=== design 1 ===
Figure 1. Where the registers sit (design 1).
Scale: 4 px per µm. Other sequential cells in the stronger gray, the rest of the logic in the fainter gray.
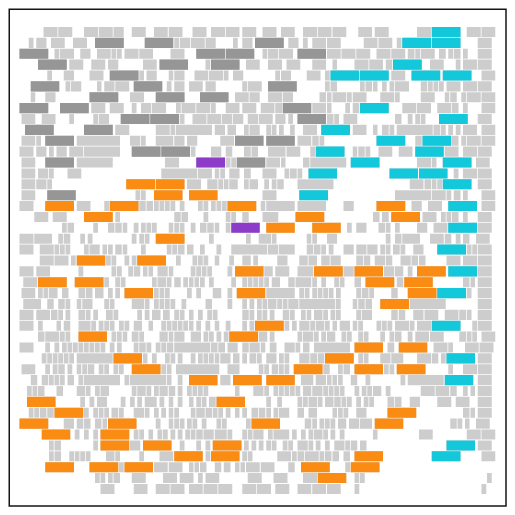

--- src/rtl/npc_pkg.sv ---
// Shared core definitions: reset PC, fetch FSM states and the EBREAK word.
package npc_pkg;

    localparam logic [31:0] RESET_PC = 32'h8000_0000;
    localparam logic [31:0] EBREAK   = 32'h0010_0073;

    typedef enum logic [1:0] {
        IDLE,
        REQ,
        WAIT,
        VALID
    } ifu_state_t;

endpackage

--- src/rtl/ifu_fetch_if.sv ---
// Instruction memory channel: one request, one response, valid/ready.
interface ifu_fetch_if;

    logic        req_valid;
    logic [31:0] req_addr;
    logic        req_ready;
    logic        resp_valid;
    logic [31:0] resp_data;
    logic        resp_err;

    modport master (
        output req_valid,
        output req_addr,
        input  req_ready,
        input  resp_valid,
        input  resp_data,
        input  resp_err
    );

    modport slave (
        input  req_valid,
        input  req_addr,
        output req_ready,
        output resp_valid,
        output resp_data,
        output resp_err
    );

endinterface

--- src/rtl/ifu_fetch.sv ---
// Instruction fetch unit: owns the PC, fetches one word per instruction
// and holds it for the core until commit.
module ifu_fetch
    import npc_pkg::*;
#(
    parameter logic [31:0] P_RESET_PC = RESET_PC
) (
    input  logic        clk,
    input  logic        rst,
    ifu_fetch_if.master mem,
    output logic        inst_valid,
    output logic [31:0] inst,
    output logic [31:0] inst_pc,
    output logic        fetch_err,
    input  logic        inst_ready,
    input  logic [31:0] next_pc,
    output logic [63:0] fetch_cnt
);

    ifu_state_t  r_state;
    ifu_state_t  w_next;
    logic [31:0] r_pc;
    logic [31:0] r_inst;
    logic        r_err;
    logic [63:0] r_cnt;
    logic        w_commit;
    logic        w_misal;
    logic        w_resp;

    assign w_commit = (r_state == VALID) && inst_ready;
    assign w_misal  = next_pc[1:0] != 2'b00;
    assign w_resp   = (r_state == WAIT) && mem.resp_valid;

    always_ff @(posedge clk) begin
        if (rst) begin
            r_state <= IDLE;
        end else begin
            r_state <= w_next;
        end
    end

    always_comb begin
        w_next = r_state;
        unique case (r_state)
            IDLE:  w_next = REQ;
            REQ:   if (mem.req_ready) w_next = WAIT;
            WAIT:  if (mem.resp_valid) w_next = VALID;
            VALID: if (inst_ready) w_next = w_misal ? VALID : REQ;
        endcase
    end

    always_comb begin
        mem.req_valid = r_state == REQ;
        mem.req_addr  = {r_pc[31:2], 2'b00};
        inst_valid    = r_state == VALID;
        inst          = r_inst;
        inst_pc       = r_pc;
        fetch_err     = r_err;
        fetch_cnt     = r_cnt;
    end

    // A misaligned target becomes a synthetic faulting instruction.
    always_ff @(posedge clk) begin
        if (rst) begin
            r_pc   <= P_RESET_PC;
            r_inst <= '0;
            r_err  <= 1'b0;
            r_cnt  <= '0;
        end else begin
            if (w_resp) begin
                r_inst <= mem.resp_err ? 32'h0 : mem.resp_data;
                r_err  <= mem.resp_err;
            end
            if (w_commit) begin
                r_pc  <= next_pc;
                r_cnt <= r_cnt + 64'd1;
                if (w_misal) begin
                    r_inst <= '0;
                    r_err  <= 1'b1;
                end
            end
        end
    end

    a_resp_in_wait: assert property (
        @(posedge clk) disable iff (rst)
        mem.resp_valid |-> r_state == WAIT
    );

endmodule
--- src/flat_wrapper.sv ---
// flat-port wrapper written by rule: the top's interface ports become plain ports
module ifu_fetch_flat import npc_pkg::*;
#(
    parameter logic [31:0] P_RESET_PC = RESET_PC
)
  (clk, rst, inst_valid, inst, inst_pc, fetch_err, inst_ready, next_pc, fetch_cnt, mem_req_valid, mem_req_addr, mem_req_ready, mem_resp_valid, mem_resp_data, mem_resp_err);
  ifu_fetch_if mem_i ();
  input  logic clk;
  input  logic rst;
  output logic inst_valid;
  output logic [31:0] inst;
  output logic [31:0] inst_pc;
  output logic fetch_err;
  input  logic inst_ready;
  input  logic [31:0] next_pc;
  output logic [63:0] fetch_cnt;
  output wire logic [$bits(mem_i.req_valid)-1:0] mem_req_valid;
  output wire logic [$bits(mem_i.req_addr)-1:0] mem_req_addr;
  input wire logic [$bits(mem_i.req_ready)-1:0] mem_req_ready;
  input wire logic [$bits(mem_i.resp_valid)-1:0] mem_resp_valid;
  input wire logic [$bits(mem_i.resp_data)-1:0] mem_resp_data;
  input wire logic [$bits(mem_i.resp_err)-1:0] mem_resp_err;
  assign mem_req_valid = mem_i.req_valid;
  assign mem_req_addr = mem_i.req_addr;
  assign mem_i.req_ready = mem_req_ready;
  assign mem_i.resp_valid = mem_resp_valid;
  assign mem_i.resp_data = mem_resp_data;
  assign mem_i.resp_err = mem_resp_err;
  ifu_fetch #(.P_RESET_PC(P_RESET_PC)) u_core (.clk(clk), .rst(rst), .mem(mem_i), .inst_valid(inst_valid), .inst(inst), .inst_pc(inst_pc), .fetch_err(fetch_err), .inst_ready(inst_ready), .next_pc(next_pc), .fetch_cnt(fetch_cnt));
endmodule
--- config.mk ---
export PLATFORM = sky130hd
export DESIGN_NAME = ifu_fetch_flat
export DESIGN_NICKNAME = d
export VERILOG_FILES = /design/src/rtl/npc_pkg.sv /design/src/rtl/ifu_fetch_if.sv /design/src/rtl/ifu_fetch.sv /design/src/flat_wrapper.sv
export SDC_FILE = /design/constraint.sdc
export NUM_CORES = 1
export LEC_CHECK = 0
export ABC_AREA = 1
export CAP_MARGIN = 40
export CORE_MARGIN = 2
export CORE_UTILIZATION = 45
export CTS_BUF_LIST = sky130_fd_sc_hd__clkbuf_16
export CTS_CLUSTER_SIZE = 40
export DETAILED_ROUTE_END_ITERATION = 10
export PLACE_DENSITY = 0.8
export SKIP_CTS_REPAIR_TIMING = 1
export SYNTH_ARGS = -nofsm -noshare
export SYNTH_HDL_FRONTEND = slang
export SYNTH_SLANG_ARGS = --single-unit
--- constraint.sdc ---
create_clock -name clk -period 1.9 [get_ports clk]
set_input_delay 0.285 -clock clk [delete_from_list [all_inputs] [get_ports clk]]
set_output_delay 0.285 -clock clk [all_outputs]
set_load 0.02 [all_outputs]
=== design 2 ===
[src/rtl/alu_arbiter.sv]
// Round-robin arbiter/sequencer for two requesters sharing one ALU_design instance.
// Optional build macro ALU_PRECHECK_EN: reject illegal requests without running the ALU.
module alu_arbiter #(
    parameter int WIDTH     = 8,
    parameter int CMD_WIDTH = 4,
    parameter int LAT_ALU   = 1,
    parameter int LAT_MUL   = 3
) (
    input  logic                   CLK,
    input  logic                   RST,

    input  logic                   REQ0_VALID,
    output logic                   REQ0_READY,
    input  logic [WIDTH-1:0]       REQ0_OPA,
    input  logic [WIDTH-1:0]       REQ0_OPB,
    input  logic [1:0]             REQ0_INP_VALID,
    input  logic                   REQ0_CIN,
    input  logic                   REQ0_MODE,
    input  logic [CMD_WIDTH-1:0]   REQ0_CMD,

    input  logic                   REQ1_VALID,
    output logic                   REQ1_READY,
    input  logic [WIDTH-1:0]       REQ1_OPA,
    input  logic [WIDTH-1:0]       REQ1_OPB,
    input  logic [1:0]             REQ1_INP_VALID,
    input  logic                   REQ1_CIN,
    input  logic                   REQ1_MODE,
    input  logic [CMD_WIDTH-1:0]   REQ1_CMD,

    output logic                   ALU_CE,
    output logic [WIDTH-1:0]       ALU_OPA,
    output logic [WIDTH-1:0]       ALU_OPB,
    output logic [1:0]             ALU_INP_VALID,
    output logic                   ALU_CIN,
    output logic                   ALU_MODE,
    output logic [CMD_WIDTH-1:0]   ALU_CMD,
    input  logic [2*WIDTH-1:0]     ALU_RES,
    input  logic                   ALU_ERR,
    input  logic                   ALU_COUT,
    input  logic                   ALU_OFLOW,
    input  logic                   ALU_G,
    input  logic                   ALU_E,
    input  logic                   ALU_L,

    output logic                   RSP_VALID,
    input  logic                   RSP_READY,
    output logic                   RSP_ID,
    output logic [2*WIDTH-1:0]     RSP_RES,
    output logic                   RSP_ERR,
    output logic                   RSP_COUT,
    output logic                   RSP_OFLOW,
    output logic                   RSP_G,
    output logic                   RSP_E,
    output logic                   RSP_L,

    output logic                   BUSY
);

    localparam int LAT_MAX = (LAT_MUL > LAT_ALU) ? LAT_MUL : LAT_ALU;
    localparam int CNT_W   = $clog2(LAT_MAX + 1);

    typedef enum logic [1:0] {IDLE, EXEC, CAPT, RESP} state_t;

    typedef struct packed {
        logic [WIDTH-1:0]     opa;
        logic [WIDTH-1:0]     opb;
        logic [1:0]           inp_valid;
        logic                 cin;
        logic                 mode;
        logic [CMD_WIDTH-1:0] cmd;
    } req_t;

    state_t           state;
    logic             last_grant;
    logic             cur_id;
    logic [CNT_W-1:0] lat_cnt;

    req_t req0, req1, sel;
    logic grant, accept, is_mul, illegal;

    assign req0 = '{REQ0_OPA, REQ0_OPB, REQ0_INP_VALID, REQ0_CIN, REQ0_MODE, REQ0_CMD};
    assign req1 = '{REQ1_OPA, REQ1_OPB, REQ1_INP_VALID, REQ1_CIN, REQ1_MODE, REQ1_CMD};

    // NOTE: every signal written in always_comb gets a default first, so no latch is inferred.
    always_comb begin
        grant = REQ1_VALID;
        if (REQ0_VALID && REQ1_VALID)
            grant = ~last_grant;
    end

    // Reset gates READY so nothing is granted while the block is held in reset.
    assign accept     = (state == IDLE) && !RST && (REQ0_VALID || REQ1_VALID);
    assign REQ0_READY = accept && !grant;
    assign REQ1_READY = accept && grant;
    assign sel        = grant ? req1 : req0;
    assign BUSY       = (state != IDLE);

    assign is_mul = sel.mode && (sel.cmd == CMD_WIDTH'(9) || sel.cmd == CMD_WIDTH'(10));

`ifdef ALU_PRECHECK_EN
    assign illegal = (sel.inp_valid == 2'b00)
                   || ( sel.mode && sel.cmd > CMD_WIDTH'(12))
                   || (!sel.mode && sel.cmd > CMD_WIDTH'(13));
`else
    assign illegal = 1'b0;
`endif

    // NOTE: sequential state uses non-blocking assignments only; every flop here has an async reset value.
    always_ff @(posedge CLK or posedge RST) begin
        if (RST) begin
            state         <= IDLE;
            last_grant    <= 1'b1;
            cur_id        <= 1'b0;
            lat_cnt       <= '0;
            ALU_CE        <= 1'b0;
            ALU_OPA       <= '0;
            ALU_OPB       <= '0;
            ALU_INP_VALID <= '0;
            ALU_CIN       <= 1'b0;
            ALU_MODE      <= 1'b0;
            ALU_CMD       <= '0;
            RSP_VALID     <= 1'b0;
            RSP_ID        <= 1'b0;
            RSP_RES       <= '0;
            RSP_ERR       <= 1'b0;
            RSP_COUT      <= 1'b0;
            RSP_OFLOW     <= 1'b0;
            RSP_G         <= 1'b0;
            RSP_E         <= 1'b0;
            RSP_L         <= 1'b0;
        end else begin
            case (state)
                IDLE: begin
                    if (accept) begin
                        {ALU_OPA, ALU_OPB, ALU_INP_VALID, ALU_CIN, ALU_MODE, ALU_CMD} <= sel;
                        last_grant <= grant;
                        cur_id     <= grant;
                        if (illegal) begin
                            // Rejected request: answer with an error, the ALU is never enabled.
                            state     <= RESP;
                            RSP_VALID <= 1'b1;
                            RSP_ID    <= grant;
                            RSP_RES   <= '0;
                            RSP_ERR   <= 1'b1;
                            RSP_COUT  <= 1'b0;
                            RSP_OFLOW <= 1'b0;
                            RSP_G     <= 1'b0;
                            RSP_E     <= 1'b0;
                            RSP_L     <= 1'b0;
                        end else begin
                            state   <= EXEC;
                            ALU_CE  <= 1'b1;
                            lat_cnt <= is_mul ? CNT_W'(LAT_MUL) : CNT_W'(LAT_ALU);
                        end
                    end
                end
                EXEC: begin
                    if (lat_cnt <= CNT_W'(1)) begin
                        ALU_CE <= 1'b0;
                        state  <= CAPT;
                    end else begin
                        lat_cnt <= lat_cnt - CNT_W'(1);
                    end
                end
                CAPT: begin
                    // ALU holds its outputs while CE is low, so this sample is stable.
                    RSP_RES   <= ALU_RES;
                    RSP_ERR   <= ALU_ERR;
                    RSP_COUT  <= ALU_COUT;
                    RSP_OFLOW <= ALU_OFLOW;
                    RSP_G     <= ALU_G;
                    RSP_E     <= ALU_E;
                    RSP_L     <= ALU_L;
                    RSP_ID    <= cur_id;
                    RSP_VALID <= 1'b1;
                    state     <= RESP;
                end
                RESP: begin
                    if (RSP_READY) begin
                        RSP_VALID <= 1'b0;
                        state     <= IDLE;
                    end
                end
                default: state <= IDLE;
            endcase
        end
    end

endmodule

[config.mk]
export PLATFORM = sky130hd
export DESIGN_NAME = alu_arbiter
export DESIGN_NICKNAME = d
export VERILOG_FILES = /design/src/rtl/alu_arbiter.sv
export SDC_FILE = /design/constraint.sdc
export NUM_CORES = 1
export LEC_CHECK = 0
export CORE_ASPECT_RATIO = 0.6
export CORE_MARGIN = 2
export CORE_UTILIZATION = 42
export DETAILED_ROUTE_END_ITERATION = 10
export PLACE_DENSITY = 0.95
export SKIP_CTS_REPAIR_TIMING = 1
export SLEW_MARGIN = 10
export SYNTH_ARGS = -nofsm -noshare
export SYNTH_HDL_FRONTEND = slang
export SYNTH_SLANG_ARGS = --single-unit
[constraint.sdc]
create_clock -name CLK -period 4.8 [get_ports CLK]
set_input_delay 0.48 -clock CLK [delete_from_list [all_inputs] [get_ports CLK]]
set_output_delay 0.48 -clock CLK [all_outputs]
set_load 0.01 [all_outputs]
=== design 3 ===
File: config.mk
export PLATFORM = sky130hd
export DESIGN_NAME = spi3w_master_shifter
export DESIGN_NICKNAME = d
export VERILOG_FILES = /design/src/rtl/spi_pkg.sv /design/src/rtl/spi_half_tick.sv /design/src/rtl/spi3w_master_shifter.sv
export SDC_FILE = /design/constraint.sdc
export NUM_CORES = 1
export LEC_CHECK = 0
export CAP_MARGIN = 20
export CORE_MARGIN = 1.5
export CORE_UTILIZATION = 40
export CTS_BUF_LIST = sky130_fd_sc_hd__clkbuf_8
export DETAILED_ROUTE_END_ITERATION = 8
export GPL_ROUTABILITY_DRIVEN = 0
export PLACE_DENSITY = 0.7
export SYNTH_ARGS = -nofsm -noshare
export SYNTH_HDL_FRONTEND = slang
export SYNTH_HIERARCHICAL = 1
export SYNTH_SLANG_ARGS = --single-unit
File: constraint.sdc
create_clock -name clk -period 3 [get_ports clk]
set_input_delay 0.45 -clock clk [delete_from_list [all_inputs] [get_ports clk]]
set_output_delay 0.45 -clock clk [all_outputs]
set_load 0.01 [all_outputs]
File: src/rtl/spi_pkg.sv
// Shared types and constants for the 3-wire SPI master byte engine.
// Latency: n/a (declarations only).
// Backpressure: n/a.
package spi_pkg;

    // Bits per byte phase; fixed at 8 for this release.
    localparam int DATA_W = 8;
    localparam int BIT_W  = $clog2(DATA_W);

    // Width of the half-period divider counter (CLK_DIV legal range 1..255).
    localparam int DIV_W  = 8;

    // Direction control toward the tristate cell.
    localparam logic CTRL_DRIVE   = 1'b1;
    localparam logic CTRL_RELEASE = 1'b0;

    typedef enum logic [2:0] {
        IDLE,
        SETUP,
        TX_CMD,
        TX_DATA,
        TURN,
        RX_DATA,
        HOLD,
        DONE
    } state_e;

endpackage

File: src/rtl/spi_half_tick.sv
// Half-period divider: pulses tick_o on the last of every CLK_DIV enabled clocks.
// Latency: first tick CLK_DIV clocks after enable rises from a cleared count.
// Backpressure: none; clr_i has priority over en_i and zeroes the count.
// Ports: clk, rst_n (async active-low), en_i (count), clr_i (sync clear), tick_o.
module spi_half_tick
    import spi_pkg::*;
#(
    parameter int unsigned CLK_DIV = 4
) (
    input  logic clk,
    input  logic rst_n,
    input  logic en_i,
    input  logic clr_i,
    output logic tick_o
);

    localparam logic [DIV_W-1:0] LAST = DIV_W'(CLK_DIV - 1);

    logic [DIV_W-1:0] cnt_q, cnt_d;

    assign tick_o = en_i && (cnt_q == LAST);

    always_comb begin
        cnt_d = cnt_q;
        if (clr_i) begin
            cnt_d = '0;
        end else if (en_i) begin
            cnt_d = tick_o ? '0 : cnt_q + DIV_W'(1);
        end
    end

    always_ff @(posedge clk or negedge rst_n) begin
        if (!rst_n) begin
            cnt_q <= '0;
        end else begin
            cnt_q <= cnt_d;
        end
    end

endmodule

File: src/rtl/spi3w_master_shifter.sv
// Half-duplex 3-wire SPI master: command byte then one write byte or one read byte, LSB first, mode 0.
// Latency: done in cycle k+34*CLK_DIV+1 (write) / k+35*CLK_DIV+1 (read) after start is accepted on edge k.
// Backpressure: start is only sampled in IDLE; busy is high from the cycle after acceptance through DONE.
// Ports: clk, rst_n, start/rw/cmd_data/wr_data (request), busy/done/rx_data (status),
//        sclk/cs_n (to slave), outline/control (to tristate cell), inline (from tristate cell).
module spi3w_master_shifter
    import spi_pkg::*;
#(
    parameter int unsigned CLK_DIV = 4
) (
    input  logic              clk,
    input  logic              rst_n,
    input  logic              start,
    input  logic              rw,
    input  logic [DATA_W-1:0] cmd_data,
    input  logic [DATA_W-1:0] wr_data,
    output logic              busy,
    output logic              done,
    output logic [DATA_W-1:0] rx_data,
    output logic              sclk,
    output logic              cs_n,
    output logic              outline,
    output logic              control,
    input  logic              inline
);

    localparam logic [BIT_W-1:0] LAST_BIT = BIT_W'(DATA_W - 1);

    state_e            state_q, state_d;
    logic              phase_q, phase_d;    // 0 = low half of a bit, 1 = high half
    logic [BIT_W-1:0]  bit_q, bit_d;
    logic              rw_q, rw_d;
    logic [DATA_W-1:0] wr_q, wr_d;
    logic [DATA_W-1:0] tx_sr_q, tx_sr_d;
    logic [DATA_W-1:0] rx_sr_q, rx_sr_d;
    logic [DATA_W-1:0] rx_data_q, rx_data_d;

    logic cs_n_q, cs_n_d;
    logic sclk_q, sclk_d;
    logic control_q, control_d;
    logic outline_q, outline_d;
    logic busy_q, busy_d;
    logic done_q, done_d;

    logic tick;
    logic div_en;
    logic div_clr;

    // The divider runs only while the bus is owned; it restarts from zero on every transaction.
    assign div_clr = (state_q == IDLE);
    assign div_en  = (state_q != IDLE) && (state_q != DONE);

    spi_half_tick #(
        .CLK_DIV (CLK_DIV)
    ) u_half_tick (
        .clk    (clk),
        .rst_n  (rst_n),
        .en_i   (div_en),
        .clr_i  (div_clr),
        .tick_o (tick)
    );

    // Next-state logic
    always_comb begin
        state_d   = state_q;
        phase_d   = phase_q;
        bit_d     = bit_q;
        rw_d      = rw_q;
        wr_d      = wr_q;
        tx_sr_d   = tx_sr_q;
        rx_sr_d   = rx_sr_q;
        rx_data_d = rx_data_q;

        case (state_q)
            IDLE: begin
                if (start) begin
                    state_d = SETUP;
                    rw_d    = rw;
                    wr_d    = wr_data;
                    tx_sr_d = cmd_data;
                    rx_sr_d = '0;
                    phase_d = 1'b0;
                    bit_d   = '0;
                end
            end
            SETUP: begin
                if (tick) begin
                    state_d = TX_CMD;
                end
            end
            TX_CMD, TX_DATA, RX_DATA: begin
                if (tick) begin
                    if (!phase_q) begin
                        // End of low half: sclk rises here, so this is the sample point.
                        phase_d = 1'b1;
                        if (state_q == RX_DATA) begin
                            rx_sr_d[bit_q] = inline;
                        end
                    end else begin
                        // End of high half: sclk falls and the next bit is presented.
                        phase_d = 1'b0;
                        bit_d   = bit_q + BIT_W'(1);
                        tx_sr_d = tx_sr_q >> 1;
                        if (bit_q == LAST_BIT) begin
                            bit_d = '0;
                            if (state_q == TX_CMD) begin
                                if (rw_q) begin
                                    state_d = TURN;
                                end else begin
                                    state_d = TX_DATA;
                                    tx_sr_d = wr_q;
                                end
                            end else begin
                                state_d = HOLD;
                            end
                        end
                    end
                end
            end
            TURN: begin
                if (tick) begin
                    state_d = RX_DATA;
                end
            end
            HOLD: begin
                if (tick) begin
                    state_d = DONE;
                end
            end
            DONE: begin
                state_d = IDLE;
            end
            default: begin
                state_d = IDLE;
            end
        endcase

        // Received byte becomes visible in the DONE cycle of reads only.
        if ((state_d == DONE) && rw_q) begin
            rx_data_d = rx_sr_d;
        end
    end

    // Output decode from next state so every pin comes straight from a flop.
    always_comb begin
        cs_n_d    = (state_d == IDLE) || (state_d == DONE);
        sclk_d    = phase_d && ((state_d == TX_CMD) || (state_d == TX_DATA) ||
                                (state_d == RX_DATA));
        busy_d    = (state_d != IDLE);
        done_d    = (state_d == DONE);
        control_d = CTRL_RELEASE;
        outline_d = 1'b0;

        case (state_d)
            SETUP, TX_CMD, TX_DATA: begin
                control_d = CTRL_DRIVE;
                outline_d = tx_sr_d[0];
            end
            HOLD: begin
                // Keep direction and last bit so a write holds data and a read never re-drives.
                control_d = control_q;
                outline_d = outline_q;
            end
            default: begin
                control_d = CTRL_RELEASE;
                outline_d = 1'b0;
            end
        endcase
    end

    always_ff @(posedge clk or negedge rst_n) begin
        if (!rst_n) begin
            state_q   <= IDLE;
            phase_q   <= 1'b0;
            bit_q     <= '0;
            rw_q      <= 1'b0;
            wr_q      <= '0;
            tx_sr_q   <= '0;
            rx_sr_q   <= '0;
            rx_data_q <= '0;
            cs_n_q    <= 1'b1;
            sclk_q    <= 1'b0;
            control_q <= CTRL_RELEASE;
            outline_q <= 1'b0;
            busy_q    <= 1'b0;
            done_q    <= 1'b0;
        end else begin
            state_q   <= state_d;
            phase_q   <= phase_d;
            bit_q     <= bit_d;
            rw_q      <= rw_d;
            wr_q      <= wr_d;
            tx_sr_q   <= tx_sr_d;
            rx_sr_q   <= rx_sr_d;
            rx_data_q <= rx_data_d;
            cs_n_q    <= cs_n_d;
            sclk_q    <= sclk_d;
            control_q <= control_d;
            outline_q <= outline_d;
            busy_q    <= busy_d;
            done_q    <= done_d;
        end
    end

    assign busy    = busy_q;
    assign done    = done_q;
    assign rx_data = rx_data_q;
    assign sclk    = sclk_q;
    assign cs_n    = cs_n_q;
    assign outline = outline_q;
    assign control = control_q;

endmodule

Figure 2. Metal layers overlaid (design 3).
Scale: 4 px per µm. Only two layers are drawn.
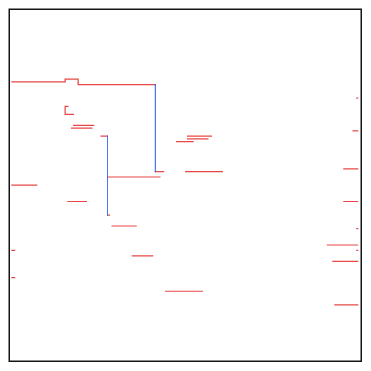
red -> M3  # wire length 155 µm
blue -> M4  # wire length 41.5 µm
WL per Instance: 13.8 µm
routed via count: 2073
GRT Overall Usage: 0.157

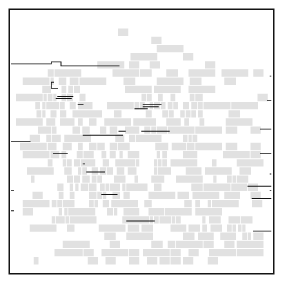
Figure 3: design 3, the metal 3 layer.
Scale: 3 px per µm. Cells faint in the background.
share of all routed wire = 2.9%
longest straight run = 19.3 µm
GR Layer Usage met3: 0.0292
wirelength, routed: 5.43 mm

==> Slide: Implementation Results, design 3 <==
Run Summary

Status
  • Outcome: finished, final reports clean

Setup path
  • WP data required: 3.20 ns
  • Critical Path Sink: outline$_DFFE_PN0P_

Place
  • Port Buffer Count: 34
  • Hpwl dp: 3.87 mm
  • Placed cell areas: 3290 µm²

Yosys
  • EDFF count, synth: 0
  • Top cells by area: dfrtp_1 46%, mux2_2 9.0%, a221oi_2 4.2%, o21ai_0 3.8%, a21oi_1 2.8%
  • YS warnings: 6
  • Seq/Total Area, Yosys: 0.472

Clocking
  • Post-cts sizing count: 0
  • Clk root buf: clkbuf_8
  • Clock buffer count from CTS: 5

Pwr
  • Pwr per Cell Area: 352 nW/µm²
  • Flop pwr share: 0.609
  • P_sw: 257 µW

Die
  • Tap cell count: 96
  • FP Rows: 30
  • Die x size: 87.7 µm
  • Core Util at FP: 0.417

Final timing
  • Slew Limit Fails: 0
  • Final setup margin: 0.294 ns
  • Setup TNS: 0 ns

Final layout
  • Fillcell total: 641
  • Non-clk buf share: 0.114
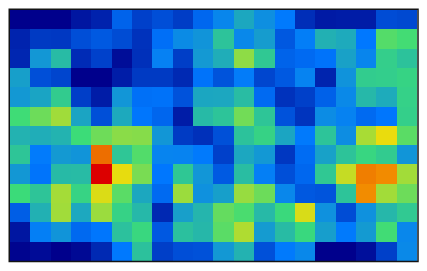
Figure 4: design 2, wire density map.
Scale: 4 px per µm. The die is cut into 20 by 13 equal tiles; dark blue is low, red is high, scaled to the fullest tile. Values are wire area over tile area, all layers added.
nearly empty tiles = 3.8%
fullest tile = 0.49
emptiest ninth of the die = upper left
routed via count: 2021
WL per Instance: 15.4 µm
GRT Overall Usage: 0.191

==> Slide: Implementation Results, design 2 <==
Run Summary

Status
  • Outcome: finished, final reports clean

Pwr
  • P_sw: 724 µW
  • Pwr per Cell Area: 572 nW/µm²
  • Flop pwr share: 0.371
  • Sequential power: 814 µW

Final layout
  • Non-clk buf share: 0.335
  • Largest regs: RSP_RES: 16 flops, ALU_OPA: 8 flops, ALU_OPB: 8 flops
  • Sequential share of cell area: 0.359
  • Top Layout Cells: 126 x clkdlybuf4s50_1, 54 x dfrtp_1, 27 x inv_1

Setup path
  • Crit path largest cell delay: 0.58 ns
  • R2R Setup Slk: 2.75 ns
  • Reg2reg start: state[0]$_DFFE_PP0P_

Yosys
  • Mapped cell area: 2410 µm²
  • Mapped Avg Cell Area: 12.4 µm²
  • XOR/XNOR Area Share: 0.00727
  • Top cells by area: dfrtp_1 56%, mux2_2 11%, a222oi_1 7.9%, inv_1 4.4%, ha_1 3.1%
  • Main flop type: dfrtp_1
  • Compound Share, Synth: 0.140

Detailed routing
  • Drt pass-1 iters: 4

Die
  • Core Util at FP: 0.435

Clocking
  • Clk root buf: clkbuf_8
  • Clock Sinks: 55
  • Clock latency on the worst-skew pair: 0.30 ns

Final timing
  • Tmin final: 2.84 ns
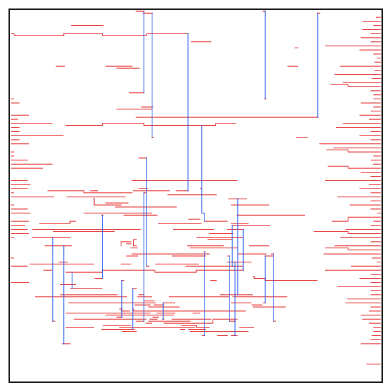
Figure 5: design 1, metal layers overlaid.
Scale: 3 px per µm. Only two layers are drawn.
blue -> M4  # wire length 586 µm
red -> M3  # wire length 2190 µm
wirelength, routed: 21.3 mm
WL per Instance: 15.1 µm

## Picture notes: Figure 1
purple -> `u_core.r_state`  # flops 2
cyan -> `u_core.inst_pc`  # flops 32
orange -> `u_core.fetch_cnt`  # flops 64
sequential power: 2.88 mW
sequential share of cell area: 0.274
sequential cell area: 2620 µm²
Layout Utilization: 0.687

==> Slide: Implementation Results, design 1 <==
Run Summary

Status
  • Outcome: finished, final reports clean

Die
  • Core area: 13900 µm²
  • Die H: 124 µm

Final layout
  • Non-clk buf share: 0.279
  • Top Layout Cells: 256 x nand2_1, 225 x clkdlybuf4s50_1, 209 x nor2_1
  • Layout sequential cell count: 131
  • Design area: 9580 µm²
  • Largest cell class: combinational gates
  • Area growth syn-to-layout: 48.2%

Yosys
  • Synthesis area per yosys: 6460 µm²
  • Synth cell types: 30
  • Mapped Avg Cell Area: 6.59 µm²
  • Async set or reset register ratio after synthesis: 0

Detailed routing
  • DR iter-0 viols: 684

Setup path
  • CP Launch Type: flop
  • WP data required: 1.62 ns

Final timing
  • Slew Limit Fails: 0

==> notes/layouts.md <==
Pictures saved along the way, in no particular order.

Placed standard cells.
image #1
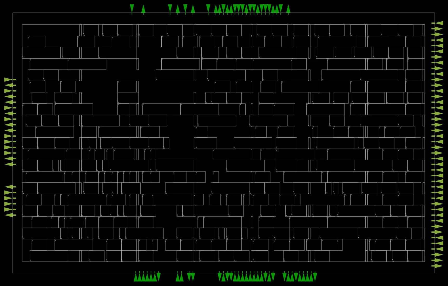
image #2
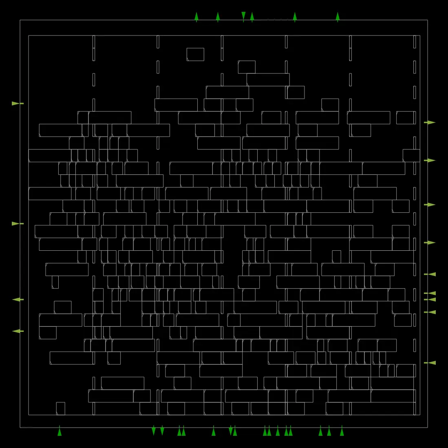
image #3
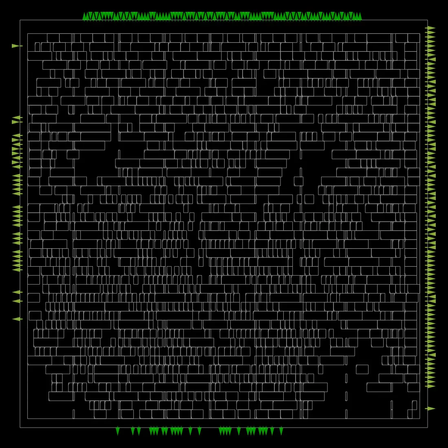
| picture | from |
|---|---|
| image #2 | design 3 |
| image #1 | design 2 |
| image #3 | design 1 |
- lowest utilization: image #2
- most sequential cells: image #3


=== design 4 ===
--- config.mk ---
export PLATFORM = sky130hd
export DESIGN_NAME = cmd_frame_parser_flat
export DESIGN_NICKNAME = d
export VERILOG_FILES = /design/src/rtl/cmd_pkg.sv /design/src/rtl/cmd_frame_parser_if.sv /design/src/rtl/cmd_reset_pulse.sv /design/src/rtl/cmd_frame_parser.sv /design/src/flat_wrapper.sv
export SDC_FILE = /design/constraint.sdc
export NUM_CORES = 1
export LEC_CHECK = 0
export CORE_UTILIZATION = 55
export CTS_CLUSTER_DIAMETER = 60
export DETAILED_ROUTE_END_ITERATION = 6
export PLACE_DENSITY = 0.75
export SETUP_SLACK_MARGIN = 0.4
export SLEW_MARGIN = 40
export SYNTH_ARGS = -nofsm -noshare
export SYNTH_HDL_FRONTEND = slang
export SYNTH_SLANG_ARGS = --single-unit
--- constraint.sdc ---
create_clock -name clk -period 3.02 [get_ports clk]
set_clock_uncertainty 0.1 [all_clocks]
set_input_delay 0.302 -clock clk [delete_from_list [all_inputs] [get_ports clk]]
set_output_delay 0.302 -clock clk [all_outputs]
set_load 0.05 [all_outputs]
--- src/rtl/cmd_pkg.sv ---
// Shared constants, function codes and parser state encoding for the
// switch-board command frame parser.
package cmd_pkg;

    localparam int UART_FIFO_COUNTER_W = 5;

    localparam logic [7:0] HDR0    = 8'hEB;
    localparam logic [7:0] HDR1    = 8'h90;
    localparam logic [7:0] TAIL0   = 8'h09;
    localparam logic [7:0] TAIL1   = 8'hD7;
    localparam logic [7:0] TGT_SWB = 8'hAB;

    localparam logic [3:0] FN_HOST   = 4'd1;
    localparam logic [3:0] FN_RST    = 4'd2;
    localparam logic [3:0] FN_RSTALL = 4'd3;
    localparam logic [3:0] FN_PWRON  = 4'd4;
    localparam logic [3:0] FN_PWROFF = 4'd5;

    // State names carry an S_ prefix so they do not clash with the tail byte constants.
    typedef enum logic [2:0] {
        S_HUNT0, S_HUNT1, S_BODY, S_TAIL0, S_TAIL1, S_EXEC
    } parse_state_e;

endpackage

--- src/rtl/cmd_frame_parser_if.sv ---
// UART FIFO side of the command parser: RX FIFO pop port and TX FIFO echo port.
interface cmd_frame_parser_if #(
    parameter int CNT_W = cmd_pkg::UART_FIFO_COUNTER_W
);
    logic [7:0]       rdr;
    logic [CNT_W-1:0] rf_counter;
    logic             rf_pop;
    logic [7:0]       tdr;
    logic             tf_push;

    modport master (input rdr, rf_counter, output rf_pop, tdr, tf_push);
    modport slave  (output rdr, rf_counter, input rf_pop, tdr, tf_push);
endinterface

--- src/rtl/cmd_reset_pulse.sv ---
// Fixed-length reset pulse for one CPU; a trigger while active reloads the length.
module cmd_reset_pulse #(
    parameter int unsigned RESET_CYCLES = 1000
) (
    input  logic clk,
    input  logic rst_n,
    input  logic trig,
    output logic cpu_reset
);
    logic [31:0] cnt_q;

    always_ff @(posedge clk or negedge rst_n) begin
        if (!rst_n)              cnt_q <= '0;
        else if (trig)           cnt_q <= RESET_CYCLES;
        else if (cnt_q != '0)    cnt_q <= cnt_q - 32'd1;
    end

    assign cpu_reset = (cnt_q != '0);
endmodule

--- src/rtl/cmd_frame_parser.sv ---
// EB 90 framed command parser driving host select, CPU resets and power enables.
// Define CMD_ECHO_EN to echo every popped byte to the TX FIFO.
module cmd_frame_parser
    import cmd_pkg::*;
#(
    parameter int          NUM_CPU      = 2,
    parameter int          FRAME_LEN    = 8,
    parameter int unsigned RESET_CYCLES = 1000,
    parameter int          IDLE_TIMEOUT = 640,
    localparam int         HS_W         = $clog2(NUM_CPU)
) (
    input  logic                clk,
    input  logic                rst_n,
    cmd_frame_parser_if.master  uart,
    input  logic [HS_W-1:0]     host_cur,
    output logic [HS_W-1:0]     host_sel,
    output logic                force_swi,
    output logic [NUM_CPU-1:0]  cpu_reset,
    output logic [NUM_CPU-1:0]  power_on,
    output logic                frame_ok,
    output logic                frame_err,
    output logic [7:0]          err_cnt
);
    localparam int              PCNT_W    = 4;
    localparam int              IDLE_W    = $clog2(IDLE_TIMEOUT + 1);
    localparam logic [PCNT_W-1:0] PLAST   = PCNT_W'(FRAME_LEN - 5);
    localparam logic [IDLE_W-1:0] IDLE_LAST = IDLE_W'(IDLE_TIMEOUT - 1);
    localparam logic [4:0]      NCPU      = 5'(NUM_CPU);

    parse_state_e         state_q, state_d;
    logic                 pop, pop_q, active, timeout, err_abort;
    logic [7:0]           chk_q, p0_q, p1_q;
    logic [PCNT_W-1:0]    pcnt_q;
    logic                 tail_ok_q;
    logic [IDLE_W-1:0]    idle_q;
    logic [3:0]           fn, n;
    logic [HS_W-1:0]      idx;
    logic                 fn_ok, n_ok, ok_c, err_c, swi_c;
    logic [NUM_CPU-1:0]   rst_trig, pwr_d;
    logic [HS_W-1:0]      host_d;

    // pop_q resets high so nothing is popped while in reset or on the first cycle after.
    assign pop         = (uart.rf_counter != '0) && !pop_q;
    assign uart.rf_pop = pop;
    assign active      = state_q inside {S_HUNT1, S_BODY, S_TAIL0, S_TAIL1};
    assign timeout     = active && !pop && (idle_q == IDLE_LAST);

    always_ff @(posedge clk or negedge rst_n) begin
        if (!rst_n) begin
            pop_q     <= 1'b1;
            state_q   <= S_HUNT0;
            idle_q    <= '0;
            chk_q     <= '0;
            p0_q      <= '0;
            p1_q      <= '0;
            pcnt_q    <= '0;
            tail_ok_q <= 1'b0;
        end else begin
            pop_q   <= pop;
            state_q <= state_d;
            idle_q  <= (active && !pop) ? idle_q + IDLE_W'(1) : '0;
            if (pop) begin
                case (state_q)
                    S_HUNT1: begin chk_q <= '0; pcnt_q <= '0; end
                    S_BODY: begin
                        chk_q  <= chk_q + uart.rdr;
                        pcnt_q <= pcnt_q + PCNT_W'(1);
                        if (pcnt_q == PCNT_W'(0)) p0_q <= uart.rdr;
                        if (pcnt_q == PCNT_W'(1)) p1_q <= uart.rdr;
                    end
                    S_TAIL0: tail_ok_q <= (uart.rdr == TAIL0);
                    S_TAIL1: tail_ok_q <= tail_ok_q && (uart.rdr == TAIL1);
                    default: ;
                endcase
            end
        end
    end

    always_comb begin
        state_d   = state_q;
        err_abort = 1'b0;
        if (timeout) begin
            state_d   = S_HUNT0;
            err_abort = 1'b1;
        end else if (pop) begin
            case (state_q)
                S_HUNT0: if (uart.rdr == HDR0) state_d = S_HUNT1;
                S_HUNT1: begin
                    // A repeated EB is treated as a fresh header start.
                    if (uart.rdr == HDR1) state_d = S_BODY;
                    else if (uart.rdr != HDR0) begin
                        state_d   = S_HUNT0;
                        err_abort = 1'b1;
                    end
                end
                S_BODY:  if (pcnt_q == PLAST) state_d = S_TAIL0;
                S_TAIL0: state_d = S_TAIL1;
                S_TAIL1: state_d = S_EXEC;
                default: ;
            endcase
        end
        if (state_q == S_EXEC) state_d = S_HUNT0;
    end

    assign fn    = p1_q[7:4];
    assign n     = p1_q[3:0];
    assign idx   = n[HS_W-1:0];
    assign fn_ok = (fn >= FN_HOST) && (fn <= FN_PWROFF);
    assign n_ok  = {1'b0, n} < NCPU;

    always_comb begin
        ok_c     = 1'b0;
        err_c    = err_abort;
        swi_c    = 1'b0;
        rst_trig = '0;
        pwr_d    = power_on;
        host_d   = host_sel;
        if (state_q == S_EXEC) begin
            if (chk_q != 8'h00 || !tail_ok_q) err_c = 1'b1;
            else if (p0_q != TGT_SWB)         ok_c  = 1'b1;
            else if (!fn_ok || !n_ok)         err_c = 1'b1;
            else begin
                ok_c = 1'b1;
                case (fn)
                    FN_HOST:   begin host_d = idx; swi_c = 1'b1; end
                    FN_RST:    if (idx != host_cur) rst_trig[idx] = 1'b1;
                    FN_RSTALL: begin rst_trig = '1; host_d = idx; swi_c = 1'b1; end
                    FN_PWRON:  pwr_d[idx] = 1'b1;
                    FN_PWROFF: if (idx != host_cur) pwr_d[idx] = 1'b0;
                    default: ;
                endcase
            end
        end
    end

    always_ff @(posedge clk or negedge rst_n) begin
        if (!rst_n) begin
            host_sel  <= '0;
            force_swi <= 1'b0;
            power_on  <= '1;
            frame_ok  <= 1'b0;
            frame_err <= 1'b0;
            err_cnt   <= '0;
        end else begin
            host_sel  <= host_d;
            force_swi <= swi_c;
            power_on  <= pwr_d;
            frame_ok  <= ok_c;
            frame_err <= err_c;
            if (err_c && err_cnt != 8'hFF) err_cnt <= err_cnt + 8'd1;
        end
    end

    for (genvar g = 0; g < NUM_CPU; g++) begin : g_rst
        cmd_reset_pulse #(.RESET_CYCLES(RESET_CYCLES)) u_pulse (
            .clk       (clk),
            .rst_n     (rst_n),
            .trig      (rst_trig[g]),
            .cpu_reset (cpu_reset[g])
        );
    end

`ifdef CMD_ECHO_EN
    always_ff @(posedge clk or negedge rst_n) begin
        if (!rst_n) begin
            uart.tdr     <= '0;
            uart.tf_push <= 1'b0;
        end else begin
            uart.tf_push <= pop;
            if (pop) uart.tdr <= uart.rdr;
        end
    end
`else
    assign uart.tdr     = '0;
    assign uart.tf_push = 1'b0;
`endif

endmodule

--- src/flat_wrapper.sv ---
// flat-port wrapper written by rule: the top's interface ports become plain ports
module cmd_frame_parser_flat import cmd_pkg::*;
#(
    parameter int          NUM_CPU      = 2,
    parameter int          FRAME_LEN    = 8,
    parameter int unsigned RESET_CYCLES = 1000,
    parameter int          IDLE_TIMEOUT = 640,
    localparam int         HS_W         = $clog2(NUM_CPU)
)
  (clk, rst_n, host_cur, host_sel, force_swi, cpu_reset, power_on, frame_ok, frame_err, err_cnt, uart_rdr, uart_rf_counter, uart_rf_pop, uart_tdr, uart_tf_push);
  cmd_frame_parser_if uart_i ();
  input  logic clk;
  input  logic rst_n;
  input  logic [HS_W-1:0] host_cur;
  output logic [HS_W-1:0] host_sel;
  output logic force_swi;
  output logic [NUM_CPU-1:0] cpu_reset;
  output logic [NUM_CPU-1:0] power_on;
  output logic frame_ok;
  output logic frame_err;
  output logic [7:0] err_cnt;
  input wire logic [$bits(uart_i.rdr)-1:0] uart_rdr;
  input wire logic [$bits(uart_i.rf_counter)-1:0] uart_rf_counter;
  output wire logic [$bits(uart_i.rf_pop)-1:0] uart_rf_pop;
  output wire logic [$bits(uart_i.tdr)-1:0] uart_tdr;
  output wire logic [$bits(uart_i.tf_push)-1:0] uart_tf_push;
  assign uart_i.rdr = uart_rdr;
  assign uart_i.rf_counter = uart_rf_counter;
  assign uart_rf_pop = uart_i.rf_pop;
  assign uart_tdr = uart_i.tdr;
  assign uart_tf_push = uart_i.tf_push;
  cmd_frame_parser #(.NUM_CPU(NUM_CPU), .FRAME_LEN(FRAME_LEN), .RESET_CYCLES(RESET_CYCLES), .IDLE_TIMEOUT(IDLE_TIMEOUT)) u_core (.clk(clk), .rst_n(rst_n), .uart(uart_i), .host_cur(host_cur), .host_sel(host_sel), .force_swi(force_swi), .cpu_reset(cpu_reset), .power_on(power_on), .frame_ok(frame_ok), .frame_err(frame_err), .err_cnt(err_cnt));
endmodule
=== design 5 ===
[config.mk]
export PLATFORM = sky130hd
export DESIGN_NAME = fixed_divider
export DESIGN_NICKNAME = d
export VERILOG_FILES = /design/src/rtl/fixed_divider.sv
export SDC_FILE = /design/constraint.sdc
export NUM_CORES = 1
export LEC_CHECK = 0
export CAP_MARGIN = 40
export CELL_PAD_IN_SITES_DETAIL_PLACEMENT = 2
export CELL_PAD_IN_SITES_GLOBAL_PLACEMENT = 2
export CORE_ASPECT_RATIO = 0.9
export CORE_UTILIZATION = 30
export DETAILED_ROUTE_END_ITERATION = 16
export PLACE_DENSITY = 0.75
export SYNTH_ARGS = -nofsm -noshare
export SYNTH_HDL_FRONTEND = slang
export SYNTH_SLANG_ARGS = --single-unit
[constraint.sdc]
create_clock -name i_clk -period 3.1 [get_ports i_clk]
set_input_delay 0.62 -clock i_clk [delete_from_list [all_inputs] [get_ports i_clk]]
set_output_delay 0.62 -clock i_clk [all_outputs]
set_load 0.005 [all_outputs]
[src/rtl/fixed_divider.sv]
// rtl/fixed_divider.sv - signed fixed-point restoring divider, one quotient bit per cycle
//
// Computes out = i_A / i_B for signed QN-Q-1.Q operands. The magnitudes are divided
// as (|A| << Q) / |B| with a restoring divider that produces N+Q quotient bits, one
// per clock. The sign is then applied and overflow is detected.
//
// Build option: FIXED_DIVIDER_SATURATE_EN
//   defined   - overflowed results clamp to the most positive or most negative value
//   undefined - overflowed results wrap to the low N bits of the signed quotient
//
// Parameters:
//   N          word width of operands and result
//   Q          number of fractional bits
// Ports:
//   i_clk      clock; all state changes on the rising edge
//   i_rst      synchronous active-high reset
//   i_start    request, sampled only in IDLE
//   i_A        dividend, signed fixed-point
//   i_B        divisor, signed fixed-point
//   o_busy     high from acceptance through the o_done cycle
//   o_done     one-cycle pulse when out is valid
//   out        quotient, signed fixed-point, held until the next o_done
//   o_ovf      quotient overflowed the N-bit range, held
//   o_div_zero divisor was zero, held

module fixed_divider #(
    parameter int N = 16,
    parameter int Q = 8
) (
    input  logic         i_clk,
    input  logic         i_rst,
    input  logic         i_start,
    input  logic [N-1:0] i_A,
    input  logic [N-1:0] i_B,
    output logic         o_busy,
    output logic         o_done,
    output logic [N-1:0] out,
    output logic         o_ovf,
    output logic         o_div_zero
);

    localparam int W  = N + Q;
    localparam int CW = $clog2(W + 1);

    localparam logic [N-1:0] MOST_POS = {1'b0, {(N-1){1'b1}}};
    localparam logic [N-1:0] MOST_NEG = {1'b1, {(N-1){1'b0}}};
    // Largest quotient magnitudes representable for each result sign.
    localparam logic [W-1:0] POS_LIMIT = {{(Q+1){1'b0}}, {(N-1){1'b1}}};
    localparam logic [W-1:0] NEG_LIMIT = POS_LIMIT + W'(1);
    localparam logic [CW-1:0] LAST_ITER = CW'(W - 1);

    typedef enum logic [1:0] {
        IDLE,
        CALC,
        DONE
    } state_t;

    state_t         state_q;
    logic [CW-1:0]  cnt_q;
    logic [W-1:0]   dvd_q;      // dividend bits shift out the top, quotient bits shift in
    logic [N-1:0]   rem_q;      // partial remainder, always below the divisor
    logic [N-1:0]   div_q;      // divisor magnitude
    logic           neg_q;      // result sign
    logic           a_neg_q;    // dividend sign, selects the divide-by-zero result
    logic           dz_q;       // divisor was zero
    logic           busy_q;
    logic           done_q;
    logic [N-1:0]   out_q;
    logic           ovf_q;
    logic           div_zero_q;

    // Operand magnitudes; the most negative value maps onto itself as unsigned 2^(N-1).
    logic [N-1:0] abs_a;
    logic [N-1:0] abs_b;

    always_comb begin
        abs_a = i_A[N-1] ? (~i_A + N'(1)) : i_A;
        abs_b = i_B[N-1] ? (~i_B + N'(1)) : i_B;
    end

    // One restoring-division step. The shifted remainder needs N+1 bits because the
    // divisor magnitude can be as large as 2^(N-1).
    logic [N:0]   rem_sh;
    logic [N:0]   rem_diff;
    logic         q_bit;
    logic [N-1:0] rem_next;

    always_comb begin
        rem_sh   = {rem_q, dvd_q[W-1]};
        rem_diff = rem_sh - {1'b0, div_q};
        q_bit    = (rem_sh >= {1'b0, div_q});
        rem_next = q_bit ? rem_diff[N-1:0] : rem_sh[N-1:0];
    end

    // Result formatting from the finished quotient magnitude held in dvd_q.
    logic [W-1:0] signed_res;
    logic         res_ovf;
    logic [N-1:0] res_out;
    logic [N-1:0] dz_out;

    always_comb begin
        // Negating zero yields zero, so a zero quotient is never given a sign.
        signed_res = neg_q ? (~dvd_q + W'(1)) : dvd_q;
        res_ovf    = neg_q ? (dvd_q > NEG_LIMIT) : (dvd_q > POS_LIMIT);
`ifdef FIXED_DIVIDER_SATURATE_EN
        res_out    = res_ovf ? (neg_q ? MOST_NEG : MOST_POS) : signed_res[N-1:0];
`else
        res_out    = signed_res[N-1:0];
`endif
        dz_out     = a_neg_q ? MOST_NEG : MOST_POS;
    end

    always_ff @(posedge i_clk) begin
        if (i_rst) begin
            state_q    <= IDLE;
            cnt_q      <= '0;
            dvd_q      <= '0;
            rem_q      <= '0;
            div_q      <= '0;
            neg_q      <= 1'b0;
            a_neg_q    <= 1'b0;
            dz_q       <= 1'b0;
            busy_q     <= 1'b0;
            done_q     <= 1'b0;
            out_q      <= '0;
            ovf_q      <= 1'b0;
            div_zero_q <= 1'b0;
        end else begin
            done_q <= 1'b0;
            case (state_q)
                IDLE: begin
                    busy_q <= 1'b0;
                    if (i_start) begin
                        busy_q  <= 1'b1;
                        cnt_q   <= '0;
                        dvd_q   <= {abs_a, {Q{1'b0}}};
                        rem_q   <= '0;
                        div_q   <= abs_b;
                        neg_q   <= i_A[N-1] ^ i_B[N-1];
                        a_neg_q <= i_A[N-1];
                        dz_q    <= (i_B == '0);
                        state_q <= (i_B == '0) ? DONE : CALC;
                    end
                end
                CALC: begin
                    rem_q <= rem_next;
                    dvd_q <= {dvd_q[W-2:0], q_bit};
                    cnt_q <= cnt_q + CW'(1);
                    if (cnt_q == LAST_ITER) begin
                        state_q <= DONE;
                    end
                end
                DONE: begin
                    done_q  <= 1'b1;
                    state_q <= IDLE;
                    if (dz_q) begin
                        out_q      <= dz_out;
                        ovf_q      <= 1'b1;
                        div_zero_q <= 1'b1;
                    end else begin
                        out_q      <= res_out;
                        ovf_q      <= res_ovf;
                        div_zero_q <= 1'b0;
                    end
                end
                default: begin
                    state_q <= IDLE;
                    busy_q  <= 1'b0;
                end
            endcase
        end
    end

    assign o_busy     = busy_q;
    assign o_done     = done_q;
    assign out        = out_q;
    assign o_ovf      = ovf_q;
    assign o_div_zero = div_zero_q;

endmodule

=== design 6 ===
## src/rtl/csi_rx_pkt_ctrl.sv

```systemverilog
// csi_rx_pkt_ctrl: CSI-2 packet sequencer; collects and ECC-checks the header, then streams payload and CRC.
module csi_rx_pkt_ctrl #(
  parameter bit         ECC_CORRECT_EN = 1'b1,
  parameter logic [5:0] DT_LONG_MIN    = 6'h10,
  parameter int         ERR_CNT_W      = 8
) (
  input  logic                 clk,
  input  logic                 rst_n,
  input  logic                 in_frame,
  input  logic                 in_valid,
  input  logic [7:0]           in_data,
  output logic                 hdr_valid,
  output logic [1:0]           pkt_vc,
  output logic [5:0]           pkt_dt,
  output logic [15:0]          pkt_wc,
  output logic                 pkt_long,
  output logic                 ecc_corrected,
  output logic                 ecc_error,
  output logic                 pay_valid,
  output logic [7:0]           pay_data,
  output logic                 pay_last,
  output logic                 crc_valid,
  output logic [15:0]          pay_crc,
  output logic                 pkt_abort,
  output logic [ERR_CNT_W-1:0] err_count
);
  typedef enum logic [2:0] {IDLE, HDR, PAYLOAD, CRC, SKIP} state_t;
  state_t state_q, state_d;
  logic [1:0] idx_q, idx_d;
  logic [7:0] b0_q, b0_d, b1_q, b1_d, b2_q, b2_d, crc_lo_q, crc_lo_d;
  logic [15:0] cnt_q, cnt_d;
  logic wait_eot_q, wait_eot_d;
  logic hdr_valid_d, ecc_corrected_d, ecc_error_d, pay_valid_d, pay_last_d, crc_valid_d, pkt_abort_d, pkt_long_d;
  logic [1:0] pkt_vc_d;
  logic [5:0] pkt_dt_d;
  logic [15:0] pkt_wc_d, pay_crc_d;
  logic [7:0] pay_data_d;
  logic [ERR_CNT_W-1:0] err_count_d;
  logic acc, hdr_ok;
  logic [5:0] syn;
  logic [23:0] flip, fixed;
  // Parity masks of the CSI-2 header Hamming code, one per ECC bit
  function automatic logic [5:0] ecc(input logic [23:0] d);
    ecc = {^(d & 24'hEFFC00), ^(d & 24'hDF03F0), ^(d & 24'hB8E38E),
           ^(d & 24'h749A6D), ^(d & 24'hF2555B), ^(d & 24'hF12CB7)};
  endfunction
  assign acc = in_frame & in_valid;
  assign syn = ecc({b2_q, b1_q, b0_q}) ^ in_data[5:0];
  always_comb begin
    flip = '0;
    for (int i = 0; i < 24; i++) flip[i] = (ecc(24'd1 << i) == syn);
  end
  assign hdr_ok = (syn == 6'd0) || (ECC_CORRECT_EN && ((|flip) || $onehot(syn)));
  assign fixed  = {b2_q, b1_q, b0_q} ^ flip;
  always_comb begin
    state_d = state_q;
    idx_d = idx_q;
    b0_d = b0_q;
    b1_d = b1_q;
    b2_d = b2_q;
    crc_lo_d = crc_lo_q;
    cnt_d = cnt_q;
    wait_eot_d = in_frame ? wait_eot_q : 1'b0;
    hdr_valid_d = 1'b0;
    ecc_corrected_d = 1'b0;
    ecc_error_d = 1'b0;
    pay_valid_d = 1'b0;
    pay_last_d = 1'b0;
    crc_valid_d = 1'b0;
    pkt_abort_d = 1'b0;
    pay_data_d = pay_data;
    pay_crc_d = pay_crc;
    pkt_vc_d = pkt_vc;
    pkt_dt_d = pkt_dt;
    pkt_wc_d = pkt_wc;
    pkt_long_d = pkt_long;
    err_count_d = err_count;
    if ((state_q == HDR || state_q == PAYLOAD || state_q == CRC) && !in_frame) begin
      pkt_abort_d = 1'b1;
      state_d = IDLE;
    end else begin
      case (state_q)
        IDLE: if (acc && !wait_eot_q) begin
          b0_d = in_data;
          idx_d = 2'd1;
          state_d = HDR;
        end
        HDR: if (acc) begin
          idx_d = idx_q + 2'd1;
          b1_d = (idx_q == 2'd1) ? in_data : b1_q;
          b2_d = (idx_q == 2'd2) ? in_data : b2_q;
          if (idx_q == 2'd3) begin
            idx_d = 2'd0;
            if (hdr_ok) begin
              hdr_valid_d = 1'b1;
              ecc_corrected_d = (syn != 6'd0);
              pkt_vc_d = fixed[7:6];
              pkt_dt_d = fixed[5:0];
              pkt_wc_d = fixed[23:8];
              pkt_long_d = (fixed[5:0] >= DT_LONG_MIN);
              cnt_d = fixed[23:8];
              state_d = !pkt_long_d ? IDLE : (fixed[23:8] != 16'd0) ? PAYLOAD : CRC;
              wait_eot_d = !pkt_long_d;
            end else begin
              ecc_error_d = 1'b1;
              err_count_d = (&err_count) ? err_count : err_count + ERR_CNT_W'(1);
              state_d = SKIP;
            end
          end
        end
        PAYLOAD: if (acc) begin
          pay_valid_d = 1'b1;
          pay_data_d = in_data;
          cnt_d = cnt_q - 16'd1;
          pay_last_d = (cnt_q == 16'd1);
          state_d = (cnt_q == 16'd1) ? CRC : PAYLOAD;
        end
        CRC: if (acc) begin
          idx_d = 2'd1;
          crc_lo_d = in_data;
          if (idx_q != 2'd0) begin
            idx_d = 2'd0;
            pay_crc_d = {in_data, crc_lo_q};
            crc_valid_d = 1'b1;
            wait_eot_d = 1'b1;
            state_d = IDLE;
          end
        end
        SKIP: state_d = in_frame ? SKIP : IDLE;
        default: state_d = IDLE;
      endcase
    end
  end
  always_ff @(posedge clk or negedge rst_n) begin
    if (!rst_n) begin
      state_q <= IDLE;
      idx_q <= '0;
      b0_q <= '0;
      b1_q <= '0;
      b2_q <= '0;
      crc_lo_q <= '0;
      cnt_q <= '0;
      wait_eot_q <= 1'b0;
      hdr_valid <= 1'b0;
      ecc_corrected <= 1'b0;
      ecc_error <= 1'b0;
      pay_valid <= 1'b0;
      pay_last <= 1'b0;
      crc_valid <= 1'b0;
      pkt_abort <= 1'b0;
      pay_data <= '0;
      pay_crc <= '0;
      pkt_vc <= '0;
      pkt_dt <= '0;
      pkt_wc <= '0;
      pkt_long <= 1'b0;
      err_count <= '0;
    end else begin
      state_q <= state_d;
      idx_q <= idx_d;
      b0_q <= b0_d;
      b1_q <= b1_d;
      b2_q <= b2_d;
      crc_lo_q <= crc_lo_d;
      cnt_q <= cnt_d;
      wait_eot_q <= wait_eot_d;
      hdr_valid <= hdr_valid_d;
      ecc_corrected <= ecc_corrected_d;
      ecc_error <= ecc_error_d;
      pay_valid <= pay_valid_d;
      pay_last <= pay_last_d;
      crc_valid <= crc_valid_d;
      pkt_abort <= pkt_abort_d;
      pay_data <= pay_data_d;
      pay_crc <= pay_crc_d;
      pkt_vc <= pkt_vc_d;
      pkt_dt <= pkt_dt_d;
      pkt_wc <= pkt_wc_d;
      pkt_long <= pkt_long_d;
      err_count <= err_count_d;
    end
  end
endmodule

```

## config.mk

```make
export PLATFORM = sky130hd
export DESIGN_NAME = csi_rx_pkt_ctrl
export DESIGN_NICKNAME = d
export VERILOG_FILES = /design/src/rtl/csi_rx_pkt_ctrl.sv
export SDC_FILE = /design/constraint.sdc
export NUM_CORES = 1
export LEC_CHECK = 0
export ABC_AREA = 1
export ABC_CLOCK_PERIOD_IN_PS = 5600
export CAP_MARGIN = 20
export CORE_AREA = 3 3 103 204
export DETAILED_ROUTE_END_ITERATION = 6
export DIE_AREA = 0 0 106 207
export PLACE_DENSITY = 0.54
export SLEW_MARGIN = 25
export SYNTH_ARGS = -nofsm -noshare
export SYNTH_HDL_FRONTEND = slang
export SYNTH_SLANG_ARGS = --single-unit
```

## constraint.sdc

```tcl
create_clock -name clk -period 5.6 [get_ports clk]
set_input_delay 1.12 -clock clk [delete_from_list [all_inputs] [get_ports clk]]
set_output_delay 1.12 -clock clk [all_outputs]
set_load 0.05 [all_outputs]
```

=== design 7 ===
===== src/rtl/inst_fetch_queue.sv =====
// inst_fetch_queue
//   Fetch stage feeding the decode/register stage. Issues word requests to
//   instruction memory, buffers in-order responses (with their PCs) in a
//   DEPTH-entry FIFO and hands them on over a valid/ready interface. A branch
//   redirect flushes the FIFO and drops every response still in flight; a
//   response equal to END_WORD halts further fetching.
//
//   Optional feature macro: FETCH_BYPASS_EN -- when defined, a response that
//   arrives while the FIFO is empty and nothing is being dropped is presented
//   to the consumer in the same cycle, and skips the FIFO if it is taken.
//
// Ports
//   clock, reset            rising-edge clock, synchronous active-low reset
//   imem_req, imem_addr     fetch request (accepted the cycle it is asserted)
//   imem_rvalid, imem_rdata in-order fetch response, latency >= 1
//   redirect, redirect_pc   taken branch/jump; low two PC bits are ignored
//   inst_valid, inst_ready  head-of-queue handshake towards the datapath
//   inst_data, inst_pc      head instruction and its PC
//   occupancy               number of buffered entries
//   end_of_program          sticky, set once the END_WORD entry is consumed
module inst_fetch_queue #(
  parameter int unsigned DEPTH    = 4,
  parameter logic [31:0] RESET_PC = 32'h0000_0000,
  parameter logic [31:0] END_WORD = 32'h0000_0000
) (
  input  logic                       clock,
  input  logic                       reset,
  output logic                       imem_req,
  output logic [31:0]                imem_addr,
  input  logic                       imem_rvalid,
  input  logic [31:0]                imem_rdata,
  input  logic                       redirect,
  input  logic [31:0]                redirect_pc,
  output logic                       inst_valid,
  input  logic                       inst_ready,
  output logic [31:0]                inst_data,
  output logic [31:0]                inst_pc,
  output logic [$clog2(DEPTH+1)-1:0] occupancy,
  output logic                       end_of_program
);

  localparam int unsigned CntW = $clog2(DEPTH + 1);
  localparam int unsigned PtrW = $clog2(DEPTH);

  typedef logic [CntW:0] sumT;
  localparam sumT DepthLim = sumT'(DEPTH);

  logic [31:0]     dataMem [DEPTH];
  logic [31:0]     pcMem   [DEPTH];
  logic [PtrW-1:0] headPtr, tailPtr;
  logic [CntW-1:0] count, outstanding, dropCnt;
  logic [31:0]     fetchPc, respPc, holdData, holdPc, redirTarget;
  logic            stopFlag, eopFlag;

  sumT  inUse;
  logic issue, respValid, respKeep, headValid, headIsEnd;
  logic bypassView, bypassTake, pushEn, popEn;

  always_comb begin
    redirTarget = redirect_pc & ~32'h3;
    inUse       = {1'b0, count} + {1'b0, outstanding};
    // Credit rule: buffered + in-flight never exceeds DEPTH, so a response
    // always finds a free slot.
    issue       = reset & ~stopFlag & ~redirect & (inUse < DepthLim);
    respValid   = imem_rvalid & (outstanding != '0);
    respKeep    = respValid & (dropCnt == '0) & ~redirect;
    headValid   = (count != '0);
`ifdef FETCH_BYPASS_EN
    bypassView  = reset & respValid & ~headValid & (dropCnt == '0);
`else
    bypassView  = 1'b0;
`endif
    bypassTake  = bypassView & inst_ready & ~redirect;
    popEn       = headValid & inst_ready & ~redirect;
    pushEn      = respKeep & ~bypassTake;
    headIsEnd   = (dataMem[headPtr] == END_WORD);
    inst_valid  = reset & (headValid | bypassView);
    if (headValid) begin
      inst_data = dataMem[headPtr];
      inst_pc   = pcMem[headPtr];
    end else if (bypassView) begin
      inst_data = imem_rdata;
      inst_pc   = respPc;
    end else begin
      // Holding registers keep the last presented head visible after the
      // FIFO drains or is flushed.
      inst_data = holdData;
      inst_pc   = holdPc;
    end
  end

  assign imem_req       = issue;
  assign imem_addr      = fetchPc;
  assign occupancy      = count;
  assign end_of_program = eopFlag;

  always_ff @(posedge clock) begin
    if (!reset) begin
      fetchPc     <= RESET_PC;
      respPc      <= RESET_PC;
      headPtr     <= '0;
      tailPtr     <= '0;
      count       <= '0;
      outstanding <= '0;
      dropCnt     <= '0;
      stopFlag    <= 1'b0;
      eopFlag     <= 1'b0;
      holdData    <= '0;
      holdPc      <= '0;
    end else begin
      outstanding <= outstanding + CntW'(issue) - CntW'(respValid);
      if (inst_valid) begin
        holdData <= inst_data;
        holdPc   <= inst_pc;
      end
      if (redirect) begin
        // Everything still in flight (less any response landing now) must be
        // discarded; stacking redirects just re-snapshots the in-flight count.
        fetchPc  <= redirTarget;
        respPc   <= redirTarget;
        headPtr  <= '0;
        tailPtr  <= '0;
        count    <= '0;
        dropCnt  <= outstanding - CntW'(respValid);
        stopFlag <= 1'b0;
        eopFlag  <= 1'b0;
      end else begin
        if (issue) fetchPc <= fetchPc + 32'd4;
        if (respValid) begin
          if (dropCnt != '0) begin
            dropCnt <= dropCnt - CntW'(1);
          end else begin
            respPc <= respPc + 32'd4;
            if (imem_rdata == END_WORD) stopFlag <= 1'b1;
          end
        end
        if (pushEn) tailPtr <= tailPtr + PtrW'(1);
        if (popEn)  headPtr <= headPtr + PtrW'(1);
        count <= count + CntW'(pushEn) - CntW'(popEn);
        if ((popEn & headIsEnd) | (bypassTake & (imem_rdata == END_WORD)))
          eopFlag <= 1'b1;
      end
    end
  end

  always_ff @(posedge clock) begin
    if (reset && pushEn) begin
      dataMem[tailPtr] <= imem_rdata;
      pcMem[tailPtr]   <= respPc;
    end
  end

endmodule


===== config.mk =====
export PLATFORM = sky130hd
export DESIGN_NAME = inst_fetch_queue
export DESIGN_NICKNAME = d
export VERILOG_FILES = /design/src/rtl/inst_fetch_queue.sv
export SDC_FILE = /design/constraint.sdc
export NUM_CORES = 1
export LEC_CHECK = 0
export CORE_ASPECT_RATIO = 2
export CORE_MARGIN = 3
export CORE_UTILIZATION = 45
export CTS_CLUSTER_SIZE = 10
export DETAILED_ROUTE_END_ITERATION = 6
export PLACE_DENSITY = 0.71
export RECOVER_POWER = 25
export SLEW_MARGIN = 20
export SYNTH_ARGS = -nofsm -noshare
export SYNTH_HDL_FRONTEND = slang
export SYNTH_SLANG_ARGS = --single-unit

===== constraint.sdc =====
create_clock -name clock -period 3.2 [get_ports clock]
set_clock_uncertainty 0.15 [all_clocks]
set_input_delay 0.64 -clock clock [delete_from_list [all_inputs] [get_ports clock]]
set_output_delay 0.64 -clock clock [all_outputs]
set_load 0.1 [all_outputs]

Figure 6. Nets reached from selected ports (design 4).
Scale: 4 px per µm.
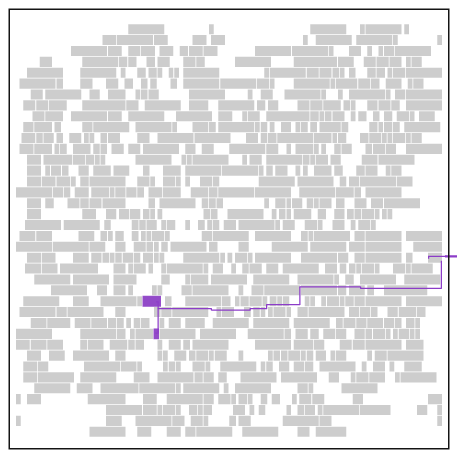
purple -> `host_cur`  # bits 1, direction input, edge right, end cells 2, buffers 1, wire 97.9 µm
I/O pin count: 42
Port Buffer Count: 32

==> Slide: Implementation Results, design 4 <==
Run Summary

Status
  • Outcome: finished, final reports clean

Global route
  • Vias in the first global route: 4879
  • Initial antenna violation count: 0

Setup path
  • Kind of cell adding the most delay to the critical path: simple AND/OR/NAND/NOR gates
  • Setup Crit Path Kind: reg2out
  • Reg2reg start: u_core.g_rst[0].u_pulse.cnt_q[6]$_DFFE_PN0P_
  • Most frequent CP cell: or4_4

Die
  • Tap cell count: 140

Final layout
  • Final Non-Filler Cells: 858
  • Inverters excl. clock: 15
  • Design area: 7750 µm²

Final timing
  • Slew of the pin with the lowest slew margin: 0.620 ns
  • Final tally of hold violations: 0
  • Final setup fails: 0

Clocking
  • Clock tree buffer depth: 2

Detailed routing
  • Met3 Wirelength: 591 µm

Yosys
  • Async set or reset register ratio after synthesis: 1.00
  • Top cells by area: dfrtp_1 46%, xnor2_1 6.2%, nor2_1 6.1%, mux2_2 3.7%, xor2_1 3.6%
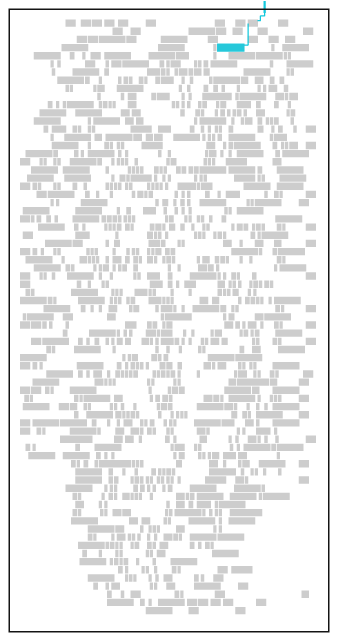
Figure 7: design 6, nets reached from selected ports.
Scale: 3 px per µm.
cyan -> `ecc_error`  # bits 1, direction output, edge top, end cells 1, buffers 1, wire 14.1 µm
I/O pin count: 76
Port Buffer Count: 75

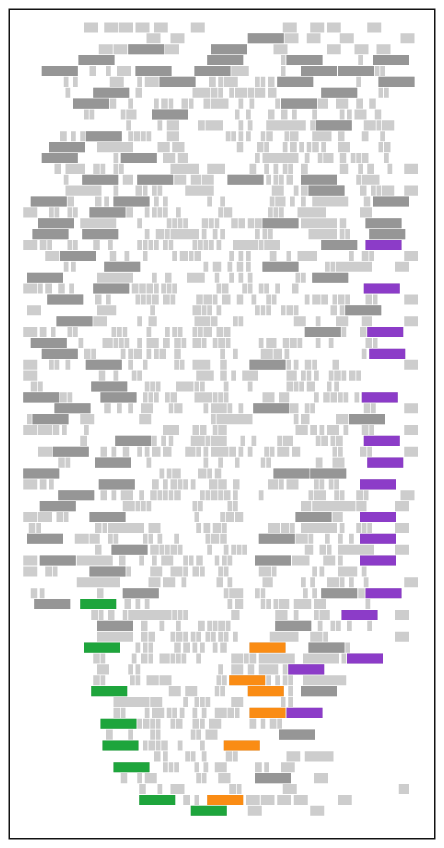
Figure 8: design 6, where the registers sit.
Scale: 4 px per µm. Other sequential cells in the stronger gray, the rest of the logic in the fainter gray.
orange -> `pkt_dt`  # flops 6, where bottom center
green -> `b0_q`  # flops 8, where lower left
purple -> `pkt_wc`  # flops 16
not colored = 88
Layout Utilization: 0.455
sequential cell area: 2950 µm²

==> Slide: Implementation Results, design 6 <==
Run Summary

Status
  • Outcome: finished, final reports clean

Yosys
  • Area leader, netlist: dfrtp_1
  • Top cells by area: dfrtp_1 41%, nand2_1 19%, nand3_1 5.2%, o21ai_0 4.6%, inv_1 4.3%

Detailed routing
  • DRC violations left: 0
  • Routed via count: 6525

Min path
  • Tightest Hold Check Type: reg2reg

Final timing
  • Fin crit share: 0.901
  • Final setup fails: 0
  • Final tally of hold violations: 0

Setup path
  • Critical Path Sink: pkt_dt[4]$_DFFE_PN0P_
  • Setup Crit Path Kind: reg2reg

Clocking
  • Clock buffer count from CTS: 17
  • Clock latency on the worst-skew pair: 0.43 ns

Final layout
  • Share of cells above drive strength 1: 0.101

Global route
  • Vias in the first global route: 6585
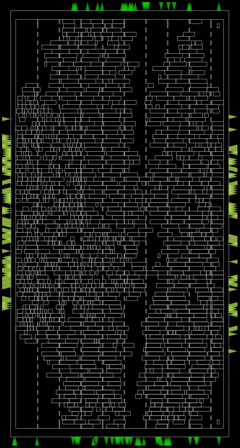
Figure 9: design 7, placed standard cells.
fillcell total: 2700
Layout Utilization: 0.585
layout sequential cell count: 389

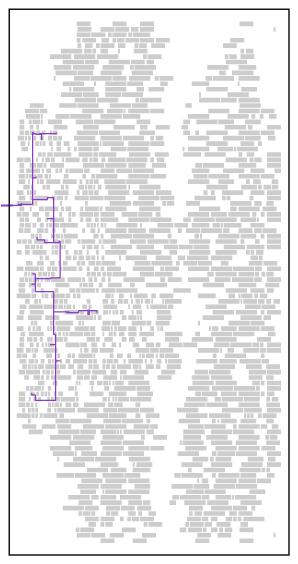
Figure 10: design 7, nets reached from selected ports.
Scale: 2 px per µm.
purple -> `imem_req`  # bits 1, direction output, edge left, end cells 1, buffers 2, wire 276 µm
I/O pin count: 171
Port Buffer Count: 166

==> Slide: Implementation Results, design 7 <==
Run Summary

Final timing
  • FMAX: 0.321 GHz
  • Tmin final: 3.12 ns
  • Slew Limit Fails: 0
  • Slew of the pin with the lowest slew margin: 0.634 ns

Final layout
  • # clk buffers: 78
  • Buffers outside the clock class: 206
  • Largest cell class: flip-flops and latches
  • Sequential share of cell area: 0.508

Die
  • FP Rows: 96

Setup path
  • R2r endpoint: occupancy[2]$_SDFF_PP0_
  • Critical Path Sink: inst_pc[12]
  • Stages on the worst setup path: 5
  • Crit-path slowest cell: mux4_2

Yosys
  • Yosys cell count: 1103
  • Async set or reset register ratio after synthesis: 0

Detailed routing
  • Routed Antenna Nets: 0

Min path
  • Hold Path Stages: 2
  • Hold wc startpoint: end_of_program$_SDFFE_PP0P_
  • Tightest Hold Check Type: reg2reg
  • Min-Delay Endpoint: end_of_program$_SDFFE_PP0P_

Place
  • Cell total after placement: 1681

Clocking
  • Clock buffer count from CTS: 44

Global route
  • GR Layer Usage met3: 0.0258

Status
  • Outcome: finished, final reports clean
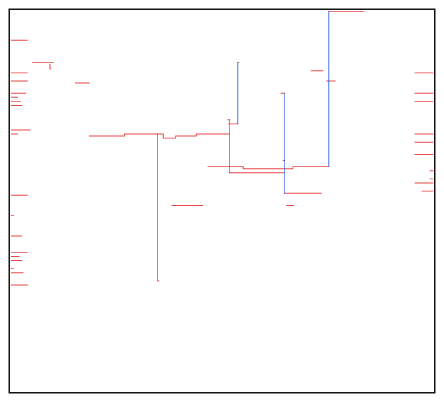
Figure 11: design 5, metal layers overlaid.
Scale: 3 px per µm. Only two layers are drawn.
red -> M3  # wire length 286 µm
blue -> M4  # wire length 172 µm
routed via count: 5138
wirelength, routed: 17.0 mm
GRT Overall Usage: 0.199

==> Slide: Implementation Results, design 5 <==
Run Summary

Setup path
  • Kind of cell adding the most delay to the critical path: simple AND/OR/NAND/NOR gates
  • R2r endpoint: rem_q[14]$_SDFFE_PP0P_
  • R2R Setup Slk: 0.35 ns
  • R2R depth: 10
  • Critical Path Fanout Max: 4

Detailed routing
  • Top Layer Used: met4
  • WL per Instance: 17.7 µm
  • Drt pass-1 iters: 4
  • DRC violations left: 0
  • Via density: 5.37

Die
  • Die x size: 141 µm

Yosys
  • Synth cell types: 55
  • Seq cells post-synth: 86
  • Compound Share, Synth: 0.246
  • EDFF count, synth: 0
  • Adder Area Share: 0.0588

Final timing
  • Fin crit share: 0.920
  • Slew Limit Fails: 0
  • Worst hold slack: 0.462 ns

Place
  • Placed cell areas: 6070 µm²
  • Hpwl dp: 12.9 mm

Clocking
  • Post-cts sizing count: 0

Final layout
  • Final Non-Filler Cells: 957
  • Largest cell class: combinational gates

Status
  • Outcome: finished, final reports clean

==> screenshots <==
Wire density map.
shot_01.png
Scale: 2 px per µm. The die is cut into 11 by 21 equal tiles; dark blue is low, red is high, scaled to the fullest tile. Values are wire area over tile area, all layers added.
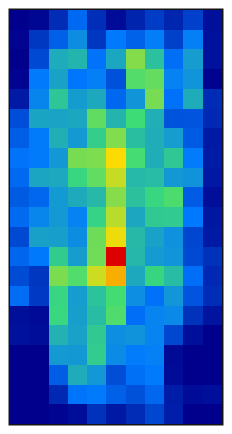
shot_02.png
Scale: 3 px per µm. The die is cut into 28 by 25 equal tiles; dark blue is low, red is high, scaled to the fullest tile. Values are wire area over tile area, all layers added.
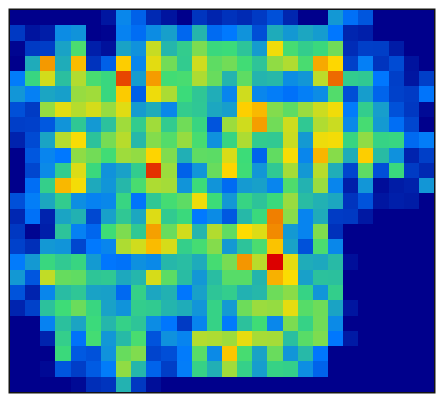
shot_03.png
Scale: 3 px per µm. The die is cut into 22 by 22 equal tiles; dark blue is low, red is high, scaled to the fullest tile. Values are wire area over tile area, all layers added.
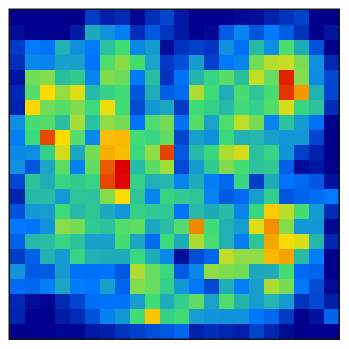
shot_04.png
Scale: 2 px per µm. The die is cut into 14 by 27 equal tiles; dark blue is low, red is high, scaled to the fullest tile. Values are wire area over tile area, all layers added.
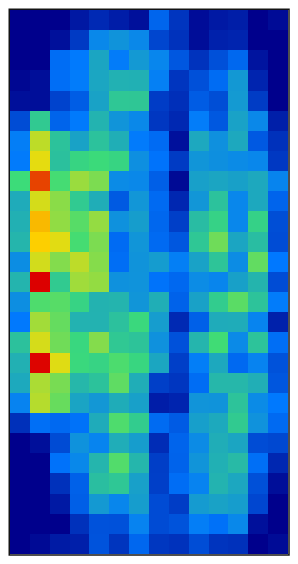
design 5 -> shot_02.png
design 4 -> shot_03.png
design 6 -> shot_01.png
design 7 -> shot_04.png
The one with the largest die is shot_04.png.
The one with the smallest die is shot_03.png.



==> screenshots <==
Metal layers overlaid.
picture 1
Scale: 2 px per µm. Only two layers are drawn.
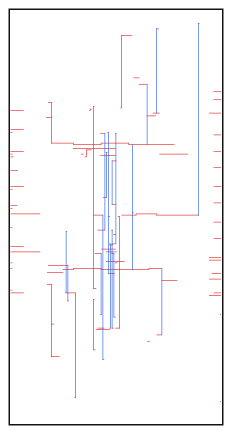
picture 2
Scale: 4 px per µm. Only two layers are drawn.
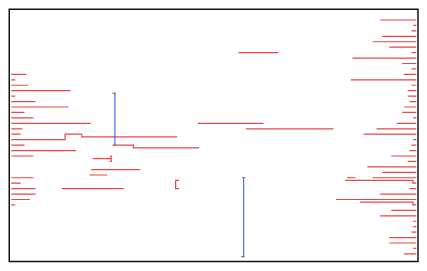
picture 3
Scale: 2 px per µm. Only two layers are drawn.
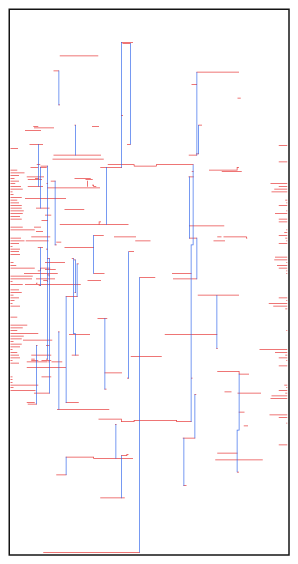
picture 4
Scale: 3 px per µm. Only two layers are drawn.
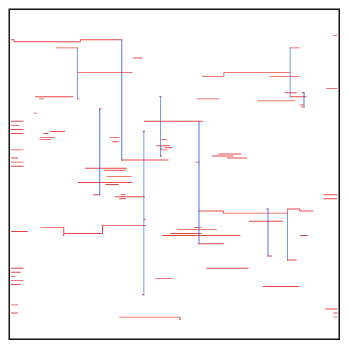
The one with the largest die is picture 3.
The one with the most wire is picture 3.
For design 7, see picture 3.
For design 2, see picture 2.
For design 4, see picture 4.
For design 6, see picture 1.

Key to picture 1:
blue -> M4  # wire length 1070 µm
red -> M3  # wire length 490 µm


==> gallery <==
Nets reached from selected ports.
(a)
Scale: 6 px per µm.
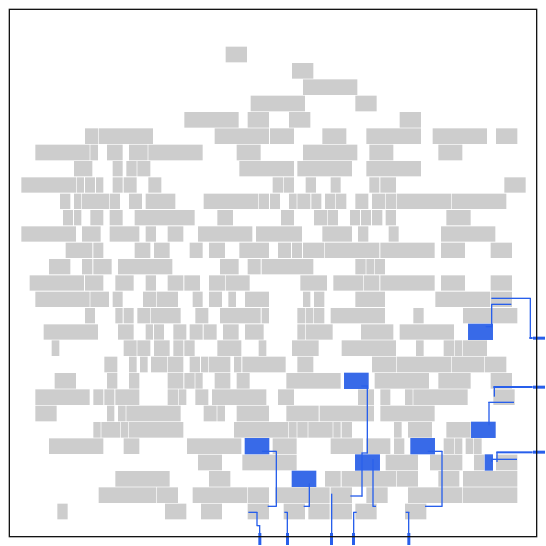
(b)
Scale: 4 px per µm.
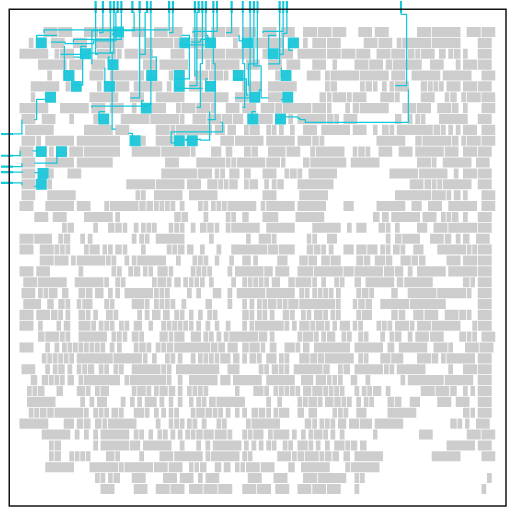
(c)
Scale: 3 px per µm.
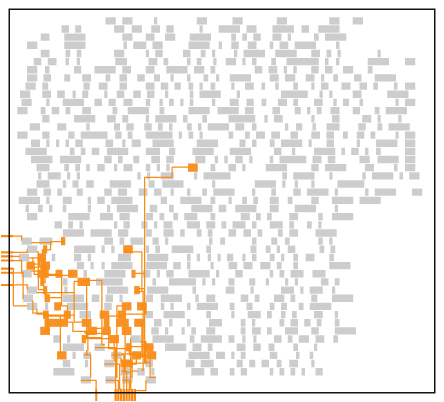
(d)
Scale: 6 px per µm.
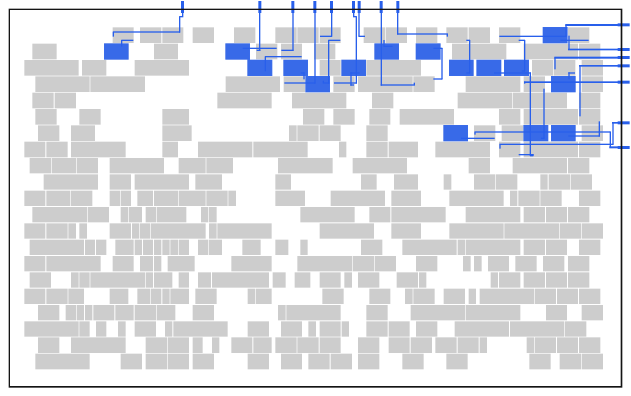
- design 5 = (c)
- design 3 = (a)
- design 2 = (d)
- design 1 = (b)

Power is estimated from default activity; no workload was simulated.
